# mdu_div_ctrl

**config.mk**
```make
export PLATFORM = sky130hd
export DESIGN_NAME = mdu_div_ctrl
export DESIGN_NICKNAME = d
export VERILOG_FILES = /design/src/rtl/mdu_div_ctrl.sv
export SDC_FILE = /design/constraint.sdc
export NUM_CORES = 1
export LEC_CHECK = 0
export CORE_MARGIN = 10
export CORE_UTILIZATION = 40
export CTS_CLUSTER_DIAMETER = 120
export CTS_CLUSTER_SIZE = 30
export DETAILED_ROUTE_END_ITERATION = 10
export GPL_ROUTABILITY_DRIVEN = 0
export PLACE_DENSITY = 0.78
export SLEW_MARGIN = 20
export SYNTH_ARGS = -nofsm -noshare
export SYNTH_HDL_FRONTEND = slang
export SYNTH_SLANG_ARGS = --single-unit
```
**constraint.sdc**
```tcl
create_clock -name clock -period 4.3 [get_ports clock]
set_input_delay 0.43 -clock clock [delete_from_list [all_inputs] [get_ports clock]]
set_output_delay 0.43 -clock clock [all_outputs]
set_load 0.01 [all_outputs]
```
**src/rtl/mdu_div_ctrl.sv**
```systemverilog
// Divide-unit front end: sequences one DIV/DIVU/REM/REMU op through an
// external iterative divider, resolving divide-by-zero and overflow locally.
module mdu_div_ctrl #(
    parameter bit BYPASS_SPECIAL = 1'b1
) (
    input  logic        clock,
    input  logic        reset,
    input  logic        flush,
    input  logic        in_valid,
    output logic        in_ready,
    input  logic [1:0]  in_op,
    input  logic [31:0] in_rs1,
    input  logic [31:0] in_rs2,
    input  logic [4:0]  in_rd,
    output logic        div_in_valid,
    input  logic        div_in_ready,
    output logic        div_in_sign,
    output logic [31:0] div_in_a,
    output logic [31:0] div_in_b,
    input  logic        div_out_valid,
    output logic        div_out_ready,
    input  logic [31:0] div_out_quot,
    input  logic [31:0] div_out_rem,
    output logic        out_valid,
    input  logic        out_ready,
    output logic [4:0]  out_rd,
    output logic [31:0] out_data
);

    typedef enum logic [1:0] {
        S_IDLE,
        S_ISSUE,
        S_WAIT,
        S_DONE
    } state_t;

    state_t      state_q;
    state_t      state_d;
    logic        rem_q;
    logic        sign_q;
    logic [31:0] a_q;
    logic [31:0] b_q;
    logic [4:0]  rd_q;
    logic [31:0] data_q;

    logic        in_accept;
    logic        in_signed;
    logic        div_zero;
    logic        overflow;
    logic        special;
    logic [31:0] spec_data;

    assign in_accept = in_valid & in_ready;
    assign in_signed = ~in_op[0];
    assign div_zero  = (in_rs2 == 32'h0);
    assign overflow  = in_signed
                     & (in_rs1 == 32'h8000_0000)
                     & (in_rs2 == 32'hFFFF_FFFF);
    assign special   = BYPASS_SPECIAL & (div_zero | overflow);

    // Divide-by-zero and overflow are mutually exclusive (rs2 differs).
    always_comb begin
        spec_data = 32'h0;
        if (in_op[1]) begin
            spec_data = div_zero ? in_rs1 : 32'h0;
        end else begin
            spec_data = div_zero ? 32'hFFFF_FFFF : 32'h8000_0000;
        end
    end

    always_ff @(posedge clock or negedge reset) begin
        if (!reset) begin
            state_q <= S_IDLE;
        end else begin
            state_q <= state_d;
        end
    end

    always_comb begin
        state_d = state_q;
        unique case (state_q)
            S_IDLE: begin
                if (in_accept) begin
                    state_d = special ? S_DONE : S_ISSUE;
                end
            end
            S_ISSUE: begin
                if (div_in_ready) state_d = S_WAIT;
            end
            S_WAIT: begin
                if (div_out_valid) state_d = S_DONE;
            end
            S_DONE: begin
                if (in_accept) begin
                    state_d = special ? S_DONE : S_ISSUE;
                end else if (out_ready) begin
                    state_d = S_IDLE;
                end
            end
            default: state_d = S_IDLE;
        endcase
        if (flush) state_d = S_IDLE;
    end

    always_comb begin
        in_ready      = 1'b0;
        div_in_valid  = 1'b0;
        div_out_ready = 1'b0;
        out_valid     = 1'b0;
        unique case (state_q)
            S_IDLE:  in_ready      = 1'b1;
            S_ISSUE: div_in_valid  = 1'b1;
            S_WAIT:  div_out_ready = 1'b1;
            S_DONE: begin
                out_valid = 1'b1;
                in_ready  = out_ready;
            end
            default: in_ready = 1'b0;
        endcase
    end

    always_ff @(posedge clock or negedge reset) begin
        if (!reset) begin
            rem_q  <= 1'b0;
            sign_q <= 1'b0;
            a_q    <= 32'h0;
            b_q    <= 32'h0;
            rd_q   <= 5'h0;
            data_q <= 32'h0;
        end else if (in_accept && !flush) begin
            rem_q  <= in_op[1];
            sign_q <= in_signed;
            a_q    <= in_rs1;
            b_q    <= in_rs2;
            rd_q   <= in_rd;
            if (special) data_q <= spec_data;
        end else if (state_q == S_WAIT && div_out_valid && !flush) begin
            data_q <= rem_q ? div_out_rem : div_out_quot;
        end
    end

    assign div_in_sign = sign_q;
    assign div_in_a    = a_q;
    assign div_in_b    = b_q;
    assign out_rd      = rd_q;
    assign out_data    = data_q;

endmodule

```
# axis_packet_arbiter_flat

**config.mk**
```make
export PLATFORM = sky130hd
export DESIGN_NAME = axis_packet_arbiter_flat
export DESIGN_NICKNAME = d
export VERILOG_FILES = /design/src/rtl/axis_packet_arbiter_if.sv /design/src/rtl/axis_packet_arbiter.sv /design/src/flat_wrapper.sv
export SDC_FILE = /design/constraint.sdc
export NUM_CORES = 1
export LEC_CHECK = 0
export ABC_AREA = 0
export CELL_PAD_IN_SITES_DETAIL_PLACEMENT = 1
export CELL_PAD_IN_SITES_GLOBAL_PLACEMENT = 2
export CORE_MARGIN = 2
export CORE_UTILIZATION = 14
export DETAILED_ROUTE_END_ITERATION = 7
export PLACE_DENSITY_LB_ADDON = 0.1
export SETUP_SLACK_MARGIN = 0.3
export SLEW_MARGIN = 10
export SYNTH_ARGS = -nofsm -noshare
export SYNTH_HDL_FRONTEND = slang
export SYNTH_SLANG_ARGS = --single-unit
```
**constraint.sdc**
```tcl
create_clock -name clk -period 2.05 [get_ports clk]
set_input_delay 0.3075 -clock clk [delete_from_list [all_inputs] [get_ports clk]]
set_output_delay 0.3075 -clock clk [all_outputs]
set_load 0.005 [all_outputs]
```
**src/rtl/axis_packet_arbiter_if.sv**
```systemverilog
// AXI-stream bundle for the packet arbiter: NUM_PORTS ingress streams
// merged onto one egress stream. The master modport is the arbiter's view;
// slave is the surrounding environment (upstream FIFOs plus downstream sink).
interface axis_packet_arbiter_if #(
  parameter int NUM_PORTS   = 4,
  parameter int TDATA_WIDTH = 32
);
  localparam int ID_WIDTH = (NUM_PORTS > 1) ? $clog2(NUM_PORTS) : 1;

  logic [NUM_PORTS*TDATA_WIDTH-1:0] s_axis_tdata;
  logic [NUM_PORTS-1:0]             s_axis_tlast;
  logic [NUM_PORTS-1:0]             s_axis_tvalid;
  logic [NUM_PORTS-1:0]             s_axis_tready;
  logic [TDATA_WIDTH-1:0]           m_axis_tdata;
  logic                             m_axis_tlast;
  logic                             m_axis_tvalid;
  logic                             m_axis_tready;
  logic [ID_WIDTH-1:0]              m_axis_tid;

  modport master (
    input  s_axis_tdata, s_axis_tlast, s_axis_tvalid, m_axis_tready,
    output s_axis_tready, m_axis_tdata, m_axis_tlast, m_axis_tvalid, m_axis_tid
  );

  modport slave (
    output s_axis_tdata, s_axis_tlast, s_axis_tvalid, m_axis_tready,
    input  s_axis_tready, m_axis_tdata, m_axis_tlast, m_axis_tvalid, m_axis_tid
  );
endinterface

```
**src/rtl/axis_packet_arbiter.sv**
```systemverilog
// Packet-granular round-robin arbiter. A grant is locked from the first beat
// until the tlast handshake, so packets never interleave. One dead cycle in
// IDLE separates consecutive packets; the port that just finished gets the
// lowest priority in the next arbitration.
module axis_packet_arbiter #(
  parameter int  NUM_PORTS   = 4,
  parameter int  TDATA_WIDTH = 32,
  localparam int ID_WIDTH    = (NUM_PORTS > 1) ? $clog2(NUM_PORTS) : 1
) (
  input  logic                  clk,
  input  logic                  reset,
  axis_packet_arbiter_if.master bus,
  output logic                  busy,
  output logic [15:0]           pkt_count
);

  typedef enum logic {IDLE, GRANT} state_t;

  localparam logic [ID_WIDTH-1:0] LAST_PORT = ID_WIDTH'(NUM_PORTS - 1);

  state_t              state;
  logic [ID_WIDTH-1:0] grant;
  logic [ID_WIDTH-1:0] rr_ptr;
  logic [ID_WIDTH-1:0] tid_q;
  logic [ID_WIDTH-1:0] hi_idx;
  logic [ID_WIDTH-1:0] lo_idx;
  logic [ID_WIDTH-1:0] sel_idx;
  logic                hi_found;
  logic                any_valid;
  logic                pkt_end;

  // Round-robin pick: lowest requesting port at or above rr_ptr, else wrap
  // to the lowest requesting port overall. Descending scan keeps the lowest.
  always_comb begin
    hi_found = 1'b0;
    hi_idx   = '0;
    lo_idx   = '0;
    for (int i = NUM_PORTS - 1; i >= 0; i--) begin
      if (bus.s_axis_tvalid[i]) begin
        lo_idx = ID_WIDTH'(i);
        if (ID_WIDTH'(i) >= rr_ptr) begin
          hi_found = 1'b1;
          hi_idx   = ID_WIDTH'(i);
        end
      end
    end
    any_valid = |bus.s_axis_tvalid;
    sel_idx   = hi_found ? hi_idx : lo_idx;
  end

  // Combinational pass-through of the granted port while in GRANT.
  always_comb begin
    bus.m_axis_tdata  = '0;
    bus.m_axis_tlast  = 1'b0;
    bus.m_axis_tvalid = 1'b0;
    bus.s_axis_tready = '0;
    if (state == GRANT) begin
      for (int i = 0; i < NUM_PORTS; i++) begin
        if (grant == ID_WIDTH'(i)) begin
          bus.m_axis_tdata  = bus.s_axis_tdata[i*TDATA_WIDTH +: TDATA_WIDTH];
          bus.m_axis_tlast  = bus.s_axis_tlast[i];
          bus.m_axis_tvalid = bus.s_axis_tvalid[i];
          bus.s_axis_tready[i] = bus.m_axis_tready;
        end
      end
    end
  end

  assign pkt_end        = (state == GRANT) & bus.m_axis_tvalid &
                          bus.m_axis_tready & bus.m_axis_tlast;
  assign bus.m_axis_tid = tid_q;

  // Arbitration FSM with registered busy/tid and the forwarded-packet counter.
  always_ff @(posedge clk or posedge reset) begin
    if (reset) begin
      state     <= IDLE;
      grant     <= '0;
      rr_ptr    <= '0;
      tid_q     <= '0;
      busy      <= 1'b0;
      pkt_count <= '0;
    end else begin
      case (state)
        IDLE: begin
          if (any_valid) begin
            state <= GRANT;
            grant <= sel_idx;
            tid_q <= sel_idx;
            busy  <= 1'b1;
          end
        end
        GRANT: begin
          if (pkt_end) begin
            state     <= IDLE;
            rr_ptr    <= (grant == LAST_PORT) ? '0 : grant + ID_WIDTH'(1);
            pkt_count <= pkt_count + 16'd1;
            tid_q     <= '0;
            busy      <= 1'b0;
          end
        end
        default: state <= IDLE;
      endcase
    end
  end

endmodule

```
**src/flat_wrapper.sv**
```systemverilog
// flat-port wrapper written by rule: the top's interface ports become plain ports
module axis_packet_arbiter_flat 
#(
  parameter int  NUM_PORTS   = 4,
  parameter int  TDATA_WIDTH = 32,
  localparam int ID_WIDTH    = (NUM_PORTS > 1) ? $clog2(NUM_PORTS) : 1
)
  (clk, reset, busy, pkt_count, bus_s_axis_tdata, bus_s_axis_tlast, bus_s_axis_tvalid, bus_m_axis_tready, bus_s_axis_tready, bus_m_axis_tdata, bus_m_axis_tlast, bus_m_axis_tvalid, bus_m_axis_tid);
  axis_packet_arbiter_if #(.NUM_PORTS(NUM_PORTS), .TDATA_WIDTH(TDATA_WIDTH)) bus_i ();
  input  logic clk;
  input  logic reset;
  output logic busy;
  output logic [15:0] pkt_count;
  input wire logic [$bits(bus_i.s_axis_tdata)-1:0] bus_s_axis_tdata;
  input wire logic [$bits(bus_i.s_axis_tlast)-1:0] bus_s_axis_tlast;
  input wire logic [$bits(bus_i.s_axis_tvalid)-1:0] bus_s_axis_tvalid;
  input wire logic [$bits(bus_i.m_axis_tready)-1:0] bus_m_axis_tready;
  output wire logic [$bits(bus_i.s_axis_tready)-1:0] bus_s_axis_tready;
  output wire logic [$bits(bus_i.m_axis_tdata)-1:0] bus_m_axis_tdata;
  output wire logic [$bits(bus_i.m_axis_tlast)-1:0] bus_m_axis_tlast;
  output wire logic [$bits(bus_i.m_axis_tvalid)-1:0] bus_m_axis_tvalid;
  output wire logic [$bits(bus_i.m_axis_tid)-1:0] bus_m_axis_tid;
  assign bus_i.s_axis_tdata = bus_s_axis_tdata;
  assign bus_i.s_axis_tlast = bus_s_axis_tlast;
  assign bus_i.s_axis_tvalid = bus_s_axis_tvalid;
  assign bus_i.m_axis_tready = bus_m_axis_tready;
  assign bus_s_axis_tready = bus_i.s_axis_tready;
  assign bus_m_axis_tdata = bus_i.m_axis_tdata;
  assign bus_m_axis_tlast = bus_i.m_axis_tlast;
  assign bus_m_axis_tvalid = bus_i.m_axis_tvalid;
  assign bus_m_axis_tid = bus_i.m_axis_tid;
  axis_packet_arbiter #(.NUM_PORTS(NUM_PORTS), .TDATA_WIDTH(TDATA_WIDTH)) u_core (.clk(clk), .reset(reset), .bus(bus_i), .busy(busy), .pkt_count(pkt_count));
endmodule
```
# toggle_debounce_flat

**config.mk**
```make
export PLATFORM = sky130hd
export DESIGN_NAME = toggle_debounce_flat
export DESIGN_NICKNAME = d
export VERILOG_FILES = /design/src/rtl/toggle_debounce_if.sv /design/src/rtl/toggle_debounce.sv /design/src/flat_wrapper.sv
export SDC_FILE = /design/constraint.sdc
export NUM_CORES = 1
export LEC_CHECK = 0
export CAP_MARGIN = 0
export CELL_PAD_IN_SITES_DETAIL_PLACEMENT = 0
export CELL_PAD_IN_SITES_GLOBAL_PLACEMENT = 1
export CORE_MARGIN = 2
export CORE_UTILIZATION = 50
export CTS_BUF_LIST = sky130_fd_sc_hd__clkbuf_8
export DETAILED_ROUTE_END_ITERATION = 10
export DONT_BUFFER_PORTS = 1
export PLACE_DENSITY = 0.86
export SYNTH_ARGS = -nofsm -noshare
export SYNTH_HDL_FRONTEND = slang
export SYNTH_SLANG_ARGS = --single-unit
```
**constraint.sdc**
```tcl
create_clock -name clk -period 2 [get_ports clk]
set_input_delay 0.4 -clock clk [delete_from_list [all_inputs] [get_ports clk]]
set_output_delay 0.4 -clock clk [all_outputs]
set_load 0.1 [all_outputs]
```
**src/rtl/toggle_debounce_if.sv**
```systemverilog
// toggle_debounce_if: button-request / T-pulse bundle for toggle_debounce.
// Ports: btn_in, en (to conditioner); T, stable, busy, press_count (from it).
`timescale 1ns/1ps
interface toggle_debounce_if #(
  parameter int PCNT_W = 8
);
  logic              btn_in;
  logic              en;
  logic              T;
  logic              stable;
  logic              busy;
  logic [PCNT_W-1:0] press_count;

  modport master (
    output btn_in,
    output en,
    input  T,
    input  stable,
    input  busy,
    input  press_count
  );

  modport slave (
    input  btn_in,
    input  en,
    output T,
    output stable,
    output busy,
    output press_count
  );
endinterface

```
**src/rtl/toggle_debounce.sv**
```systemverilog
// toggle_debounce: sync + debounce a bouncy button, one T pulse per press.
// Ports: clk, reset (sync, active-high); io.btn_in/en in; io.T/stable/busy/press_count out.
`timescale 1ns/1ps
module toggle_debounce #(
  parameter int DEBOUNCE_CYCLES = 4,
  parameter int CNT_W           = 16,
  parameter int PCNT_W          = 8
) (
  input logic              clk,
  input logic              reset,
  toggle_debounce_if.slave io
);

  localparam logic [1:0] IDLE      = 2'd0;
  localparam logic [1:0] WAIT_HIGH = 2'd1;
  localparam logic [1:0] PRESSED   = 2'd2;
  localparam logic [1:0] WAIT_LOW  = 2'd3;

  localparam logic [CNT_W-1:0] LAST =
    CNT_W'(DEBOUNCE_CYCLES - 1);

  logic              sync1;
  logic              sync2;
  logic [1:0]        state_q;
  logic [1:0]        state_d;
  logic [CNT_W-1:0]  cnt_q;
  logic [CNT_W-1:0]  cnt_d;
  logic              accept;
  logic              t_q;
  logic              stable_q;
  logic              busy_q;
  logic [PCNT_W-1:0] pcnt_q;

  always_comb begin
    state_d = state_q;
    cnt_d   = cnt_q;
    accept  = 1'b0;
    unique case (state_q)
      IDLE: begin
        if (sync2) begin
          state_d = WAIT_HIGH;
          cnt_d   = '0;
        end
      end
      WAIT_HIGH: begin
        if (!sync2) begin
          state_d = IDLE;
        end else if (cnt_q == LAST) begin
          state_d = PRESSED;
          accept  = 1'b1;
        end else begin
          cnt_d = cnt_q + 1'b1;
        end
      end
      PRESSED: begin
        if (!sync2) begin
          state_d = WAIT_LOW;
          cnt_d   = '0;
        end
      end
      WAIT_LOW: begin
        if (sync2) begin
          state_d = PRESSED;
        end else if (cnt_q == LAST) begin
          state_d = IDLE;
        end else begin
          cnt_d = cnt_q + 1'b1;
        end
      end
      default: begin
        state_d = IDLE;
      end
    endcase
  end

  // stable/busy are decoded from the next state so they
  // move on the same edge as the state register.
  always_ff @(posedge clk) begin
    if (reset) begin
      sync1    <= 1'b0;
      sync2    <= 1'b0;
      state_q  <= IDLE;
      cnt_q    <= '0;
      t_q      <= 1'b0;
      stable_q <= 1'b0;
      busy_q   <= 1'b0;
      pcnt_q   <= '0;
    end else begin
      sync1    <= io.btn_in;
      sync2    <= sync1;
      state_q  <= state_d;
      cnt_q    <= cnt_d;
      t_q      <= accept & io.en;
      stable_q <= (state_d == PRESSED) ||
                  (state_d == WAIT_LOW);
      busy_q   <= (state_d == WAIT_HIGH) ||
                  (state_d == WAIT_LOW);
      if (accept) begin
        pcnt_q <= pcnt_q + 1'b1;
      end
    end
  end

  assign io.T           = t_q;
  assign io.stable      = stable_q;
  assign io.busy        = busy_q;
  assign io.press_count = pcnt_q;

endmodule

```
**src/flat_wrapper.sv**
```systemverilog
// flat-port wrapper written by rule: the top's interface ports become plain ports
module toggle_debounce_flat 
#(
  parameter int DEBOUNCE_CYCLES = 4,
  parameter int CNT_W           = 16,
  parameter int PCNT_W          = 8
)
  (clk, reset, io_btn_in, io_en, io_T, io_stable, io_busy, io_press_count);
  toggle_debounce_if #(.PCNT_W(PCNT_W)) io_i ();
  input logic clk;
  input logic reset;
  input wire logic [$bits(io_i.btn_in)-1:0] io_btn_in;
  input wire logic [$bits(io_i.en)-1:0] io_en;
  output wire logic [$bits(io_i.T)-1:0] io_T;
  output wire logic [$bits(io_i.stable)-1:0] io_stable;
  output wire logic [$bits(io_i.busy)-1:0] io_busy;
  output wire logic [$bits(io_i.press_count)-1:0] io_press_count;
  assign io_i.btn_in = io_btn_in;
  assign io_i.en = io_en;
  assign io_T = io_i.T;
  assign io_stable = io_i.stable;
  assign io_busy = io_i.busy;
  assign io_press_count = io_i.press_count;
  toggle_debounce #(.DEBOUNCE_CYCLES(DEBOUNCE_CYCLES), .CNT_W(CNT_W), .PCNT_W(PCNT_W)) u_core (.clk(clk), .reset(reset), .io(io_i));
endmodule
```

## Gallery

Cell classes on the final placement.
picture 1
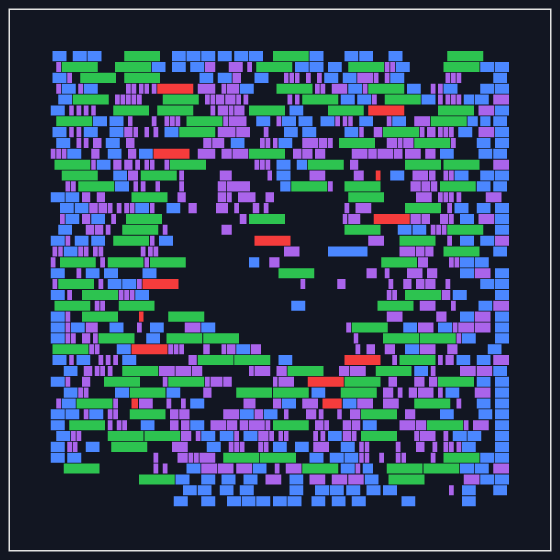
picture 2
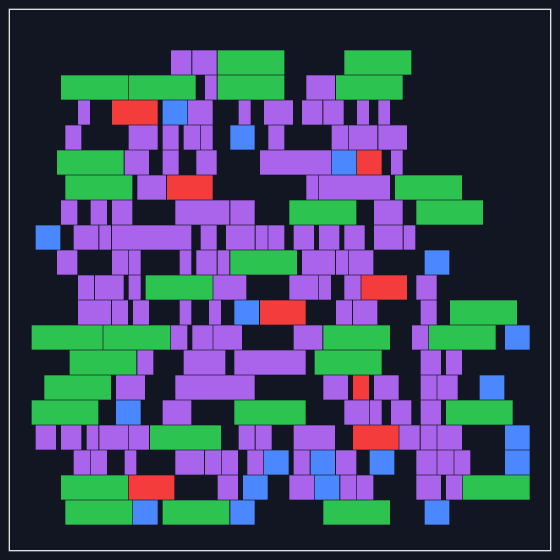
picture 3
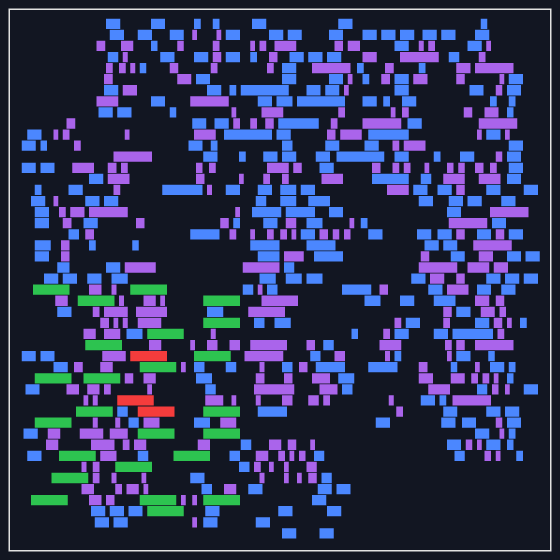
- most cells: picture 1
- mdu_div_ctrl = picture 1
- toggle_debounce_flat = picture 2
- axis_packet_arbiter_flat = picture 3

Key to picture 3:
Key: green = flip-flops [cells 24]; blue = other buffers and delay cells [cells 259]; red = cells driving clock nets [cells 3]; purple = all other logic [cells 265]

Fig. 1: mdu_div_ctrl, clock nets
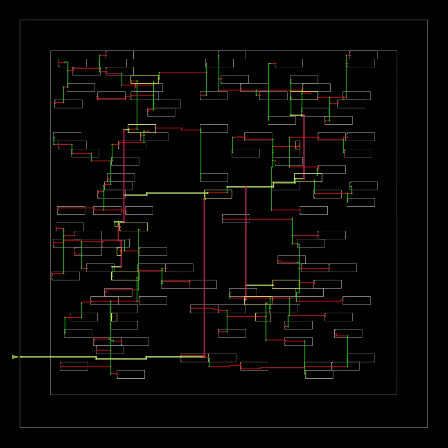
Clk Latency, worst-skew pair: 340 ps
clock network power: 748 uW
CTS Buf Count: 9
registers: 105

==> metrics.yaml, mdu_div_ctrl <==
status: "complete, no violations"
fp_nets: 725
nonClkBufAreaFrac_pct: 31.05
rows: 42
hold_viol: 0
p_clk_share_pct: 14.6
r2r_end: "out_data[9]"
tns_ps: 0
drv_slew: 0
drive_above_1_share_pct: 7.037
cts-resized-gates: 0
cts_setup_buffers: 0
n_all_buffers: 254
top_cells_by_area: "dfrtp_1 49%, nand2_1 17%, mux2_1 6.8%"
fmax_mhz: 329.8
==> mdu_div_ctrl: through the flow <==
step | setup WS, ps | instances | hold WS, ps
5_1_grt | 1075 | 986 | 233.7
4_1_cts | 1041 | 985 | 211.7
3_3_place_gp | 1015 | 972 | 456.5
6_report | 1268 | 986 | 193.4
3_5_place_dp | 909.2 | 972 | 461.5
2_1_floorplan | 2044 | 579 | 134.4
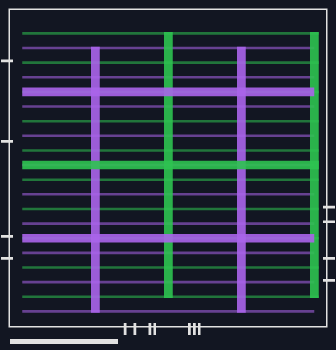
Fig. 2. PDN straps and rails (toggle_debounce_flat).
The bar under the picture is 20 um long. Pins as bars on the die edge.
Key: purple = VSS; green = VDD
4 straps on met4. 3 straps on met5. 15 signal pins sit on the boundary. 20 met1 rails follow the rows. The core has 19 rows.

==> metrics.yaml, toggle_debounce_flat <==
drive_above_1_share_pct: 20.67
cts-resized-gates: 0
ant_nets: 0
sh_seq_area_pct: 35.20
violations: "DRC"
power_leader: "sequential cells"
final.fill_count: 252
core_mm2: 0.002805
mux_share_pct: 0.6678
r2r_end: "u_core.io.press_count[5]"
synth_chip_area_mm2: 0.001499
finalClockSkew_ps: 6.923
remaining_drc_errors: 1
crit_end: "u_core.io.press_count[5]"
cp_top_family: "simple AND/OR/NAND/NOR gates"
ys_sh_simple_pct: 32.39
regMostFlops: "u_core.cnt_q"
setup_ws_ps: 142.1
status: "finished with violations"
==> toggle_debounce_flat: cells in the mapped netlist (2+ instances only) <==
library cell	count
o21ai_0	4
o31ai_1	5
nand4_1	7
buf_6	3
nor4b_4	2
nand2_1	9
nand3_1	10
and2_1	5
xor2_1	7
a21oi_1	17
clkbuf_1	2
and4_1	3
o21ai_1	4
nor2_1	9
or3_1	6
ha_1	2
nor2b_1	3
and3_1	2
or4_1	6
inv_1	4
dfxtp_1	30
nor4_4	2
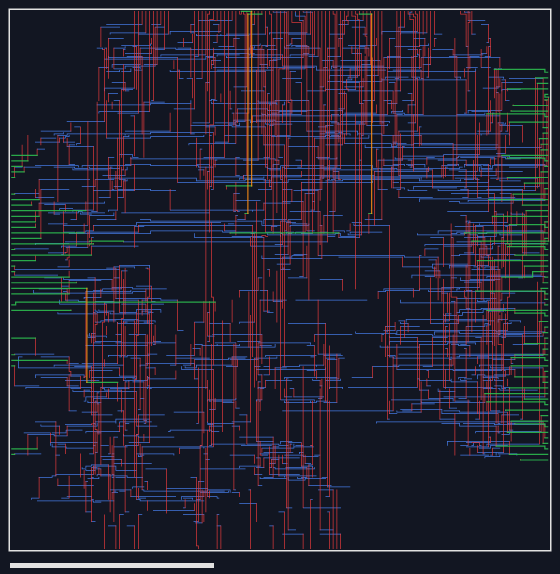
Fig. 3. Metal layers overlaid (axis_packet_arbiter_flat).
The bar under the picture is 50 um long.
Key: red = met2 [wire length 7050 um]; blue = met1 [wire length 6480 um]; green = met3 [wire length 850 um]; orange = met4 [wire length 164 um]

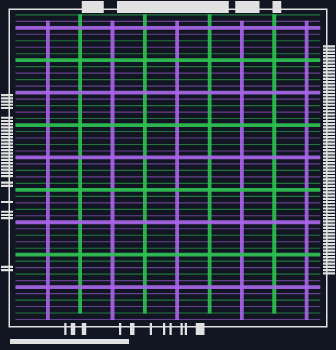
Fig. 4. PDN straps and rails (axis_packet_arbiter_flat).
The bar under the picture is 50 um long. Pins as bars on the die edge.
Key: purple = VSS; green = VDD
The core has 47 rows. 9 straps on met5. 48 met1 rails follow the rows.

==> metrics.yaml, axis_packet_arbiter_flat <==
status: "finished with violations"
violations: "setup timing"
syn_area_mm2: 0.002315
setup_viol: 56
setup_ws_ps: -307.8
pre_cts_slack_ps: -369.9
post-route-min-period_ps: 2358
startpoint_type: "flip-flop"
dpl-instance-area_mm2: 0.004768
worstSetupPathType: "reg -> reg"
stdcell_area_mm2: 0.005821
antennaDiodeCount: 0
largest_register_ffs: 16
r2r_cells: 8
power_leader: "combinational logic"
hold_buffers: 0
die-height_um: 132.6
finalNonFillerCells: 771
crit_end: "u_core.pkt_count[10]"
busiest_layer: "met2"
crit_path_end_kind: "flip-flop"
clk_latency_ps: 250
cts-root-buf: "clkbuf_16"
comb_cell_power_mw: 6.30
cts_tree: "done"
synth_chip_area_mm2: 0.002315
==> axis_packet_arbiter_flat: metal layers <==
metal / wire length [um] / vias to the layer above
met5: 0 / -
met4: 163 / 0
met3: 849 / 8
met2: 7047 / 115
met1: 6481 / 1618
li1: - / 1627
==> axis_packet_arbiter_flat: critical path, cell delays in order (launching register included) <==
cell	delay, ps
dfrtp_1	410
buf_6	130
ha_4	170
buf_6	130
nand3b_1	190
a2111oi_4	390
o2111ai_4	220
or4_4	470
xnor2_1	140

# timer_cmp_multi

Fig. 5: timer_cmp_multi, cell classes on the final placement
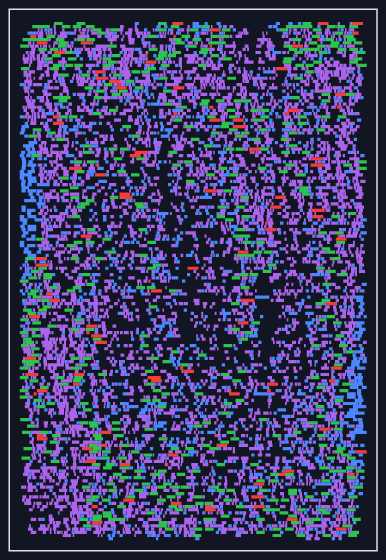

===== src/rtl/timer_cmp_multi.sv =====
// timer_cmp_multi: NUM_CH compare channels against an external counter, register-mapped.
// Define TIMER_CMP_MISSED_EN to build the per-channel missed (overrun) flags.
module timer_cmp_multi #(
    parameter int NUM_CH = 4,
    parameter int CNT_W  = 64
) (
    input  logic              sys_clk,
    input  logic              sys_rst,
    input  logic              wr_en,
    input  logic              rd_en,
    input  logic [11:0]       tim_paddr,
    input  logic [31:0]       tim_pwdata,
    input  logic [3:0]        tim_pstrb,
    output logic [31:0]       tim_prdata,
    input  logic [CNT_W-1:0]  cnt_val,
    output logic [NUM_CH-1:0] tim_int,
    output logic              tim_int_any,
    output logic              reg_error_flag
);

    localparam bit NARROW = (CNT_W == 32);

    function automatic logic [31:0] merge_bytes(input logic [31:0] old_v,
                                                input logic [31:0] new_v,
                                                input logic [3:0]  strb);
        logic [31:0] r;
        r = old_v;
        for (int b = 0; b < 4; b++) begin
            if (strb[b]) r[b*8 +: 8] = new_v[b*8 +: 8];
        end
        return r;
    endfunction

    logic [CNT_W-1:0]  cmp     [NUM_CH];
    logic [CNT_W-1:0]  prd     [NUM_CH];
    logic [CNT_W-1:0]  cmp_nxt [NUM_CH];
    logic [CNT_W-1:0]  prd_nxt [NUM_CH];
    logic [63:0]       cmp_x   [NUM_CH];
    logic [63:0]       prd_x   [NUM_CH];
    logic [NUM_CH-1:0] int_en, mode, ch_en, status;
    logic [NUM_CH-1:0] int_en_nxt, mode_nxt, ch_en_nxt, status_nxt;
    logic [NUM_CH-1:0] match, ch_sel, wr_sel, clr_status, missed_rd;

    logic [2:0] ch_idx;
    logic [4:0] reg_off;
    logic       in_ch_space, is_summary, ch_valid;
    logic       off_cmp_lo, off_cmp_hi, off_prd_lo, off_prd_hi, off_ctrl, off_sts;
    logic       off_known, mapped, err_ro, err_hi, err_prd, wr_ok;

    // Channel window is 0x100..0x1FF, 0x20 bytes per channel
    assign in_ch_space = (tim_paddr[11:8] == 4'h1);
    assign is_summary  = (tim_paddr == 12'h0F0);
    assign ch_idx      = tim_paddr[7:5];
    assign reg_off     = tim_paddr[4:0];

    assign off_cmp_lo = (reg_off == 5'h00);
    assign off_cmp_hi = (reg_off == 5'h04);
    assign off_prd_lo = (reg_off == 5'h08);
    assign off_prd_hi = (reg_off == 5'h0C);
    assign off_ctrl   = (reg_off == 5'h10);
    assign off_sts    = (reg_off == 5'h14);
    assign off_known  = off_cmp_lo | off_cmp_hi | off_prd_lo | off_prd_hi | off_ctrl | off_sts;

    for (genvar c = 0; c < NUM_CH; c++) begin : g_ch
        assign ch_sel[c] = in_ch_space && (ch_idx == 3'(c));
        assign match[c]  = ch_en[c] && (cnt_val == cmp[c]);
        assign cmp_x[c]  = 64'(cmp[c]);
        assign prd_x[c]  = 64'(prd[c]);
    end

    assign ch_valid = |ch_sel;
    assign mapped   = is_summary || (ch_valid && off_known);
    assign err_ro   = wr_en && is_summary;
    assign err_hi   = wr_en && ch_valid && (off_cmp_hi || off_prd_hi) && NARROW;
    assign err_prd  = wr_en && (off_prd_lo || off_prd_hi) && (|(ch_sel & ch_en));

    assign reg_error_flag = ((wr_en || rd_en) && !mapped) || err_ro || err_hi || err_prd;

    assign wr_ok      = wr_en && !reg_error_flag;
    assign wr_sel     = ch_sel & {NUM_CH{wr_ok}};
    assign clr_status = wr_sel & {NUM_CH{off_sts && tim_pstrb[0] && tim_pwdata[0]}};

    assign tim_int     = status & int_en;
    assign tim_int_any = |tim_int;

`ifdef TIMER_CMP_MISSED_EN
    logic [NUM_CH-1:0] missed, missed_nxt, clr_missed;

    assign clr_missed = wr_sel & {NUM_CH{off_sts && tim_pstrb[0] && tim_pwdata[1]}};
    assign missed_rd  = missed;

    // A coinciding status clear absorbs the new match, so no overrun is recorded
    always_comb begin
        missed_nxt = missed & ~clr_missed;
        missed_nxt = missed_nxt | (match & status & ~clr_status);
    end

    always_ff @(posedge sys_clk) begin
        if (sys_rst) missed <= '0;
        else         missed <= missed_nxt;
    end
`else
    assign missed_rd = '0;
`endif

    always_comb begin
        tim_prdata = '0;
        if (is_summary) tim_prdata = 32'(tim_int);
        for (int c = 0; c < NUM_CH; c++) begin
            if (ch_sel[c]) begin
                if (off_cmp_lo) tim_prdata = cmp_x[c][31:0];
                if (off_cmp_hi) tim_prdata = cmp_x[c][63:32];
                if (off_prd_lo) tim_prdata = prd_x[c][31:0];
                if (off_prd_hi) tim_prdata = prd_x[c][63:32];
                if (off_ctrl)   tim_prdata = {29'b0, ch_en[c], mode[c], int_en[c]};
                if (off_sts)    tim_prdata = {30'b0, missed_rd[c], status[c]};
            end
        end
    end

    // Hardware events first, software writes last so they take priority
    always_comb begin
        int_en_nxt = int_en;
        mode_nxt   = mode;
        ch_en_nxt  = ch_en;
        status_nxt = (status & ~clr_status) | match;
        for (int c = 0; c < NUM_CH; c++) begin
            cmp_nxt[c] = cmp[c];
            prd_nxt[c] = prd[c];
            if (match[c]) begin
                if (mode[c] && (prd[c] != '0)) cmp_nxt[c] = cmp[c] + prd[c];
                else                           ch_en_nxt[c] = 1'b0;
            end
            if (wr_sel[c]) begin
                if (off_cmp_lo)
                    cmp_nxt[c] = CNT_W'({cmp_x[c][63:32],
                                         merge_bytes(cmp_x[c][31:0], tim_pwdata, tim_pstrb)});
                if (off_cmp_hi)
                    cmp_nxt[c] = CNT_W'({merge_bytes(cmp_x[c][63:32], tim_pwdata, tim_pstrb),
                                         cmp_x[c][31:0]});
                if (off_prd_lo)
                    prd_nxt[c] = CNT_W'({prd_x[c][63:32],
                                         merge_bytes(prd_x[c][31:0], tim_pwdata, tim_pstrb)});
                if (off_prd_hi)
                    prd_nxt[c] = CNT_W'({merge_bytes(prd_x[c][63:32], tim_pwdata, tim_pstrb),
                                         prd_x[c][31:0]});
                if (off_ctrl && tim_pstrb[0]) begin
                    int_en_nxt[c] = tim_pwdata[0];
                    mode_nxt[c]   = tim_pwdata[1];
                    ch_en_nxt[c]  = tim_pwdata[2];
                end
            end
        end
    end

    always_ff @(posedge sys_clk) begin
        if (sys_rst) begin
            for (int c = 0; c < NUM_CH; c++) begin
                cmp[c] <= '1;
                prd[c] <= '0;
            end
            int_en <= '0;
            mode   <= '0;
            ch_en  <= '0;
            status <= '0;
        end else begin
            for (int c = 0; c < NUM_CH; c++) begin
                cmp[c] <= cmp_nxt[c];
                prd[c] <= prd_nxt[c];
            end
            int_en <= int_en_nxt;
            mode   <= mode_nxt;
            ch_en  <= ch_en_nxt;
            status <= status_nxt;
        end
    end

endmodule

===== config.mk =====
export PLATFORM = sky130hd
export DESIGN_NAME = timer_cmp_multi
export DESIGN_NICKNAME = d
export VERILOG_FILES = /design/src/rtl/timer_cmp_multi.sv
export SDC_FILE = /design/constraint.sdc
export NUM_CORES = 2
export LEC_CHECK = 0
export CAP_MARGIN = 20
export CORE_ASPECT_RATIO = 1.5
export CORE_MARGIN = 8
export CORE_UTILIZATION = 35
export DETAILED_ROUTE_END_ITERATION = 10
export SYNTH_ARGS = -nofsm -noshare
export SYNTH_HDL_FRONTEND = slang
export SYNTH_SLANG_ARGS = --single-unit

===== constraint.sdc =====
create_clock -name sys_clk -period 4 [get_ports sys_clk]
set_input_delay 0.6 -clock sys_clk [delete_from_list [all_inputs] [get_ports sys_clk]]
set_output_delay 0.6 -clock sys_clk [all_outputs]
set_load 0.05 [all_outputs]

# hub75_panel_rx_flat

`src/rtl/hub75_panel_rx_if.sv`:
```
// Frame-buffer write port of hub75_panel_rx (master = receiver, slave = frame buffer).
// A write transfers on every cycle with wr_en && wr_ready; while wr_en=1 and wr_ready=0 the
// master holds wr_addr/wr_data and keeps wr_en high until the transfer happens.
interface hub75_panel_rx_if #(
    parameter int COLS   = 64,
    parameter int ADDR_W = 5
);
    localparam int AW = 1 + ADDR_W + $clog2(COLS);

    logic          wr_en;
    logic          wr_ready;
    logic [AW-1:0] wr_addr;
    logic [2:0]    wr_data;

    modport master (output wr_en, output wr_addr, output wr_data, input wr_ready);
    modport slave  (input wr_en, input wr_addr, input wr_data, output wr_ready);
endinterface

```
`src/rtl/hub75_panel_rx.sv`:
```
// HUB75 panel-side capture: oversamples shift/latch/blank, rebuilds each row, drains it to a frame buffer.
// Optional OE on-time statistics are enabled with `define HUB75_RX_OE_STATS_EN.
module hub75_panel_rx #(
    parameter int COLS   = 64,
    parameter int ADDR_W = 5
) (
    input  logic              clk,
    input  logic              rst,
    input  logic              hub_clk,
    input  logic              hub_lat,
    input  logic              hub_oe_n,
    input  logic [ADDR_W-1:0] hub_addr,
    input  logic [2:0]        hub_rgb0,
    input  logic [2:0]        hub_rgb1,
    hub75_panel_rx_if.master  wr,
    output logic              row_done,
    output logic              err_short,
    output logic              err_long,
    output logic              err_overrun,
    input  logic              err_clr,
    output logic [15:0]       oe_cycles,
    output logic [2:0]        dbg
);
    localparam int COL_W = $clog2(COLS);
    localparam int K_W   = $clog2(COLS + 1);
    localparam int SW    = 3 + ADDR_W + 6;
    localparam logic [K_W-1:0]   K_MAX    = K_W'(COLS);
    localparam logic [COL_W-1:0] COL_LAST = COL_W'(COLS - 1);
    // oe_n resets to its idle (blanked) level so nothing is counted before the pin is seen
    localparam logic [SW-1:0]    SYNC_RST = {3'b001, {(ADDR_W + 6){1'b0}}};

    typedef enum logic [1:0] {IDLE = 2'd0, DRAIN = 2'd1, DONE = 2'd2} state_t;

    logic [SW-1:0]     sync1, sync2;
    logic              s_clk, s_lat, s_oe_n;
    logic [ADDR_W-1:0] s_addr;
    logic [5:0]        s_rgb;
    logic              clk_q, lat_q, clk_rise, lat_rise;

    logic [K_W-1:0]    k;
    logic [5:0]        cap [COLS];
    logic [5:0]        sh  [COLS];
    state_t            state_q, state_d;
    logic              h_q;
    logic [COL_W-1:0]  c_q;
    logic [ADDR_W-1:0] row_q;
    logic              accept, row_accept;

    assign {s_clk, s_lat, s_oe_n, s_addr, s_rgb} = sync2;
    assign clk_rise   = s_clk & ~clk_q;
    assign lat_rise   = s_lat & ~lat_q;
    assign row_accept = lat_rise && (state_q == IDLE);
    assign accept     = (state_q == DRAIN) && wr.wr_ready;

    always_ff @(posedge clk or negedge rst) begin
        if (!rst) begin
            sync1 <= SYNC_RST;
            sync2 <= SYNC_RST;
            clk_q <= 1'b0;
            lat_q <= 1'b0;
        end else begin
            sync1 <= {hub_clk, hub_lat, hub_oe_n, hub_addr, hub_rgb0, hub_rgb1};
            sync2 <= sync1;
            clk_q <= s_clk;
            lat_q <= s_lat;
        end
    end

    // A latch edge takes priority over a coincident shift edge; that pixel is dropped.
    always_ff @(posedge clk or negedge rst) begin
        if (!rst) begin
            k <= '0;
            for (int i = 0; i < COLS; i++) cap[i] <= '0;
        end else if (lat_rise) begin
            k <= '0;
        end else if (clk_rise && (k < K_MAX)) begin
            cap[k[COL_W-1:0]] <= s_rgb;
            k                 <= k + 1'b1;
        end
    end

    always_comb begin
        state_d = state_q;
        case (state_q)
            IDLE:    if (lat_rise) state_d = DRAIN;
            DRAIN:   if (accept && h_q && (c_q == COL_LAST)) state_d = DONE;
            DONE:    state_d = IDLE;
            default: state_d = IDLE;
        endcase
    end

    always_ff @(posedge clk or negedge rst) begin
        if (!rst) begin
            state_q <= IDLE;
            h_q     <= 1'b0;
            c_q     <= '0;
            row_q   <= '0;
            for (int i = 0; i < COLS; i++) sh[i] <= '0;
        end else begin
            state_q <= state_d;
            if (row_accept) begin
                row_q <= s_addr;
                for (int i = 0; i < COLS; i++) sh[i] <= cap[i];
            end
            if (accept) begin
                if (c_q == COL_LAST) begin
                    c_q <= '0;
                    h_q <= ~h_q;
                end else begin
                    c_q <= c_q + 1'b1;
                end
            end
        end
    end

    assign wr.wr_en   = (state_q == DRAIN);
    assign wr.wr_addr = {h_q, row_q, c_q};
    assign wr.wr_data = h_q ? sh[c_q][2:0] : sh[c_q][5:3];
    assign row_done   = (state_q == DONE);
    assign dbg        = {s_oe_n, state_q};

    always_ff @(posedge clk or negedge rst) begin
        if (!rst) begin
            err_short   <= 1'b0;
            err_long    <= 1'b0;
            err_overrun <= 1'b0;
        end else begin
            err_short   <= (err_short & ~err_clr)   | (lat_rise && (k < K_MAX));
            err_long    <= (err_long & ~err_clr)    | (clk_rise && !lat_rise && (k == K_MAX));
            err_overrun <= (err_overrun & ~err_clr) | (lat_rise && (state_q != IDLE));
        end
    end

`ifdef HUB75_RX_OE_STATS_EN
    logic [15:0] oe_cnt;

    always_ff @(posedge clk or negedge rst) begin
        if (!rst) begin
            oe_cnt    <= '0;
            oe_cycles <= '0;
        end else if (row_accept) begin
            oe_cycles <= oe_cnt;
            oe_cnt    <= '0;
        end else if (!s_oe_n && (oe_cnt != 16'hFFFF)) begin
            oe_cnt <= oe_cnt + 1'b1;
        end
    end
`else
    assign oe_cycles = '0;
`endif
endmodule
```
`src/flat_wrapper.sv`:
```
// flat-port wrapper written by rule: the top's interface ports become plain ports
module hub75_panel_rx_flat 
#(
    parameter int COLS   = 64,
    parameter int ADDR_W = 5
)
  (clk, rst, hub_clk, hub_lat, hub_oe_n, hub_addr, hub_rgb0, hub_rgb1, row_done, err_short, err_long, err_overrun, err_clr, oe_cycles, dbg, wr_wr_en, wr_wr_addr, wr_wr_data, wr_wr_ready);
  hub75_panel_rx_if #(.COLS(COLS), .ADDR_W(ADDR_W)) wr_i ();
  input  logic clk;
  input  logic rst;
  input  logic hub_clk;
  input  logic hub_lat;
  input  logic hub_oe_n;
  input  logic [ADDR_W-1:0] hub_addr;
  input  logic [2:0] hub_rgb0;
  input  logic [2:0] hub_rgb1;
  output logic row_done;
  output logic err_short;
  output logic err_long;
  output logic err_overrun;
  input  logic err_clr;
  output logic [15:0] oe_cycles;
  output logic [2:0] dbg;
  output wire logic [$bits(wr_i.wr_en)-1:0] wr_wr_en;
  output wire logic [$bits(wr_i.wr_addr)-1:0] wr_wr_addr;
  output wire logic [$bits(wr_i.wr_data)-1:0] wr_wr_data;
  input wire logic [$bits(wr_i.wr_ready)-1:0] wr_wr_ready;
  assign wr_wr_en = wr_i.wr_en;
  assign wr_wr_addr = wr_i.wr_addr;
  assign wr_wr_data = wr_i.wr_data;
  assign wr_i.wr_ready = wr_wr_ready;
  hub75_panel_rx #(.COLS(COLS), .ADDR_W(ADDR_W)) u_core (.clk(clk), .rst(rst), .hub_clk(hub_clk), .hub_lat(hub_lat), .hub_oe_n(hub_oe_n), .hub_addr(hub_addr), .hub_rgb0(hub_rgb0), .hub_rgb1(hub_rgb1), .wr(wr_i), .row_done(row_done), .err_short(err_short), .err_long(err_long), .err_overrun(err_overrun), .err_clr(err_clr), .oe_cycles(oe_cycles), .dbg(dbg));
endmodule
```
`config.mk`:
```
export PLATFORM = sky130hd
export DESIGN_NAME = hub75_panel_rx_flat
export DESIGN_NICKNAME = d
export VERILOG_FILES = /design/src/rtl/hub75_panel_rx_if.sv /design/src/rtl/hub75_panel_rx.sv /design/src/flat_wrapper.sv
export SDC_FILE = /design/constraint.sdc
export NUM_CORES = 1
export LEC_CHECK = 0
export CAP_MARGIN = 20
export CORE_ASPECT_RATIO = 0.75
export CORE_MARGIN = 10
export CORE_UTILIZATION = 60
export DETAILED_ROUTE_END_ITERATION = 7
export GPL_ROUTABILITY_DRIVEN = 0
export PLACE_DENSITY = 0.82
export SYNTH_ARGS = -nofsm -noshare
export SYNTH_HDL_FRONTEND = slang
export SYNTH_SLANG_ARGS = --single-unit
```
`constraint.sdc`:
```
create_clock -name clk -period 3.6 [get_ports clk]
set_input_delay 1.08 -clock clk [delete_from_list [all_inputs] [get_ports clk]]
set_output_delay 1.08 -clock clk [all_outputs]
set_load 0.02 [all_outputs]
```
# subkey_ring_buf

[src/rtl/crypto1_pkg.sv]
// Shared definitions for the Crypto1 key-search datapath: subkey width,
// default replay ring depth and the compare-core state encoding.
package crypto1_pkg;

    localparam int SUBKEY_W   = 24;
    localparam int RING_DEPTH = 16;

    typedef enum logic [1:0] {
        WAIT_FULL,
        COMPARE,
        FINISHED
    } state_t;

endpackage

[src/rtl/subkey_ring_mem.sv]
// WIDTH x DEPTH register array, one write port and one registered read port.
// The read register holds its value between reads and clears on reset.
module subkey_ring_mem
    import crypto1_pkg::*;
#(
    parameter int WIDTH = SUBKEY_W,
    parameter int DEPTH = RING_DEPTH
) (
    input  logic                     CLK,
    input  logic                     RESETn,
    input  logic                     wr_en,
    input  logic [$clog2(DEPTH)-1:0] wr_addr,
    input  logic [WIDTH-1:0]         wr_data,
    input  logic                     rd_en,
    input  logic [$clog2(DEPTH)-1:0] rd_addr,
    output logic [WIDTH-1:0]         rd_data
);

    logic [WIDTH-1:0] mem_q [DEPTH];
    logic [WIDTH-1:0] rd_data_q, rd_data_d;

    always_comb begin
        rd_data_d = rd_data_q;
        if (rd_en) begin
            rd_data_d = mem_q[rd_addr];
        end
    end

    // Storage is not reset; only the presented read word is.
    always_ff @(posedge CLK) begin
        if (wr_en) begin
            mem_q[wr_addr] <= wr_data;
        end
    end

    always_ff @(posedge CLK) begin
        if (!RESETn) begin
            rd_data_q <= '0;
        end else begin
            rd_data_q <= rd_data_d;
        end
    end

    assign rd_data = rd_data_q;

endmodule

[src/rtl/subkey_ring_buf.sv]
// Loads a batch of up to DEPTH subkeys from the upstream generator FIFO, then
// replays them cyclically for the compare engine until the consumer resets it.
//
//   state     | meaning
//   WAIT_FULL | filling from the upstream FIFO; replay blocked
//   COMPARE   | batch loaded (FULL=1); RDEN replays entries cyclically
//   FINISHED  | upstream exhausted with nothing loaded; DONE=1, FULL stays 0
module subkey_ring_buf
    import crypto1_pkg::*;
#(
    parameter int DEPTH = RING_DEPTH,
    parameter int WIDTH = SUBKEY_W
) (
    input  logic             CLK,
    input  logic             RESETn,
    input  logic [WIDTH-1:0] FIFO_RDDATA,
    output logic             FIFO_RDEN,
    input  logic             FIFO_RDEMPTY,
    input  logic             FIFO_DONE,
    input  logic             RDEN,
    output logic [WIDTH-1:0] RDDATA,
    output logic             FULL,
    output logic             DONE,
    output logic             END
);

    localparam int AW = $clog2(DEPTH);
    localparam int CW = $clog2(DEPTH + 1);
    localparam logic [CW:0]   DEPTH_W   = (CW + 1)'(DEPTH);
    localparam logic [AW-1:0] LAST_ADDR = AW'(DEPTH - 1);

    state_t        state_q, state_d;
    logic [CW-1:0] count_q, count_d;
    logic [AW-1:0] wr_ptr_q, wr_ptr_d;
    logic [AW-1:0] rd_ptr_q, rd_ptr_d;
    logic          inflight_q, inflight_d;
    logic          fifo_rden_q, fifo_rden_d;
    logic          done_q, done_d;
    logic          end_q, end_d;

    logic [CW:0]   pending;
    logic          src_exhausted;
    logic          rd_accept;
    logic          rd_last;

    always_comb begin
        state_d     = state_q;
        count_d     = count_q;
        wr_ptr_d    = wr_ptr_q;
        rd_ptr_d    = rd_ptr_q;
        inflight_d  = fifo_rden_q;
        fifo_rden_d = 1'b0;
        end_d       = 1'b0;
        rd_accept   = 1'b0;

        src_exhausted = FIFO_DONE & FIFO_RDEMPTY;
        // Entries stored plus reads still on their way in.
        pending = {1'b0, count_q} + {{CW{1'b0}}, inflight_q} + {{CW{1'b0}}, fifo_rden_q};
        rd_last = (CW'(rd_ptr_q) == (count_q - CW'(1)));

        if (inflight_q) begin
            count_d  = count_q + CW'(1);
            wr_ptr_d = (wr_ptr_q == LAST_ADDR) ? '0 : wr_ptr_q + AW'(1);
        end

        case (state_q)
            WAIT_FULL: begin
                // One read outstanding at a time so a registered strobe never
                // pops a FIFO that the previous read has just drained.
                fifo_rden_d = ~FIFO_RDEMPTY & ~fifo_rden_q & (pending < DEPTH_W);
                if (!inflight_q && !fifo_rden_q) begin
                    if ({1'b0, count_q} == DEPTH_W) begin
                        state_d = COMPARE;
                    end else if (src_exhausted) begin
                        state_d = (count_q != '0) ? COMPARE : FINISHED;
                    end
                end
            end
            COMPARE: begin
                rd_accept = RDEN;
                if (RDEN) begin
                    rd_ptr_d = rd_last ? '0 : rd_ptr_q + AW'(1);
                    end_d    = rd_last;
                end
            end
            default: begin
            end
        endcase

        done_d = done_q | ((state_d != WAIT_FULL) & src_exhausted);
    end

    always_ff @(posedge CLK) begin
        if (!RESETn) begin
            state_q     <= WAIT_FULL;
            count_q     <= '0;
            wr_ptr_q    <= '0;
            rd_ptr_q    <= '0;
            inflight_q  <= 1'b0;
            fifo_rden_q <= 1'b0;
            done_q      <= 1'b0;
            end_q       <= 1'b0;
        end else begin
            state_q     <= state_d;
            count_q     <= count_d;
            wr_ptr_q    <= wr_ptr_d;
            rd_ptr_q    <= rd_ptr_d;
            inflight_q  <= inflight_d;
            fifo_rden_q <= fifo_rden_d;
            done_q      <= done_d;
            end_q       <= end_d;
        end
    end

    subkey_ring_mem #(
        .WIDTH (WIDTH),
        .DEPTH (DEPTH)
    ) u_mem (
        .CLK     (CLK),
        .RESETn  (RESETn),
        .wr_en   (inflight_q),
        .wr_addr (wr_ptr_q),
        .wr_data (FIFO_RDDATA),
        .rd_en   (rd_accept),
        .rd_addr (rd_ptr_q),
        .rd_data (RDDATA)
    );

    assign FIFO_RDEN = fifo_rden_q;
    assign FULL      = (state_q == COMPARE);
    assign DONE      = done_q;
    assign END       = end_q;

endmodule

[config.mk]
export PLATFORM = sky130hd
export DESIGN_NAME = subkey_ring_buf
export DESIGN_NICKNAME = d
export VERILOG_FILES = /design/src/rtl/crypto1_pkg.sv /design/src/rtl/subkey_ring_mem.sv /design/src/rtl/subkey_ring_buf.sv
export SDC_FILE = /design/constraint.sdc
export NUM_CORES = 1
export LEC_CHECK = 0
export ABC_AREA = 1
export CORE_UTILIZATION = 45
export DETAILED_ROUTE_END_ITERATION = 8
export PLACE_DENSITY = 0.64
export SKIP_LAST_GASP = 1
export SLEW_MARGIN = 20
export SYNTH_ARGS = -nofsm -noshare
export SYNTH_HDL_FRONTEND = slang
export SYNTH_SLANG_ARGS = --single-unit
[constraint.sdc]
create_clock -name CLK -period 3.35 [get_ports CLK]
set_input_delay 0.335 -clock CLK [delete_from_list [all_inputs] [get_ports CLK]]
set_output_delay 0.335 -clock CLK [all_outputs]
set_load 0.005 [all_outputs]

==> layout pictures side by side <==
Clock wires, drivers and flops.
Plate I
The bar under the picture is 100 um long.
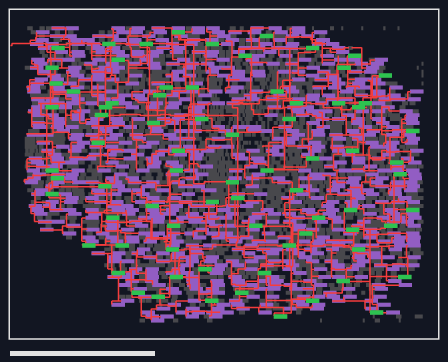
Plate II
The bar under the picture is 50 um long.
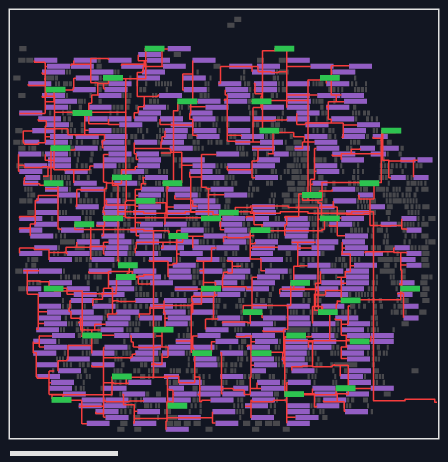
Plate III
The bar under the picture is 100 um long.
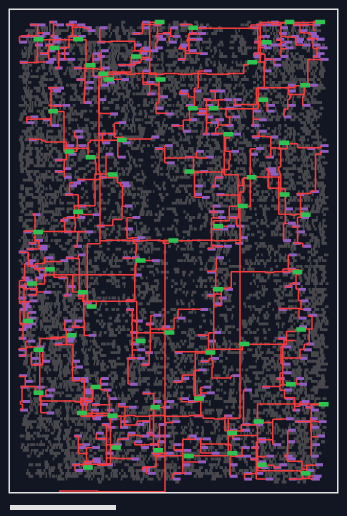
| picture | from |
|---|---|
| Plate I | hub75_panel_rx_flat |
| Plate III | timer_cmp_multi |
| Plate II | subkey_ring_buf |

Key to Plate I:
Key: green = cells driving clock nets [count 76]; purple = flip-flops [count 822]; red = clock wires [length 9280 um]
Position of the flops: all over the die.

Fig. 6: hub75_panel_rx_flat, PDN straps and rails
The bar under the picture is 100 um long. Pins as bars on the die edge.
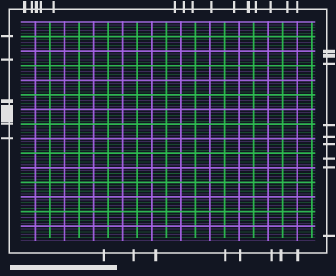
Key: purple = VSS; green = VDD
57 signal pins sit on the boundary. 76 met1 rails follow the rows. 15 straps on met5.

==> metrics.yaml, hub75_panel_rx_flat <==
hold_buffers: 0
log.warning_count: 31
firstDrtPassIters: 5
topRoutingLayerUsed: "met4"
drt-total-wl_um: 80910
grt_setup_unrepaired: "yes"
violations: "setup timing"
wl_met1_um: 35520
setup_ws_ps: -595.4
core_mm2: 0.05602
setup_viol: 3
power_density_mw_per_mm2: 569.3
worstSetupPathType: "reg -> out"
antennaDiodeCount: 0
logic_gate_count: 1192
cts-htree-levels: 3
status: "finished with violations"
ys_warn_count: 0
drv_slew: 0
grt_use_total_pct: 24.84
die-height_um: 226.1
startpoint_type: "flip-flop"
cts-root-buf: "clkbuf_16"
remaining_drc_errors: 0
ir_drop_mv: 0.4205
ff_count: 822
grtUsageMet1_pct: 35.24
drt-initial-drc-count: 1461
cp_num_buf_inv: 3
wl_per_cell_um: 26.25
hub75_panel_rx_flat: path summary, 6_finish.rpt:
| check | to | start | slack, ps | depth (start not counted) |
|---|---|---|---|---|
| worst max-delay path | wr_wr_data[1] | u_core.c_q[0] | -600 | 8 |
| worst min-delay path | u_core.sync2[4] | u_core.sync1[4] | 350 | 0 |
| worst max register to register | u_core.cap[283] | u_core.k[6] | 490 | 5 |
| worst min register to register | u_core.sync2[4] | u_core.sync1[4] | 350 | 0 |
| max in group asynchronous | u_core.sh[39] | rst | 2110 | 2 |
| min in group asynchronous | u_core.cap[371] | rst | 400 | 1 |
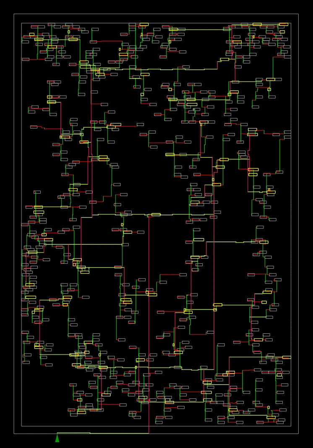
Fig. 7. Clock nets (timer_cmp_multi).
Setup Skew: 36.59 ps
CLK BUF: 89
CTS Buf Count: 66

About Fig. 5:
Key: purple = all other logic [cells 5217]; red = clock drivers and dummy loads [cells 117]; blue = other buffers and delay cells [cells 1453]; green = flip-flops [cells 528]

==> metrics.yaml, timer_cmp_multi <==
ys_seq_share_pct: 23.38
worstSetupPathType: "in -> out"
logic_area_mm2: 0.03323
violations: "setup timing"
status: "finished with violations"
setup_ws_ps: -88.05
p_sw_mw: 4.191
ant_nets: 0
ys_warn_count: 0
antennaDiodeCount: 34
remaining_drc_errors: 0
top_cells_by_area: "dfxtp_1 23%, a21oi_1 7.8%, ha_1 7.0%"
grt_setup_unrepaired: "yes"
place.gp.congestion: 1.152
cts_buffer_depth: 3
fin_crit_sh_pct: 102.2
setup_viol: 12
io_buffers: 153
sh_seq_area_pct: 17.24
==> timer_cmp_multi: metrics by stage <==
stage               utilization (%)  setup TNS (ps)  cell area, um^2  cells
floorplan                         -          -228.4            45300   6153
global placement              45.33          -68010            58170   8897
detailed placement            45.34          -63680            58180   8898
CTS                           47.43          -3.318            60860   9023
global route                  47.74          -763.2            61260   9036
finish                        47.79          -390.4            61320   9060
==> timer_cmp_multi: worst max-delay path, delay by kind of cell <==
family / cells / cell delay (ps)
AND-OR/OR-AND: 2 / 1010
buffers and inverters: 4 / 900
AND/OR/NAND/NOR: 4 / 870
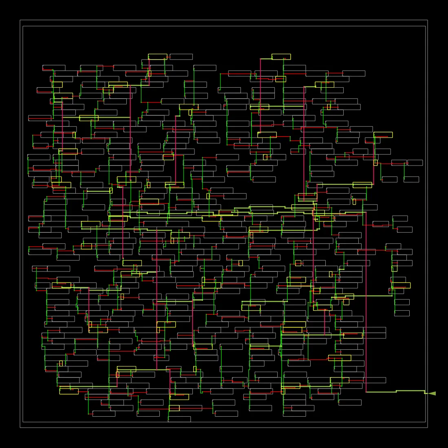
Fig. 8. Clock nets (subkey_ring_buf).
CLK BUF: 68
clock network power: 4.81 mW

==> metrics.yaml, subkey_ring_buf <==
drive_above_1_share_pct: 6.262
syn_avg_cell_area_um2: 11.12
ys_cells: 1568
ant_nets: 0
switching_share_pct: 21.23
p_int_mw: 8.867
cts_buffer_depth: 3
tns_ps: 0
flop_area_mm2: 0.01240
status: "complete, no violations"
worst_pin_slew_ps: 1058
die-height_um: 198.8
rows: 71
cts-htree-levels: 2
logic_gate_count: 978
hold_path.class: "reg -> reg"
grt_pass1_wl_um: 61160
die_w_um: 198.8
whs_ps: 450.3
dpl-instance-area_mm2: 0.01846
seq_power_share_pct: 52.1
xor_share_pct: 0.2512
setup_ws_ps: 1117
synthCells: 1568
firstDrtPassIters: 9
top_cells_by_area: "edfxtp_1 66%, nand2_1 10%, nand3_1 5.0%"
cp_slowest_cell: "nor2_4"
ys_sh_simple_pct: 19.01
min_path_cells: 2
clk_latency_ps: 550
## subkey_ring_buf: sequential cells by signal, indices dropped and copies added (netlist names)
name / cells
u_mem.mem_q: 384
u_mem.rd_data: 24
inflight_q: 1
DONE: 1
wr_ptr_q: 4
FIFO_RDEN: 1
count_q: 5
rd_ptr_q: 4
END: 1
state_q: 2
## subkey_ring_buf: layer usage
layer | wire (um) | global-route usage, % | vias up
met2 | 18960 | 33.81 | 341
met3 | 2250 | 3.001 | 59
li1 | - | - | 5404
met1 | 17520 | 28.44 | 5255
met4 | 819 | 6.211 | 0
met5 | 0 | 0 | -

# led_status_ctrl_flat

Fig. 9: led_status_ctrl_flat, clock wires, drivers and flops
The bar under the picture is 20 um long.
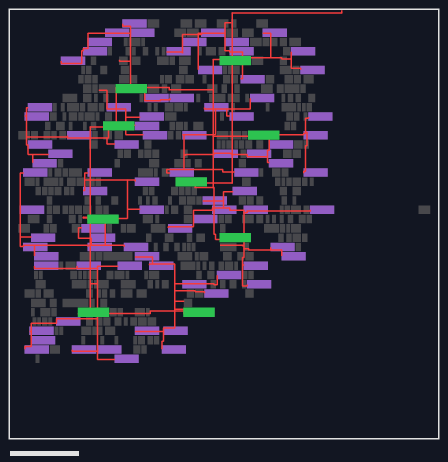

<file path="src/rtl/led_status_ctrl_if.sv">
// ============================================================================
// Module      : led_status_ctrl_if
// Description : Config/event/LED bundle between firmware status sources and
//               the LED controller.
// Revision    : 1.0 - initial release
// ============================================================================
`default_nettype none

interface led_status_ctrl_if;
  logic       cfg_wr;
  logic [1:0] cfg_addr;
  logic [2:0] cfg_mode;
  logic [3:0] event_in;
  logic [3:0] led_n;
  logic       tick;

  modport master (
    output cfg_wr,
    output cfg_addr,
    output cfg_mode,
    output event_in,
    input  led_n,
    input  tick
  );

  modport slave (
    input  cfg_wr,
    input  cfg_addr,
    input  cfg_mode,
    input  event_in,
    output led_n,
    output tick
  );
endinterface

`default_nettype wire

</file>
<file path="src/rtl/led_status_ctrl.sv">
// ============================================================================
// Module      : led_status_ctrl
// Description : Per-LED programmable mode controller for four active-low LEDs
//               with shared 1 ms timebase, blink phases and event stretch.
// Revision    : 1.0 - initial release
// ============================================================================
`default_nettype none

module led_status_ctrl #(
  parameter int TICK_DIV   = 100000,
  parameter int SLOW_MS    = 500,
  parameter int FAST_MS    = 125,
  parameter int STRETCH_MS = 50
) (
  input wire              clk,
  input wire              rst,
  led_status_ctrl_if.slave bus
);

  localparam int c_PRE_W  = (TICK_DIV > 1) ? $clog2(TICK_DIV) : 1;
  localparam int c_SLOW_W = (SLOW_MS  > 1) ? $clog2(SLOW_MS)  : 1;
  localparam int c_FAST_W = (FAST_MS  > 1) ? $clog2(FAST_MS)  : 1;
  localparam int c_STR_W  = $clog2(STRETCH_MS + 1);

  localparam logic [c_PRE_W-1:0]  c_PRE_MAX  = c_PRE_W'(TICK_DIV - 1);
  localparam logic [c_SLOW_W-1:0] c_SLOW_MAX = c_SLOW_W'(SLOW_MS - 1);
  localparam logic [c_FAST_W-1:0] c_FAST_MAX = c_FAST_W'(FAST_MS - 1);
  localparam logic [c_STR_W-1:0]  c_STR_LOAD = c_STR_W'(STRETCH_MS);

  localparam logic [2:0] c_MODE_OFF   = 3'd0;
  localparam logic [2:0] c_MODE_ON    = 3'd1;
  localparam logic [2:0] c_MODE_SLOW  = 3'd2;
  localparam logic [2:0] c_MODE_FAST  = 3'd3;
  localparam logic [2:0] c_MODE_EVENT = 3'd4;
  localparam logic [2:0] c_MODE_LATCH = 3'd5;

  logic [c_PRE_W-1:0]  r_pre;
  logic                r_tick;
  logic                w_wrap;
  logic [c_SLOW_W-1:0] r_slow_cnt;
  logic                r_slow_ph;
  logic [c_FAST_W-1:0] r_fast_cnt;
  logic                r_fast_ph;
  logic [3:0]          r_ev_d;
  logic [3:0]          w_rise;
  logic [3:0]          w_lit;
  logic [3:0]          r_led_n;

  // Internal timebase uses the wrap itself so phases move on the same edge tick rises.
  assign w_wrap = (r_pre == c_PRE_MAX);

  always_ff @(posedge clk) begin
    if (rst) begin
      r_pre  <= '0;
      r_tick <= 1'b0;
    end else begin
      r_tick <= w_wrap;
      r_pre  <= w_wrap ? '0 : r_pre + c_PRE_W'(1);
    end
  end

  always_ff @(posedge clk) begin
    if (rst) begin
      r_slow_cnt <= '0;
      r_slow_ph  <= 1'b0;
    end else if (w_wrap) begin
      if (r_slow_cnt == c_SLOW_MAX) begin
        r_slow_cnt <= '0;
        r_slow_ph  <= ~r_slow_ph;
      end else begin
        r_slow_cnt <= r_slow_cnt + c_SLOW_W'(1);
      end
    end
  end

  always_ff @(posedge clk) begin
    if (rst) begin
      r_fast_cnt <= '0;
      r_fast_ph  <= 1'b0;
    end else if (w_wrap) begin
      if (r_fast_cnt == c_FAST_MAX) begin
        r_fast_cnt <= '0;
        r_fast_ph  <= ~r_fast_ph;
      end else begin
        r_fast_cnt <= r_fast_cnt + c_FAST_W'(1);
      end
    end
  end

  always_ff @(posedge clk) begin
    if (rst) begin
      r_ev_d <= '0;
    end else begin
      r_ev_d <= bus.event_in;
    end
  end

  assign w_rise = bus.event_in & ~r_ev_d;

  for (genvar gi = 0; gi < 4; gi++) begin : g_led
    logic [2:0]         r_mode;
    logic [c_STR_W-1:0] r_str;
    logic               r_latch;
    logic               w_wr_hit;
    logic               w_led_lit;

    assign w_wr_hit = bus.cfg_wr && (bus.cfg_addr == 2'(gi));

    // A write to this LED overrides a simultaneous rise: that is the acknowledge path.
    always_ff @(posedge clk) begin
      if (rst) begin
        r_mode  <= (gi < 2) ? c_MODE_ON : c_MODE_OFF;
        r_str   <= '0;
        r_latch <= 1'b0;
      end else if (w_wr_hit) begin
        r_mode  <= bus.cfg_mode;
        r_str   <= '0;
        r_latch <= 1'b0;
      end else begin
        if (w_rise[gi]) begin
          r_str <= c_STR_LOAD;
        end else if (w_wrap && (r_str != '0)) begin
          r_str <= r_str - c_STR_W'(1);
        end
        if (w_rise[gi]) begin
          r_latch <= 1'b1;
        end
      end
    end

    always_comb begin
      w_led_lit = 1'b0;
      case (r_mode)
        c_MODE_OFF:   w_led_lit = 1'b0;
        c_MODE_ON:    w_led_lit = 1'b1;
        c_MODE_SLOW:  w_led_lit = r_slow_ph;
        c_MODE_FAST:  w_led_lit = r_fast_ph;
        c_MODE_EVENT: w_led_lit = (r_str != '0);
        c_MODE_LATCH: w_led_lit = r_latch;
        default:      w_led_lit = 1'b0;
      endcase
    end

    assign w_lit[gi] = w_led_lit;
  end

  always_ff @(posedge clk) begin
    if (rst) begin
      r_led_n <= 4'b1111;
    end else begin
      r_led_n <= ~w_lit;
    end
  end

  assign bus.led_n = r_led_n;
  assign bus.tick  = r_tick;

endmodule

`default_nettype wire

</file>
<file path="src/flat_wrapper.sv">
// flat-port wrapper written by rule: the top's interface ports become plain ports
module led_status_ctrl_flat 
#(
  parameter int TICK_DIV   = 100000,
  parameter int SLOW_MS    = 500,
  parameter int FAST_MS    = 125,
  parameter int STRETCH_MS = 50
)
  (clk, rst, bus_cfg_wr, bus_cfg_addr, bus_cfg_mode, bus_event_in, bus_led_n, bus_tick);
  led_status_ctrl_if bus_i ();
  input wire clk;
  input wire rst;
  input wire logic [$bits(bus_i.cfg_wr)-1:0] bus_cfg_wr;
  input wire logic [$bits(bus_i.cfg_addr)-1:0] bus_cfg_addr;
  input wire logic [$bits(bus_i.cfg_mode)-1:0] bus_cfg_mode;
  input wire logic [$bits(bus_i.event_in)-1:0] bus_event_in;
  output wire logic [$bits(bus_i.led_n)-1:0] bus_led_n;
  output wire logic [$bits(bus_i.tick)-1:0] bus_tick;
  assign bus_i.cfg_wr = bus_cfg_wr;
  assign bus_i.cfg_addr = bus_cfg_addr;
  assign bus_i.cfg_mode = bus_cfg_mode;
  assign bus_i.event_in = bus_event_in;
  assign bus_led_n = bus_i.led_n;
  assign bus_tick = bus_i.tick;
  led_status_ctrl #(.TICK_DIV(TICK_DIV), .SLOW_MS(SLOW_MS), .FAST_MS(FAST_MS), .STRETCH_MS(STRETCH_MS)) u_core (.clk(clk), .rst(rst), .bus(bus_i));
endmodule
</file>
<file path="config.mk">
export PLATFORM = sky130hd
export DESIGN_NAME = led_status_ctrl_flat
export DESIGN_NICKNAME = d
export VERILOG_FILES = /design/src/rtl/led_status_ctrl_if.sv /design/src/rtl/led_status_ctrl.sv /design/src/flat_wrapper.sv
export SDC_FILE = /design/constraint.sdc
export NUM_CORES = 1
export LEC_CHECK = 0
export CORE_MARGIN = 2
export CORE_UTILIZATION = 27
export DETAILED_ROUTE_END_ITERATION = 8
export SKIP_CTS_REPAIR_TIMING = 1
export SLEW_MARGIN = 5
export SYNTH_ARGS = -nofsm -noshare
export SYNTH_HDL_FRONTEND = slang
export SYNTH_SLANG_ARGS = --single-unit
</file>
<file path="constraint.sdc">
create_clock -name clk -period 3.33 [get_ports clk]
set_input_delay 0.4995 -clock clk [delete_from_list [all_inputs] [get_ports clk]]
set_output_delay 0.4995 -clock clk [all_outputs]
set_load 0.02 [all_outputs]
</file>
# div_samp

### config.mk
export PLATFORM = sky130hd
export DESIGN_NAME = div_samp
export DESIGN_NICKNAME = d
export VERILOG_FILES = /design/src/rtl/div_samp.sv
export SDC_FILE = /design/constraint.sdc
export NUM_CORES = 1
export LEC_CHECK = 0
export CAP_MARGIN = 20
export CORE_ASPECT_RATIO = 1.4
export CORE_MARGIN = 1.5
export CORE_UTILIZATION = 30
export CTS_CLUSTER_SIZE = 40
export DETAILED_ROUTE_END_ITERATION = 6
export PLACE_DENSITY = 0.6
export SLEW_MARGIN = 10
export SYNTH_ARGS = -nofsm -noshare
export SYNTH_HDL_FRONTEND = slang
export SYNTH_SLANG_ARGS = --single-unit
### constraint.sdc
create_clock -name clk -period 4.8 [get_ports clk]
set_clock_uncertainty 0.2 [all_clocks]
set_input_delay 0.72 -clock clk [delete_from_list [all_inputs] [get_ports clk]]
set_output_delay 0.72 -clock clk [all_outputs]
set_load 0.005 [all_outputs]
### src/rtl/div_samp.sv
// Sequential restoring divider: WIDTH_N-bit dividend by WIDTH_D-bit divisor,
// one quotient bit per clock under a start/busy/done handshake.
module div_samp #(
    parameter int unsigned WIDTH_N = 8,
    parameter int unsigned WIDTH_D = 4
) (
    input  logic               clk,
    input  logic               rst_n,
    input  logic               start,
    input  logic [WIDTH_N-1:0] A_in,
    input  logic [WIDTH_D-1:0] B_in,
    output logic [WIDTH_N-1:0] Quo,
    output logic [WIDTH_D-1:0] Rem,
    output logic               div_zero,
    output logic               busy,
    output logic               done
);
    localparam int unsigned RW = WIDTH_D + 1;
    localparam int unsigned CW = $clog2(WIDTH_N + 1);

    typedef enum logic [1:0] {IDLE, CALC, DONE} state_t;

    state_t             state_q, state_d;
    logic [WIDTH_N-1:0] dvd_q, dvd_d;
    logic [WIDTH_D-1:0] dvs_q, dvs_d;
    logic [WIDTH_D-1:0] prem_q, prem_d;
    logic [CW-1:0]      cnt_q, cnt_d;
    logic [WIDTH_N-1:0] quo_q, quo_d;
    logic [WIDTH_D-1:0] rem_q, rem_d;
    logic               dz_q, dz_d;
    logic               busy_q, busy_d;
    logic               done_q, done_d;

    logic [RW-1:0]      shifted;
    logic [WIDTH_D-1:0] diff;
    logic               qbit;
    logic [WIDTH_D-1:0] prem_next;

    // Partial remainder stays below the divisor, so WIDTH_D bits hold it between steps;
    // the shifted trial value needs one extra bit.
    always_comb begin
        shifted   = {prem_q, dvd_q[WIDTH_N-1]};
        qbit      = (shifted >= {1'b0, dvs_q});
        diff      = WIDTH_D'(shifted - {1'b0, dvs_q});
        prem_next = qbit ? diff : shifted[WIDTH_D-1:0];

        state_d = state_q;
        dvd_d   = dvd_q;
        dvs_d   = dvs_q;
        prem_d  = prem_q;
        cnt_d   = cnt_q;
        quo_d   = quo_q;
        rem_d   = rem_q;
        dz_d    = dz_q;
        busy_d  = busy_q;
        done_d  = 1'b0;

        case (state_q)
            IDLE: begin
                if (start) begin
                    dvd_d  = A_in;
                    dvs_d  = B_in;
                    busy_d = 1'b1;
                    if (B_in == '0) begin
                        state_d = DONE;
                        quo_d   = '1;
                        rem_d   = A_in[WIDTH_D-1:0];
                        dz_d    = 1'b1;
                        done_d  = 1'b1;
                    end else begin
                        state_d = CALC;
                        prem_d  = '0;
                        cnt_d   = CW'(WIDTH_N);
                    end
                end
            end
            CALC: begin
                prem_d = prem_next;
                dvd_d  = {dvd_q[WIDTH_N-2:0], qbit};
                cnt_d  = cnt_q - CW'(1);
                if (cnt_q == CW'(1)) begin
                    state_d = DONE;
                    quo_d   = {dvd_q[WIDTH_N-2:0], qbit};
                    rem_d   = prem_next;
                    dz_d    = 1'b0;
                    done_d  = 1'b1;
                end
            end
            DONE: begin
                state_d = IDLE;
                busy_d  = 1'b0;
            end
            default: begin
                state_d = IDLE;
                busy_d  = 1'b0;
            end
        endcase
    end

    always_ff @(posedge clk or negedge rst_n) begin
        if (!rst_n) begin
            state_q <= IDLE;
            dvd_q   <= '0;
            dvs_q   <= '0;
            prem_q  <= '0;
            cnt_q   <= '0;
            quo_q   <= '0;
            rem_q   <= '0;
            dz_q    <= 1'b0;
            busy_q  <= 1'b0;
            done_q  <= 1'b0;
        end else begin
            state_q <= state_d;
            dvd_q   <= dvd_d;
            dvs_q   <= dvs_d;
            prem_q  <= prem_d;
            cnt_q   <= cnt_d;
            quo_q   <= quo_d;
            rem_q   <= rem_d;
            dz_q    <= dz_d;
            busy_q  <= busy_d;
            done_q  <= done_d;
        end
    end

    assign Quo      = quo_q;
    assign Rem      = rem_q;
    assign div_zero = dz_q;
    assign busy     = busy_q;
    assign done     = done_q;

endmodule

# control_sequencer

**src/rtl/control_sequencer.sv**
```systemverilog
// control_sequencer: hardwired control unit for the ALU system datapath.
// It fetches a 16-bit instruction into the IR as two byte cycles (T0 low, T1 high).
// It then decodes the registered IROut and drives every datapath control line.
// Only the state and the sequence counter are registered; all outputs are
// decoded combinationally from state, counter, IROut and Flags.
//
// Optional feature macro: CU_ILLEGAL_TRAP_EN
//   defined   -> an undefined opcode traps into HALT at the end of T2
//   undefined -> an undefined opcode runs as a 3-cycle NOP
module control_sequencer #(
  parameter int T_BITS = 3
) (
  input  logic        clock,
  input  logic        reset,
  input  logic [15:0] IROut,
  input  logic [3:0]  Flags,
  output logic [3:0]  RF_RegSel,
  output logic [3:0]  RF_ScrSel,
  output logic [2:0]  RF_FunSel,
  output logic [2:0]  RF_OutASel,
  output logic [2:0]  RF_OutBSel,
  output logic [4:0]  ALU_FunSel,
  output logic [1:0]  MuxASel,
  output logic [1:0]  MuxBSel,
  output logic [1:0]  MuxCSel,
  output logic        MuxDSel,
  output logic [2:0]  ARF_RegSel,
  output logic [1:0]  ARF_FunSel,
  output logic [1:0]  ARF_OutCSel,
  output logic [1:0]  ARF_OutDSel,
  output logic        IR_LH,
  output logic        IR_Write,
  output logic        DR_E,
  output logic [1:0]  DR_FunSel,
  output logic        Mem_CS,
  output logic        Mem_WR,
  output logic [7:0]  T,
  output logic        Halted
);

  typedef enum logic [1:0] {
    FETCH_L = 2'd0,
    FETCH_H = 2'd1,
    EXEC    = 2'd2,
    HALT    = 2'd3
  } state_t;

  // Opcodes understood by the decoder
  localparam logic [5:0] OP_BRA = 6'h00;
  localparam logic [5:0] OP_BNE = 6'h01;
  localparam logic [5:0] OP_INC = 6'h05;
  localparam logic [5:0] OP_ADD = 6'h0A;
  localparam logic [5:0] OP_ADC = 6'h0B;
  localparam logic [5:0] OP_IMM = 6'h12;
  localparam logic [5:0] OP_HLT = 6'h3F;

  // Sequence step values
  localparam logic [T_BITS-1:0] T_STEP0 = T_BITS'(0);
  localparam logic [T_BITS-1:0] T_STEP1 = T_BITS'(1);
  localparam logic [T_BITS-1:0] T_STEP2 = T_BITS'(2);
  localparam logic [T_BITS-1:0] T_STEP3 = T_BITS'(3);

  // Encodings shared by several instructions
  localparam logic [2:0] RF_FUN_INC  = 3'b001;
  localparam logic [2:0] RF_FUN_LOAD = 3'b010;
  localparam logic [4:0] ALU_PASS_A  = 5'b10000;
  localparam logic [4:0] ALU_ADD     = 5'b10100;
  localparam logic [4:0] ALU_ADC     = 5'b10101;
  localparam logic [1:0] MUX_ALU     = 2'b00;
  localparam logic [1:0] MUX_IR_LOW  = 2'b11;
  localparam logic [2:0] ARF_SEL_PC  = 3'b100;
  localparam logic [1:0] ARF_FUN_INC = 2'b01;
  localparam logic [1:0] ARF_FUN_LD  = 2'b10;

  state_t            state;
  logic [T_BITS-1:0] t_cnt;

  // Instruction fields of the registered IR
  logic [5:0] opcode;
  logic [1:0] dst;
  logic [1:0] src1;
  logic [1:0] src2;
  logic       flag_z;
  logic       op_defined;
  logic       enter_halt;
  logic       unused_inputs;

  assign opcode = IROut[15:10];
  assign dst    = IROut[9:8];
  assign src1   = IROut[7:6];
  assign src2   = IROut[5:4];
  assign flag_z = Flags[3];

  // The low IR nibble and the C/N/O flags are consumed by the datapath, not here
  assign unused_inputs = ^{IROut[3:0], Flags[2:0]};

  // Register field 00..11 selects R1..R4; R1 is the MSB of RF_RegSel
  function automatic logic [3:0] reg_enable(input logic [1:0] sel);
    return 4'b1000 >> sel;
  endfunction

  // Classify the opcode as one the decoder implements
  always_comb begin
    unique case (opcode)
      OP_BRA, OP_BNE, OP_INC, OP_ADD,
      OP_ADC, OP_IMM, OP_HLT: op_defined = 1'b1;
      default:                op_defined = 1'b0;
    endcase
  end

  // Decide whether the current T2 step finishes in HALT
`ifdef CU_ILLEGAL_TRAP_EN
  assign enter_halt = (opcode == OP_HLT) || !op_defined;
`else
  assign enter_halt = (opcode == OP_HLT);
`endif

  // State and sequence counter; an out-of-range counter recovers to T0
  // NOTE: registered state uses non-blocking assignments so every flop
  // samples the pre-edge values regardless of statement order.
  always_ff @(posedge clock or posedge reset) begin
    if (reset) begin
      state <= FETCH_L;
      t_cnt <= T_STEP0;
    end else begin
      unique case (state)
        FETCH_L: begin
          state <= FETCH_H;
          t_cnt <= T_STEP1;
        end
        FETCH_H: begin
          state <= EXEC;
          t_cnt <= T_STEP2;
        end
        EXEC: begin
          if (t_cnt == T_STEP2 && opcode == OP_INC) begin
            state <= EXEC;
            t_cnt <= T_STEP3;
          end else if (t_cnt == T_STEP2 && enter_halt) begin
            state <= HALT;
            t_cnt <= T_STEP0;
          end else begin
            // Last step of the instruction or an illegal counter value
            state <= FETCH_L;
            t_cnt <= T_STEP0;
          end
        end
        HALT: begin
          // Only reset leaves HALT; keep the counter parked at zero
          state <= HALT;
          t_cnt <= T_STEP0;
        end
        default: begin
          state <= FETCH_L;
          t_cnt <= T_STEP0;
        end
      endcase
    end
  end

  // One-hot step indicator and halt flag; T reads all-zero while halted
  always_comb begin
    T      = 8'd0;
    Halted = 1'b0;
    if (state == HALT) begin
      Halted = 1'b1;
    end else begin
      T = 8'd1 << t_cnt;
    end
  end

  // Decode state, counter, IR and flags into the datapath control lines
  // NOTE: every output gets its idle default first so no path through the
  // case statements can leave a value unassigned and infer a latch.
  always_comb begin
    RF_RegSel   = 4'b0000;
    RF_ScrSel   = 4'b0000;
    RF_FunSel   = 3'b000;
    RF_OutASel  = 3'b000;
    RF_OutBSel  = 3'b000;
    ALU_FunSel  = 5'b00000;
    MuxASel     = 2'b00;
    MuxBSel     = 2'b00;
    MuxCSel     = 2'b00;
    MuxDSel     = 1'b0;
    ARF_RegSel  = 3'b000;
    ARF_FunSel  = 2'b00;
    ARF_OutCSel = 2'b00;
    ARF_OutDSel = 2'b00;
    IR_LH       = 1'b0;
    IR_Write    = 1'b0;
    DR_E        = 1'b0;
    DR_FunSel   = 2'b00;
    Mem_CS      = 1'b1;
    Mem_WR      = 1'b0;

    unique case (state)
      FETCH_L, FETCH_H: begin
        // Read M[PC] into one IR byte and advance PC
        Mem_CS      = 1'b0;
        ARF_OutDSel = 2'b00;
        IR_Write    = 1'b1;
        IR_LH       = (state == FETCH_H);
        ARF_RegSel  = ARF_SEL_PC;
        ARF_FunSel  = ARF_FUN_INC;
      end

      EXEC: begin
        if (t_cnt == T_STEP2) begin
          unique case (opcode)
            OP_BRA: begin
              MuxBSel    = MUX_IR_LOW;
              ARF_RegSel = ARF_SEL_PC;
              ARF_FunSel = ARF_FUN_LD;
            end
            OP_BNE: begin
              if (!flag_z) begin
                MuxBSel    = MUX_IR_LOW;
                ARF_RegSel = ARF_SEL_PC;
                ARF_FunSel = ARF_FUN_LD;
              end
            end
            OP_INC: begin
              // Copy S1 into DST; the increment follows in T3
              RF_OutASel = {1'b0, src1};
              ALU_FunSel = ALU_PASS_A;
              MuxASel    = MUX_ALU;
              RF_RegSel  = reg_enable(dst);
              RF_FunSel  = RF_FUN_LOAD;
            end
            OP_ADD, OP_ADC: begin
              RF_OutASel = {1'b0, src1};
              RF_OutBSel = {1'b0, src2};
              ALU_FunSel = (opcode == OP_ADC) ? ALU_ADC : ALU_ADD;
              MuxASel    = MUX_ALU;
              RF_RegSel  = reg_enable(dst);
              RF_FunSel  = RF_FUN_LOAD;
            end
            OP_IMM: begin
              MuxASel   = MUX_IR_LOW;
              RF_RegSel = reg_enable(dst);
              RF_FunSel = RF_FUN_LOAD;
            end
            default: begin
              // HLT and undefined opcodes drive idle lines in T2
            end
          endcase
        end else if (t_cnt == T_STEP3 && opcode == OP_INC) begin
          RF_RegSel = reg_enable(dst);
          RF_FunSel = RF_FUN_INC;
        end
      end

      HALT: begin
        // Idle defaults only
      end

      default: begin
      end
    endcase
  end

endmodule

```
**config.mk**
```make
export PLATFORM = sky130hd
export DESIGN_NAME = control_sequencer
export DESIGN_NICKNAME = d
export VERILOG_FILES = /design/src/rtl/control_sequencer.sv
export SDC_FILE = /design/constraint.sdc
export NUM_CORES = 1
export LEC_CHECK = 0
export ABC_AREA = 1
export CORE_MARGIN = 2
export CORE_UTILIZATION = 29
export DETAILED_ROUTE_END_ITERATION = 16
export PLACE_DENSITY_LB_ADDON = 0.25
export SKIP_LAST_GASP = 1
export SYNTH_ARGS = -nofsm -noshare
export SYNTH_HDL_FRONTEND = slang
export SYNTH_SLANG_ARGS = --single-unit
```
**constraint.sdc**
```tcl
create_clock -name clock -period 1.3 [get_ports clock]
set_input_delay 0.195 -clock clock [delete_from_list [all_inputs] [get_ports clock]]
set_output_delay 0.195 -clock clock [all_outputs]
set_load 0.02 [all_outputs]
```

==> screenshots <==
Cell classes on the final placement.
shot_01.png
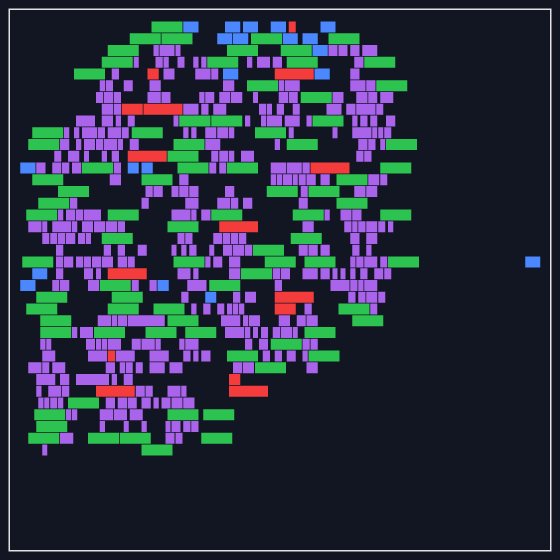
shot_02.png
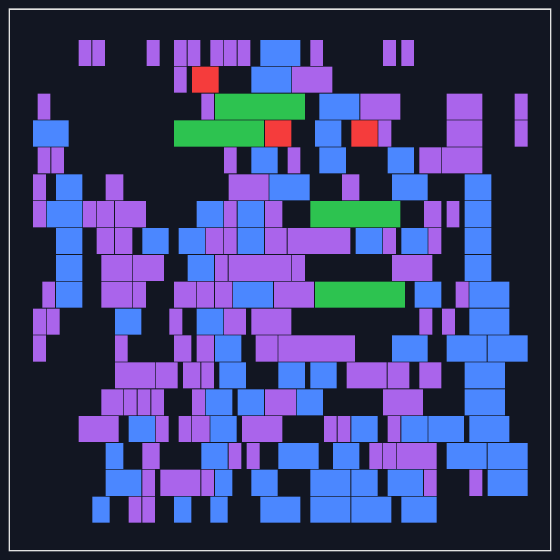
shot_03.png
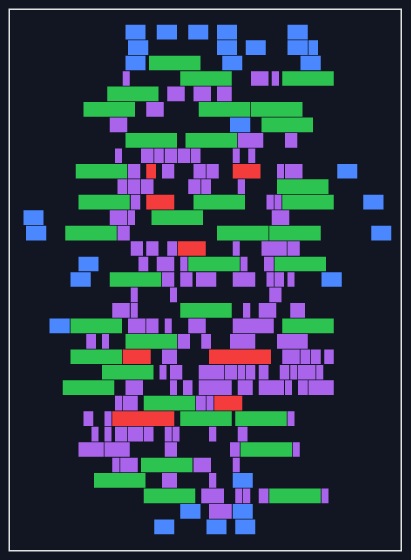
- fewest sequential cells: shot_02.png
- lowest utilization: shot_01.png
div_samp -> shot_03.png
led_status_ctrl_flat -> shot_01.png
control_sequencer -> shot_02.png

Key to shot_03.png:
Key: red = clock drivers and dummy loads [cells 8]; green = flip-flops [cells 37]; purple = all other logic [cells 132]; blue = other buffers and delay cells [cells 29]

Fig. 10: control_sequencer, metal layers overlaid
The bar under the picture is 20 um long.
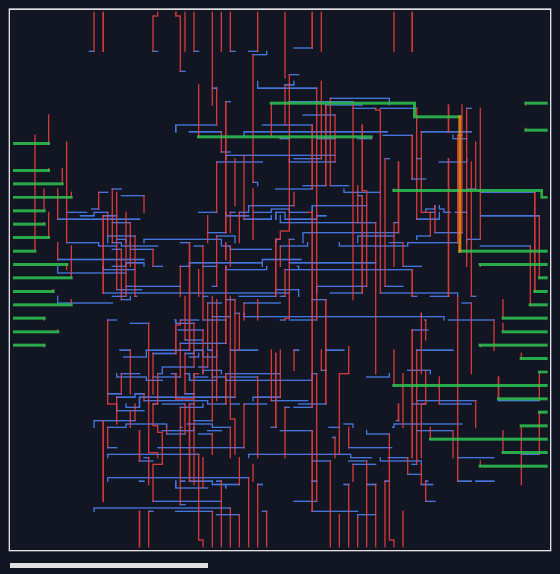
Key: green = met3 [wire length 202 um]; orange = met4 [wire length 13.6 um]; red = met2 [wire length 1180 um]; blue = met1 [wire length 810 um]

==> metrics.yaml, control_sequencer <==
status: "finished with violations"
violations: "setup timing"
yosys.cell_count.top_type: "buf_4"
critical_path.startpoint: "t_cnt[0]"
post-route-min-period_ps: 1597
setup_viol: 24
hold_buffers: 0
setup_ws_ps: -296.6
crit_path_end_kind: "output port"
drt-total-wl_um: 2207
lay_top_count: "buf_4"
seq_power_share_pct: 27.1
finalNonFillerCells: 217
remaining_drc_errors: 0
ff_count: 4
synth_flops: 4
-- control_sequencer: what timing repair did --
item / 4_1_cts / 5_1_grt
pin swaps: 14 / 7
resized: 193 / 21
setup buffers: 7 / 6
endpoints found under the setup margin: 28 / 28
-- control_sequencer: kinds of logic after synthesis --
group | Yosys count | share of synthesized area [%]
simple gates | 51 | 37.31
flops | 4 | 13.45
compound gates | 8 | 5.377
buf+inv | 55 | 43.36
other cells | 1 | 0.5037
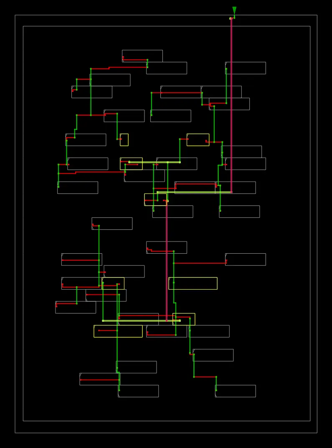
Fig. 11. Clock nets (div_samp).
clock network power: 322 uW
CLK BUF: 5

==> metrics.yaml, div_samp <==
cts_sinks: 37
remaining_drc_errors: 0
via_count: 1410
numCtsBuffers: 5
die_w_um: 68.73
logic_area_um2: 804.5
dp.cells: 268
cts_buffer_depth: 2
ff_type: "dfrtp_1"
min_to: "busy"
chipArea_mm2: 0.006530
grt_pass1_wl_um: 6755
r2r_end: "Rem[2]"
status: "complete, no violations"
reg2reg_from: "state_q[1]"
clk_pin_slew_ps: 70
hold_path.class: "reg -> reg"
firstDrtPassIters: 4
flop_area_um2: 925.9
fmax_mhz: 368.2
via_per_inst: 5.109
cap_viol_max_count: 0
log.warning_count: 27
yosys.cell_count.top_type: "dfrtp_1"
drv_slew: 0
maxSlewHeadroom_pct: 45.85
## div_samp: layer usage
| layer | GRT usage [%] | part of all wire (%) | up-vias |
|---|---|---|---|
| met5 | 0 | 0 | - |
| met4 | 5.882 | 1.6 | 0 |
| met3 | 3.070 | 2.4 | 4 |
| met2 | 22.60 | 52 | 19 |
| met1 | 17.51 | 44 | 697 |
| li1 | - | - | 690 |
## div_samp: worst max-delay path: stages
cell	delay (ps)
clkdlybuf4s50_1	440
or4_4	590
o21ai_4	580
nand2_2	70
o32a_1	290
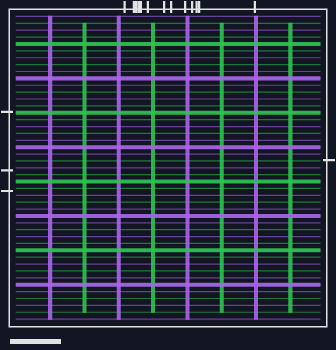
Fig. 12. PDN straps and rails (led_status_ctrl_flat).
The bar under the picture is 20 um long. Pins as bars on the die edge.
Key: green = VDD; purple = VSS
17 signal pins sit on the boundary. The core has 44 rows. 8 straps on met4. 45 met1 rails follow the rows. 8 straps on met5.

Notes on Fig. 9 above:
Key: red = clock wires [length 1110 um]; purple = flip-flops [count 84]; green = cells driving clock nets [count 9]
There are 10 routed clock nets.

==> metrics.yaml, led_status_ctrl_flat <==
status: "complete, no violations"
dpl-instance-area_mm2: 0.004298
fin_crit_sh_pct: 73.51
arrival_ps: 2720
r2r_cells: 5
hold_path.class: "reg -> reg"
hold_viol: 0
total_power_mw: 2.164
ys_warn_count: 0
utilization_pct: 31.72
cap_viol_max_count: 0
clkbuf_count: 11
dr_wl_met3_um: 279
yosys.area.top_type_share_pct: 42.57
seq_power_share_pct: 48.8
die_w_um: 125.0
stdcell_area_mm2: 0.004576
drv_slew: 0
xor_share_pct: 2.882
nNetsFinal: 497
firstDrtPassIters: 4
globalRouteOverflowTotal: 0
numCtsBuffers: 9
dp.cells: 648
wl_met1_um: 4047
-- led_status_ctrl_flat: worst register-to-register path, delay by kind of cell (launching register included) --
| kind | cells | cell delay, ps |
|---|---|---|
| and+or+nand+nor | 3 | 1620 |
| DFF | 1 | 370 |
| AOI/OAI and AO/OA | 1 | 160 |
| adders and majority gates | 1 | 230 |
-- led_status_ctrl_flat: kinds of logic after synthesis --
group,Yosys count
fa+ha+maj,10
flops,84
mux,7
compound gates,110
buf+inv,41
simple gates,193
xor+xnor,13

# divider

Fig. 13: divider, cell classes on the final placement
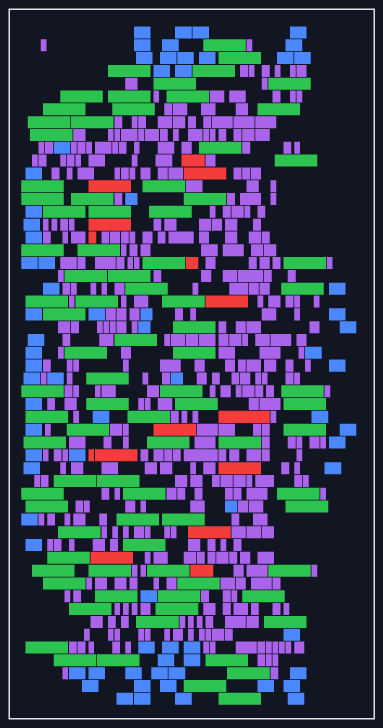

**config.mk**
```make
export PLATFORM = sky130hd
export DESIGN_NAME = divider
export DESIGN_NICKNAME = d
export VERILOG_FILES = /design/src/rtl/divider.sv
export SDC_FILE = /design/constraint.sdc
export NUM_CORES = 1
export LEC_CHECK = 0
export ABC_CLOCK_PERIOD_IN_PS = 5500
export CAP_MARGIN = 25
export CORE_ASPECT_RATIO = 2
export CORE_MARGIN = 2
export CORE_UTILIZATION = 44
export DETAILED_ROUTE_END_ITERATION = 16
export PLACE_DENSITY = 0.75
export SETUP_SLACK_MARGIN = 0.2
export SLEW_MARGIN = 0
export SYNTH_ARGS = -nofsm -noshare
export SYNTH_HDL_FRONTEND = slang
export SYNTH_SLANG_ARGS = --single-unit
```
**constraint.sdc**
```tcl
create_clock -name clock -period 5.5 [get_ports clock]
set_input_delay 0.55 -clock clock [delete_from_list [all_inputs] [get_ports clock]]
set_output_delay 0.55 -clock clock [all_outputs]
set_load 0.005 [all_outputs]
```
**src/rtl/divider.sv**
```systemverilog
// rtl/divider.sv - 16-bit restoring divider, one quotient bit per clock; DIVIDER_SIGNED_EN enables signed mode
module divider (
    input  logic        clock,
    input  logic        reset,
    input  logic        start,
    input  logic [15:0] destination,
    input  logic [15:0] source,
    input  logic [15:0] flags,
    output logic [15:0] quotient,
    output logic [15:0] remainder,
    output logic        busy,
    output logic        done,
    output logic        div_zero,
    output logic        overflow
);

    localparam logic [1:0] IDLE = 2'd0;
    localparam logic [1:0] RUN  = 2'd1;
    localparam logic [1:0] DONE = 2'd2;

    logic [1:0]  state;
    logic [3:0]  count;
    logic [15:0] work;
    logic [15:0] divisor;
    logic [15:0] part;

    logic        accept;
    logic [16:0] shifted;
    logic [17:0] trial;
    logic        borrow;
    logic [15:0] part_next;
    logic [15:0] quo_next;
    logic [15:0] quo_final;
    logic [15:0] rem_final;
    logic [15:0] dend_mag;
    logic [15:0] dsor_mag;
    logic        unused_flags;

    assign accept = (state == IDLE) && start;
    assign busy   = (state == RUN);
    assign done   = (state == DONE);

    // work holds the unconsumed dividend bits on the left and the quotient bits built so far on the right
    always_comb begin
        shifted   = {part, work[15]};
        trial     = {1'b0, shifted} - {2'b00, divisor};
        borrow    = trial[17];
        part_next = borrow ? shifted[15:0] : trial[15:0];
        quo_next  = {work[14:0], ~borrow};
    end

`ifdef DIVIDER_SIGNED_EN
    logic signed_mode;
    logic neg_quo;
    logic neg_rem;

    assign signed_mode  = flags[8];
    assign unused_flags = ^{flags[15:9], flags[7:0]};

    always_comb begin
        dend_mag  = (signed_mode && destination[15]) ? (~destination + 16'd1) : destination;
        dsor_mag  = (signed_mode && source[15]) ? (~source + 16'd1) : source;
        quo_final = neg_quo ? (~quo_next + 16'd1) : quo_next;
        rem_final = neg_rem ? (~part_next + 16'd1) : part_next;
    end

    // 0x8000 / 0xFFFF needs no special datapath: magnitude 0x8000 / 1 with a positive sign gives 0x8000
    always_ff @(posedge clock or posedge reset) begin
        if (reset) begin
            neg_quo  <= 1'b0;
            neg_rem  <= 1'b0;
            overflow <= 1'b0;
        end else if (accept) begin
            neg_rem  <= signed_mode & destination[15];
            neg_quo  <= signed_mode & (destination[15] ^ source[15]);
            overflow <= signed_mode && (destination == 16'h8000) && (source == 16'hFFFF);
        end
    end
`else
    assign unused_flags = ^flags;
    assign overflow     = 1'b0;

    always_comb begin
        dend_mag  = destination;
        dsor_mag  = source;
        quo_final = quo_next;
        rem_final = part_next;
    end
`endif

    always_ff @(posedge clock or posedge reset) begin
        if (reset) begin
            state     <= IDLE;
            count     <= 4'd0;
            work      <= 16'd0;
            divisor   <= 16'd0;
            part      <= 16'd0;
            quotient  <= 16'd0;
            remainder <= 16'd0;
            div_zero  <= 1'b0;
        end else begin
            case (state)
                IDLE: begin
                    if (start) begin
                        work    <= dend_mag;
                        divisor <= dsor_mag;
                        part    <= 16'd0;
                        count   <= 4'd0;
                        if (source == 16'd0) begin
                            state     <= DONE;
                            quotient  <= 16'hFFFF;
                            remainder <= destination;
                            div_zero  <= 1'b1;
                        end else begin
                            state    <= RUN;
                            div_zero <= 1'b0;
                        end
                    end
                end
                RUN: begin
                    work  <= quo_next;
                    part  <= part_next;
                    count <= count + 4'd1;
                    if (count == 4'd15) begin
                        quotient  <= quo_final;
                        remainder <= rem_final;
                        state     <= DONE;
                    end
                end
                DONE:    state <= IDLE;
                default: state <= IDLE;
            endcase
        end
    end

endmodule

```
# peak_detect_array

## src/rtl/tmdb_mpu_pkg.sv

```systemverilog
// Shared defaults for the peak-detector array and the width rule used by
// the saturating neighbour sum.
package tmdb_mpu_pkg;

   localparam int PD_W      = 19;
   localparam int PD_NCH    = 4;
   localparam int PD_HW     = 4;
   localparam int PD_CW     = 16;
   localparam int PRIME_LEN = 3;

   // Adding two W-bit signed values needs one extra bit before saturation.
   function automatic int sat_sum_width(input int w);
      return w + 1;
   endfunction

endpackage

```

## src/rtl/pd_channel.sv

```systemverilog
// One detector channel: 3-tap shift register, strict peak/threshold compare,
// hold-off suppression after a low-threshold hit, and a saturating hit counter.
module pd_channel #(
   parameter int W  = 19,
   parameter int HW = 4,
   parameter int CW = 16
) (
   input  logic                clk,
   input  logic                rst,
   input  logic                shift,
   input  logic                flush,
   input  logic                armed,
   input  logic signed [W-1:0] sample_in,
   input  logic signed [W-1:0] lt,
   input  logic signed [W-1:0] ht,
   input  logic [HW-1:0]       holdoff,
   input  logic                clr_cnt,
   output logic                pd,
   output logic                llt,
   output logic                hlt,
   output logic signed [W-1:0] peak,
   output logic [CW-1:0]       hit_cnt
);

   logic signed [W-1:0] t0_q, t1_q, t2_q, t0_d, t1_d, t2_d;
   logic signed [W-1:0] peak_q, peak_d;
   logic [HW-1:0]       hold_q, hold_d;
   logic [CW-1:0]       cnt_q, cnt_d;
   logic                pd_q, pd_d, llt_q, llt_d, hlt_q, hlt_d;
   logic                suppress, raw_pd;

   // Flags are judged on the taps as they will look after this shift.
   always_comb begin
      t0_d = flush ? '0 : t0_q;
      t1_d = flush ? '0 : t1_q;
      t2_d = flush ? '0 : t2_q;
      if (shift) begin
         t2_d = t1_d;
         t1_d = t0_d;
         t0_d = sample_in;
      end
      suppress = (hold_q != '0);
      raw_pd   = (t0_d < t1_d) && (t1_d > t2_d);
      pd_d     = shift && armed && !suppress && raw_pd;
      llt_d    = pd_d && (t1_d > lt);
      hlt_d    = pd_d && (t1_d > ht);
      hold_d   = hold_q;
      if (shift) begin
         if (suppress) begin
            hold_d = hold_q - HW'(1);
         end else if (llt_d) begin
            hold_d = holdoff;
         end
      end
      peak_d = shift ? t1_d : peak_q;
      cnt_d  = cnt_q;
      if (clr_cnt) begin
         cnt_d = '0;
      end else if (hlt_d && (cnt_q != '1)) begin
         cnt_d = cnt_q + CW'(1);
      end
   end

   always_ff @(posedge clk or posedge rst) begin
      if (rst) begin
         t0_q   <= '0;
         t1_q   <= '0;
         t2_q   <= '0;
         peak_q <= '0;
         hold_q <= '0;
         cnt_q  <= '0;
         pd_q   <= 1'b0;
         llt_q  <= 1'b0;
         hlt_q  <= 1'b0;
      end else begin
         t0_q   <= t0_d;
         t1_q   <= t1_d;
         t2_q   <= t2_d;
         peak_q <= peak_d;
         hold_q <= hold_d;
         cnt_q  <= cnt_d;
         pd_q   <= pd_d;
         llt_q  <= llt_d;
         hlt_q  <= hlt_d;
      end
   end

   assign pd      = pd_q;
   assign llt     = llt_q;
   assign hlt     = hlt_q;
   assign peak    = peak_q;
   assign hit_cnt = cnt_q;

endmodule

```

## src/rtl/peak_detect_array.sv

```systemverilog
// Multi-channel peak detector: optional saturating neighbour sum per channel,
// shared priming/flush control, and NCH independent detector channels.
module peak_detect_array
   import tmdb_mpu_pkg::*;
#(
   parameter int W   = PD_W,
   parameter int NCH = PD_NCH,
   parameter int HW  = PD_HW,
   parameter int CW  = PD_CW
) (
   input  logic              clk,
   input  logic              rst,
   input  logic              in_valid,
   input  logic [NCH*W-1:0]  samples,
   input  logic [NCH*W-1:0]  lt,
   input  logic [NCH*W-1:0]  ht,
   input  logic              sum_mode,
   input  logic [HW-1:0]     holdoff,
   input  logic              clr_cnt,
   output logic              out_valid,
   output logic [NCH-1:0]    pd,
   output logic [NCH-1:0]    llt,
   output logic [NCH-1:0]    hlt,
   output logic [NCH*W-1:0]  peak,
   output logic [NCH*CW-1:0] hit_cnt
);

   localparam int         SW         = sat_sum_width(W);
   localparam logic [1:0] PRIME_FULL = 2'(PRIME_LEN);

   logic       mode_q, mode_d, valid_q, valid_d;
   logic [1:0] prime_q, prime_d;
   logic       flush, armed;

   // A mode switch empties the taps, so priming restarts with this sample.
   always_comb begin
      flush   = (sum_mode != mode_q);
      mode_d  = sum_mode;
      valid_d = in_valid;
      prime_d = flush ? '0 : prime_q;
      if (in_valid && (prime_d != PRIME_FULL)) begin
         prime_d = prime_d + 2'd1;
      end
      armed = (prime_d == PRIME_FULL);
   end

   always_ff @(posedge clk or posedge rst) begin
      if (rst) begin
         mode_q  <= 1'b0;
         valid_q <= 1'b0;
         prime_q <= '0;
      end else begin
         mode_q  <= mode_d;
         valid_q <= valid_d;
         prime_q <= prime_d;
      end
   end

   assign out_valid = valid_q;

   for (genvar i = 0; i < NCH; i++) begin : g_ch
      localparam int J = (i + 1) % NCH;
      logic signed [W-1:0]  a, b, ch_in;
      logic signed [SW-1:0] sum;

      assign a   = samples[i*W +: W];
      assign b   = samples[J*W +: W];
      assign sum = SW'(a) + SW'(b);

      // Differing top two bits of the widened sum mean it left the W-bit range.
      always_comb begin
         ch_in = a;
         if (sum_mode) begin
            if (sum[SW-1] != sum[SW-2]) begin
               ch_in = sum[SW-1] ? {1'b1, {(W-1){1'b0}}} : {1'b0, {(W-1){1'b1}}};
            end else begin
               ch_in = sum[W-1:0];
            end
         end
      end

      pd_channel #(
         .W  (W),
         .HW (HW),
         .CW (CW)
      ) u_ch (
         .clk       (clk),
         .rst       (rst),
         .shift     (in_valid),
         .flush     (flush),
         .armed     (armed),
         .sample_in (ch_in),
         .lt        (lt[i*W +: W]),
         .ht        (ht[i*W +: W]),
         .holdoff   (holdoff),
         .clr_cnt   (clr_cnt),
         .pd        (pd[i]),
         .llt       (llt[i]),
         .hlt       (hlt[i]),
         .peak      (peak[i*W +: W]),
         .hit_cnt   (hit_cnt[i*CW +: CW])
      );
   end

endmodule

```

## config.mk

```make
export PLATFORM = sky130hd
export DESIGN_NAME = peak_detect_array
export DESIGN_NICKNAME = d
export VERILOG_FILES = /design/src/rtl/tmdb_mpu_pkg.sv /design/src/rtl/pd_channel.sv /design/src/rtl/peak_detect_array.sv
export SDC_FILE = /design/constraint.sdc
export NUM_CORES = 1
export LEC_CHECK = 0
export CAP_MARGIN = 20
export CORE_ASPECT_RATIO = 0.75
export CORE_MARGIN = 1
export CORE_UTILIZATION = 59
export CTS_BUF_LIST = sky130_fd_sc_hd__clkbuf_2
export CTS_CLUSTER_SIZE = 20
export DETAILED_ROUTE_END_ITERATION = 7
export PLACE_DENSITY = 0.87
export SLEW_MARGIN = 20
export SYNTH_ARGS = -nofsm -noshare
export SYNTH_HDL_FRONTEND = slang
export SYNTH_HIERARCHICAL = 1
export SYNTH_SLANG_ARGS = --single-unit
```

## constraint.sdc

```tcl
create_clock -name clk -period 5.4 [get_ports clk]
set_input_delay 1.35 -clock clk [delete_from_list [all_inputs] [get_ports clk]]
set_output_delay 1.35 -clock clk [all_outputs]
set_load 0.01 [all_outputs]
```

Fig. 14: peak_detect_array, PDN straps and rails
The bar under the picture is 100 um long. Pins as bars on the die edge.
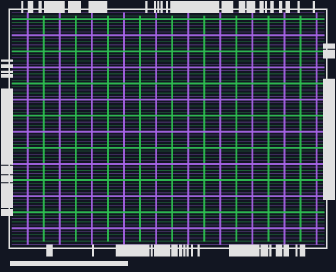
Key: purple = VSS; green = VDD
390 signal pins sit on the boundary. 14 straps on met5. The core has 72 rows. 73 met1 rails follow the rows.

==> metrics.yaml, peak_detect_array <==
status: "finished with violations"
violations: "setup timing"
path_cells: "clkdlybuf4s50_1 > buf_4 > ha_1 > a21o_1 > a21o_1 > a221oi_2 > nand2_2 > xor2_4 > buf_12 > o21ai_2 > o2bb2ai_1 > nand2_1 > o21ai_1 > ha_1 > and4_1 > nand4_1 > nor4_1 > a31oi_1 > o21ai_2 > buf_4 > mux2_2 > o311ai_0 > o41ai_1"
wl_per_cell_um: 20.19
io-pin-count: 390
clkbuf_count: 133
maxSlewHeadroom_pct: 40.14
setup_viol: 5
edf_count: 0
p_sw_mw: 3.889
lay_top_cells: "455 x buf_4, 400 x dfrtp_1, 340 x nand2_1"
grt_pass1_wl_um: 160600
globalRouteOverflowTotal: 0
area_growth_pct: 34.15
setup_ws_ps: -61.66
dp.cells: 4984
die-height_um: 200.9
ant_nets: 0
[peak_detect_array: worst register-to-register path, delay by kind of cell, from the launching register on]
family	cells	cell delay, ps
AND/OR/NAND/NOR	4	1460
AND-OR/OR-AND	5	1140
adder cells (fa/ha/maj)	1	300
XOR/XNOR	1	130
buffers and inverters	5	830
flip-flops	1	390
[peak_detect_array: metrics by stage]
step	setup TNS, ps	cell area [um^2]	hold slack (ps)
4_1_cts	-149.8	40810	497.5
2_1_floorplan	-15100	31870	499.8
6_report	-139.9	41730	496.2
3_5_place_dp	-111860	39430	472.8
5_1_grt	-1697	41710	516.3
3_3_place_gp	-103720	39430	464.9
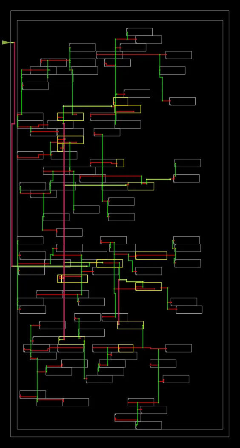
Fig. 15. Clock nets (divider).
clock tree sinks: 87
CTS Buf Count: 9
Setup Skew: 4.623 ps

Notes on Fig. 13 above:
Key: blue = other buffers and delay cells [cells 74]; green = flip-flops [cells 87]; purple = all other logic [cells 411]; red = clock drivers and dummy loads [cells 15]

==> metrics.yaml, divider <==
edf_count: 0
status: "complete, no violations"
min_path_cells: 1
whs_ps: 483.1
p_int_mw: 2.389
ys_top_cells_by_count: "87 x dfrtp_1, 66 x nand2_1, 57 x nor2_1"
clock_power_uw: 617
met2WireLength_um: 6631
fmax_mhz: 305.0
hold_buffers: 0
ir_drop_mv: 0.3018
arrival_ps: 3490
topRoutingLayerUsed: "met4"
drive_above_1_share_pct: 4.770
area_growth_pct: 22.64
==> divider: critical path: stages <==
cell and delay (ps):
clkdlybuf4s50_1 420, nor4_1 550, nand4_1 340, nor2_1 240, nor2_1 190, inv_2 720, mux2i_1 170, a41oi_1 200
o21ai_1 90
==> divider: cell type report <==
class                   instances  area (um^2)
flip-flops and latches         87         2177
well taps                     137        171.4
clock inverters                 3        42.54
multi-input cells             387         2307
repair buffers                 74        728.2
inverters                      24        91.34
clock buffers                  12        256.5
fillers                       997         4703

# mem_port_arbiter_flat

Fig. 16: mem_port_arbiter_flat, clock nets
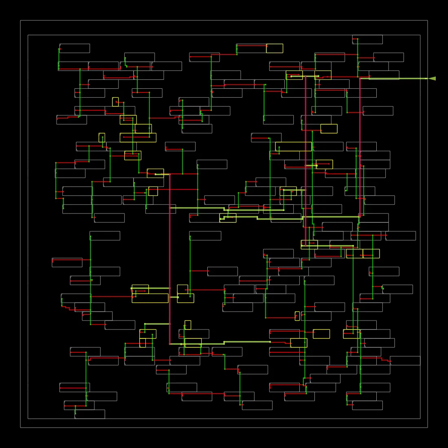
Fig. 17: mem_port_arbiter_flat, clock wires, drivers and flops
The bar under the picture is 20 um long.
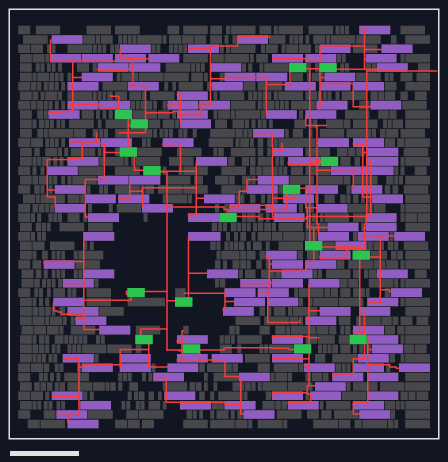
Fig. 18: mem_port_arbiter_flat, PDN straps and rails
The bar under the picture is 20 um long. Pins as bars on the die edge.
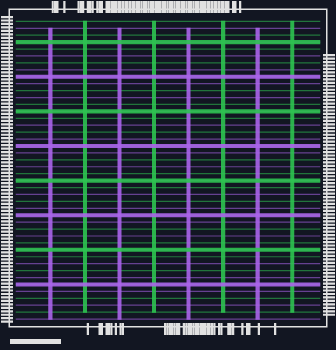
## config.mk

```make
export PLATFORM = sky130hd
export DESIGN_NAME = mem_port_arbiter_flat
export DESIGN_NICKNAME = d
export VERILOG_FILES = /design/src/rtl/mem_port_arbiter_if.sv /design/src/rtl/mem_port_arbiter.sv /design/src/flat_wrapper.sv
export SDC_FILE = /design/constraint.sdc
export NUM_CORES = 1
export LEC_CHECK = 0
export ABC_AREA = 1
export CAP_MARGIN = 40
export CORE_MARGIN = 2
export CORE_UTILIZATION = 44
export CTS_BUF_LIST = sky130_fd_sc_hd__clkbuf_8
export CTS_CLUSTER_DIAMETER = 50
export DETAILED_ROUTE_END_ITERATION = 10
export PLACE_DENSITY = 0.83
export SYNTH_ARGS = -nofsm -noshare
export SYNTH_HDL_FRONTEND = slang
export SYNTH_SLANG_ARGS = --single-unit
```

## constraint.sdc

```tcl
create_clock -name clk -period 1.8 [get_ports clk]
set_input_delay 0.36 -clock clk [delete_from_list [all_inputs] [get_ports clk]]
set_output_delay 0.36 -clock clk [all_outputs]
set_load 0.1 [all_outputs]
```

## src/rtl/mem_port_arbiter_if.sv

```systemverilog
// rtl/mem_port_arbiter_if.sv - shared bus bundle for the fetch port, the data port and the memory port
//
// Signals:
//   i_req/i_addr                  fetch request in      i_rdata/i_ready      fetch completion out
//   d_req/d_we/d_addr/d_width/d_wdata  data request in   d_rdata/d_ready      data completion out
//   mem_req/mem_we/mem_addr/mem_width/mem_wdata  memory request out
//   mem_rdata/mem_ack             memory completion in
//   err                           watchdog abort pulse  grant_d              access owner flag
// Modports: slave = arbiter side, master = requesters plus memory side.
interface mem_port_arbiter_if;
    logic        i_req;
    logic [31:0] i_addr;
    logic [31:0] i_rdata;
    logic        i_ready;

    logic        d_req;
    logic        d_we;
    logic [31:0] d_addr;
    logic [2:0]  d_width;
    logic [31:0] d_wdata;
    logic [31:0] d_rdata;
    logic        d_ready;

    logic        mem_req;
    logic        mem_we;
    logic [31:0] mem_addr;
    logic [2:0]  mem_width;
    logic [31:0] mem_wdata;
    logic [31:0] mem_rdata;
    logic        mem_ack;

    logic        err;
    logic        grant_d;

    modport slave (
        input  i_req, i_addr,
        input  d_req, d_we, d_addr, d_width, d_wdata,
        input  mem_rdata, mem_ack,
        output i_rdata, i_ready,
        output d_rdata, d_ready,
        output mem_req, mem_we, mem_addr, mem_width, mem_wdata,
        output err, grant_d
    );

    modport master (
        output i_req, i_addr,
        output d_req, d_we, d_addr, d_width, d_wdata,
        output mem_rdata, mem_ack,
        input  i_rdata, i_ready,
        input  d_rdata, d_ready,
        input  mem_req, mem_we, mem_addr, mem_width, mem_wdata,
        input  err, grant_d
    );
endinterface

```

## src/rtl/mem_port_arbiter.sv

```systemverilog
// rtl/mem_port_arbiter.sv - serialises fetch (I) and data (D) accesses onto one variable-latency memory
//
// Ports:
//   clk    rising-edge clock
//   rst_n  asynchronous active-low reset
//   bus    mem_port_arbiter_if.slave: I/D request ports, memory port, err and grant_d
// Parameters:
//   STARVE_MAX  consecutive contended D grants before I is forced to win
//   TIMEOUT     WAIT cycles without mem_ack before the access is aborted
module mem_port_arbiter #(
    parameter int STARVE_MAX = 4,
    parameter int TIMEOUT    = 64
) (
    input  logic              clk,
    input  logic              rst_n,
    mem_port_arbiter_if.slave bus
);
    localparam int SW = $clog2(STARVE_MAX + 1);
    localparam int TW = $clog2(TIMEOUT);
    localparam logic [SW-1:0] STARVE_LIM = SW'(STARVE_MAX);
    localparam logic [TW-1:0] WDOG_LIM   = TW'(TIMEOUT - 1);

    typedef enum logic {S_IDLE, S_WAIT} state_t;

    state_t         state, state_n;
    logic [SW-1:0]  starve, starve_n;
    logic [TW-1:0]  wdog, wdog_n;

    logic           mem_req_n, mem_we_n, grant_d_n;
    logic [31:0]    mem_addr_n, mem_wdata_n;
    logic [2:0]     mem_width_n;
    logic [31:0]    i_rdata_n, d_rdata_n;
    logic           i_ready_n, d_ready_n, err_n;

    // A port whose ready is high is still holding the request it just had
    // served, so it must not be granted again in the same cycle.
    logic i_elig, d_elig;
    assign i_elig = bus.i_req & ~bus.i_ready;
    assign d_elig = bus.d_req & ~bus.d_ready;

    always_ff @(posedge clk or negedge rst_n) begin
        if (!rst_n) begin
            state         <= S_IDLE;
            starve        <= '0;
            wdog          <= '0;
            bus.mem_req   <= 1'b0;
            bus.mem_we    <= 1'b0;
            bus.mem_addr  <= '0;
            bus.mem_width <= '0;
            bus.mem_wdata <= '0;
            bus.grant_d   <= 1'b0;
            bus.i_rdata   <= '0;
            bus.d_rdata   <= '0;
            bus.i_ready   <= 1'b0;
            bus.d_ready   <= 1'b0;
            bus.err       <= 1'b0;
        end else begin
            state         <= state_n;
            starve        <= starve_n;
            wdog          <= wdog_n;
            bus.mem_req   <= mem_req_n;
            bus.mem_we    <= mem_we_n;
            bus.mem_addr  <= mem_addr_n;
            bus.mem_width <= mem_width_n;
            bus.mem_wdata <= mem_wdata_n;
            bus.grant_d   <= grant_d_n;
            bus.i_rdata   <= i_rdata_n;
            bus.d_rdata   <= d_rdata_n;
            bus.i_ready   <= i_ready_n;
            bus.d_ready   <= d_ready_n;
            bus.err       <= err_n;
        end
    end

    always_comb begin
        state_n     = state;
        starve_n    = starve;
        wdog_n      = wdog;
        mem_req_n   = bus.mem_req;
        mem_we_n    = bus.mem_we;
        mem_addr_n  = bus.mem_addr;
        mem_width_n = bus.mem_width;
        mem_wdata_n = bus.mem_wdata;
        grant_d_n   = bus.grant_d;
        i_rdata_n   = bus.i_rdata;
        d_rdata_n   = bus.d_rdata;
        i_ready_n   = 1'b0;
        d_ready_n   = 1'b0;
        err_n       = 1'b0;

        case (state)
            S_IDLE: begin
                if (d_elig && !(i_elig && starve == STARVE_LIM)) begin
                    state_n     = S_WAIT;
                    mem_req_n   = 1'b1;
                    grant_d_n   = 1'b1;
                    mem_we_n    = bus.d_we;
                    mem_addr_n  = bus.d_addr;
                    mem_width_n = bus.d_width;
                    mem_wdata_n = bus.d_wdata;
                    wdog_n      = '0;
                    // D only wins a contended grant below the limit, so the
                    // increment cannot overflow past STARVE_LIM.
                    starve_n    = i_elig ? starve + 1'b1 : '0;
                end else if (i_elig) begin
                    state_n     = S_WAIT;
                    mem_req_n   = 1'b1;
                    grant_d_n   = 1'b0;
                    mem_we_n    = 1'b0;
                    mem_addr_n  = bus.i_addr;
                    mem_width_n = 3'b010;
                    mem_wdata_n = '0;
                    wdog_n      = '0;
                    starve_n    = '0;
                end
            end
            S_WAIT: begin
                if (bus.mem_ack) begin
                    state_n   = S_IDLE;
                    mem_req_n = 1'b0;
                    grant_d_n = 1'b0;
                    if (bus.grant_d) begin
                        d_ready_n = 1'b1;
                        if (!bus.mem_we) begin
                            d_rdata_n = bus.mem_rdata;
                        end
                    end else begin
                        i_ready_n = 1'b1;
                        i_rdata_n = bus.mem_rdata;
                    end
                end else if (wdog == WDOG_LIM) begin
                    // Hung access: complete it with zero data and flag err so
                    // the pipeline is released rather than stalled forever.
                    state_n   = S_IDLE;
                    mem_req_n = 1'b0;
                    grant_d_n = 1'b0;
                    err_n     = 1'b1;
                    if (bus.grant_d) begin
                        d_ready_n = 1'b1;
                        d_rdata_n = '0;
                    end else begin
                        i_ready_n = 1'b1;
                        i_rdata_n = '0;
                    end
                end else begin
                    wdog_n = wdog + 1'b1;
                end
            end
            default: state_n = S_IDLE;
        endcase
    end
endmodule

```

## src/flat_wrapper.sv

```systemverilog
// flat-port wrapper written by rule: the top's interface ports become plain ports
module mem_port_arbiter_flat 
#(
    parameter int STARVE_MAX = 4,
    parameter int TIMEOUT    = 64
)
  (clk, rst_n, bus_i_req, bus_i_addr, bus_d_req, bus_d_we, bus_d_addr, bus_d_width, bus_d_wdata, bus_mem_rdata, bus_mem_ack, bus_i_rdata, bus_i_ready, bus_d_rdata, bus_d_ready, bus_mem_req, bus_mem_we, bus_mem_addr, bus_mem_width, bus_mem_wdata, bus_err, bus_grant_d);
  mem_port_arbiter_if bus_i ();
  input  logic clk;
  input  logic rst_n;
  input wire logic [$bits(bus_i.i_req)-1:0] bus_i_req;
  input wire logic [$bits(bus_i.i_addr)-1:0] bus_i_addr;
  input wire logic [$bits(bus_i.d_req)-1:0] bus_d_req;
  input wire logic [$bits(bus_i.d_we)-1:0] bus_d_we;
  input wire logic [$bits(bus_i.d_addr)-1:0] bus_d_addr;
  input wire logic [$bits(bus_i.d_width)-1:0] bus_d_width;
  input wire logic [$bits(bus_i.d_wdata)-1:0] bus_d_wdata;
  input wire logic [$bits(bus_i.mem_rdata)-1:0] bus_mem_rdata;
  input wire logic [$bits(bus_i.mem_ack)-1:0] bus_mem_ack;
  output wire logic [$bits(bus_i.i_rdata)-1:0] bus_i_rdata;
  output wire logic [$bits(bus_i.i_ready)-1:0] bus_i_ready;
  output wire logic [$bits(bus_i.d_rdata)-1:0] bus_d_rdata;
  output wire logic [$bits(bus_i.d_ready)-1:0] bus_d_ready;
  output wire logic [$bits(bus_i.mem_req)-1:0] bus_mem_req;
  output wire logic [$bits(bus_i.mem_we)-1:0] bus_mem_we;
  output wire logic [$bits(bus_i.mem_addr)-1:0] bus_mem_addr;
  output wire logic [$bits(bus_i.mem_width)-1:0] bus_mem_width;
  output wire logic [$bits(bus_i.mem_wdata)-1:0] bus_mem_wdata;
  output wire logic [$bits(bus_i.err)-1:0] bus_err;
  output wire logic [$bits(bus_i.grant_d)-1:0] bus_grant_d;
  assign bus_i.i_req = bus_i_req;
  assign bus_i.i_addr = bus_i_addr;
  assign bus_i.d_req = bus_d_req;
  assign bus_i.d_we = bus_d_we;
  assign bus_i.d_addr = bus_d_addr;
  assign bus_i.d_width = bus_d_width;
  assign bus_i.d_wdata = bus_d_wdata;
  assign bus_i.mem_rdata = bus_mem_rdata;
  assign bus_i.mem_ack = bus_mem_ack;
  assign bus_i_rdata = bus_i.i_rdata;
  assign bus_i_ready = bus_i.i_ready;
  assign bus_d_rdata = bus_i.d_rdata;
  assign bus_d_ready = bus_i.d_ready;
  assign bus_mem_req = bus_i.mem_req;
  assign bus_mem_we = bus_i.mem_we;
  assign bus_mem_addr = bus_i.mem_addr;
  assign bus_mem_width = bus_i.mem_width;
  assign bus_mem_wdata = bus_i.mem_wdata;
  assign bus_err = bus_i.err;
  assign bus_grant_d = bus_i.grant_d;
  mem_port_arbiter #(.STARVE_MAX(STARVE_MAX), .TIMEOUT(TIMEOUT)) u_core (.clk(clk), .rst_n(rst_n), .bus(bus_i));
endmodule
```

==> metrics.yaml <==
status: "complete, no violations"
grt_use_total_pct: 27.38
p_sw_mw: 12.63
cp_slowest_cell: "dfrtp_2"
cp_common_cell: "nand2_2"
synth_flops: 147
async_flop_share_pct: 100.0
sh_seq_area_pct: 32.69
nWellTaps: 180
p_clk_share_pct: 11.5
hold_path.class: "in -> async"
wl_met1_um: 7534
cts_sinks: 147
fmax_mhz: 586.2
drive_above_1_share_pct: 24.61
fp_util_pct: 45.40
numCtsBuffers: 17
synth_chip_area_mm2: 0.006351
cts-root-buf: "clkbuf_8"
cts_tree: "done"
finalNonFillerCells: 1208
setup_ws_ps: 94.01
## Picture notes: Fig. 16
clock network power: 2.73 mW
CLK BUF: 21

## Picture notes: Fig. 17
Key: purple = flip-flops [count 147]; red = clock wires [length 1760 um]; green = cells driving clock nets [count 17]
Position of the flops: all over the die. There are 18 routed clock nets.

## Picture notes: Fig. 18
Key: green = VDD; purple = VSS
The core has 43 rows. 8 straps on met5. 8 straps on met4. 44 met1 rails follow the rows. 274 signal pins sit on the boundary.

cells in the mapped netlist (2+ instances only):
| master | count |
|---|---|
| nand2_2 | 21 |
| nand2_1 | 368 |
| inv_2 | 3 |
| dfrtp_1 | 147 |
| clkbuf_1 | 19 |
| a21oi_1 | 2 |
| nor2_2 | 2 |
| buf_2 | 14 |
| nand3_1 | 43 |
| ha_1 | 3 |
| o21ai_1 | 47 |
| buf_4 | 3 |
| inv_1 | 18 |
| buf_6 | 6 |
| nor2_1 | 5 |
| o21ai_0 | 5 |
| o21ai_2 | 23 |


==> gallery <==
PDN straps and rails.
panel A
The bar under the picture is 20 um long. Pins as bars on the die edge.
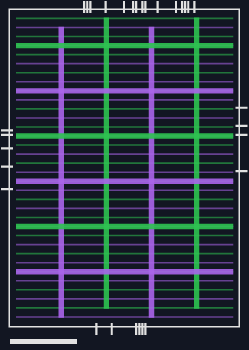
panel B
The bar under the picture is 100 um long. Pins as bars on the die edge.
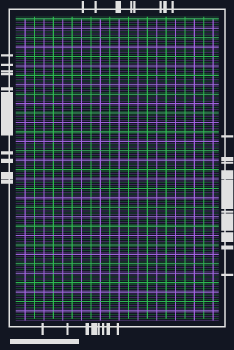
panel C
The bar under the picture is 20 um long. Pins as bars on the die edge.
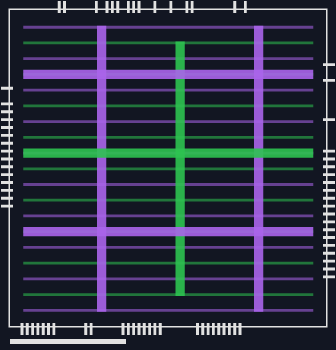
panel D
The bar under the picture is 50 um long. Pins as bars on the die edge.
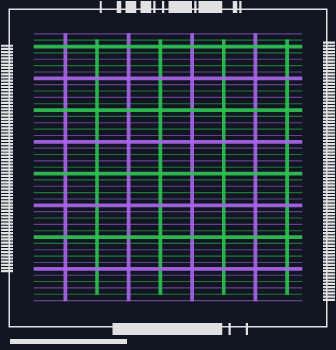
panel E
The bar under the picture is 20 um long. Pins as bars on the die edge.
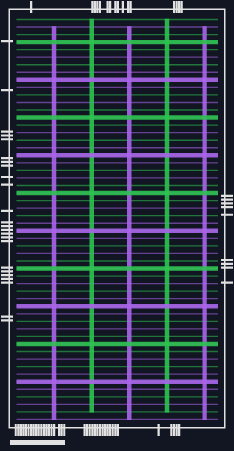
panel F
The bar under the picture is 50 um long. Pins as bars on the die edge.
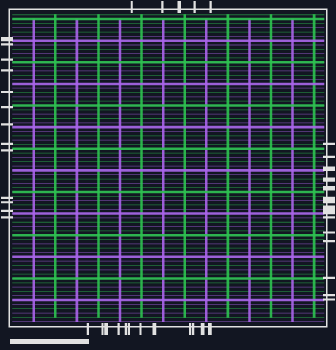
- most pins: panel D
- largest die: panel B
- panel F = subkey_ring_buf
- panel A = div_samp
- panel B = timer_cmp_multi
- panel E = divider
- panel D = mdu_div_ctrl
- panel C = control_sequencer

Key to panel A:
Key: purple = VSS; green = VDD
6 straps on met5. The core has 33 rows. 4 straps on met4.


## Gallery

Clock wires, drivers and flops.
(a)
The bar under the picture is 50 um long.
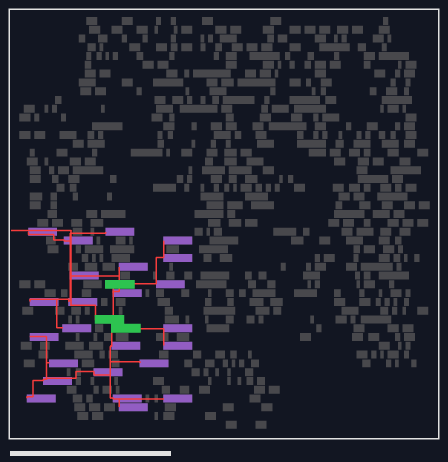
(b)
The bar under the picture is 20 um long.
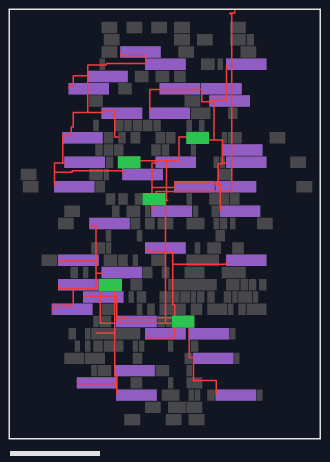
(c)
The bar under the picture is 20 um long.
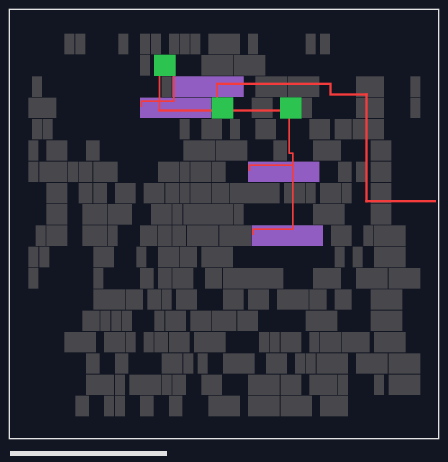
(d)
The bar under the picture is 50 um long.
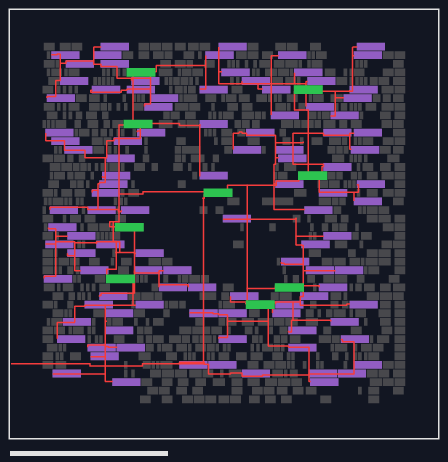
(e)
The bar under the picture is 20 um long.
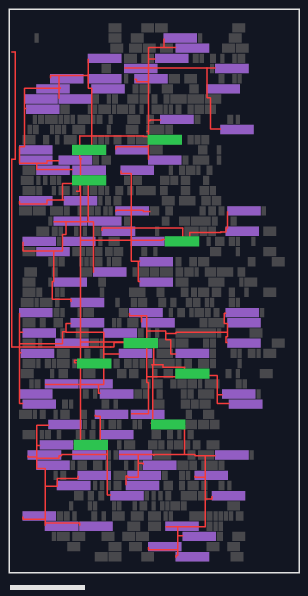
(f)
The bar under the picture is 100 um long.
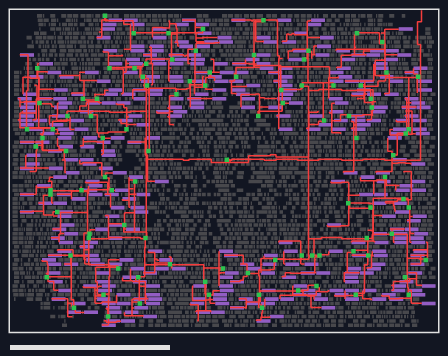
(b): div_samp
(d): mdu_div_ctrl
(f): peak_detect_array
(c): control_sequencer
(e): divider
(a): axis_packet_arbiter_flat

Power figures rest on the tool's default switching activity, not on a simulated workload.
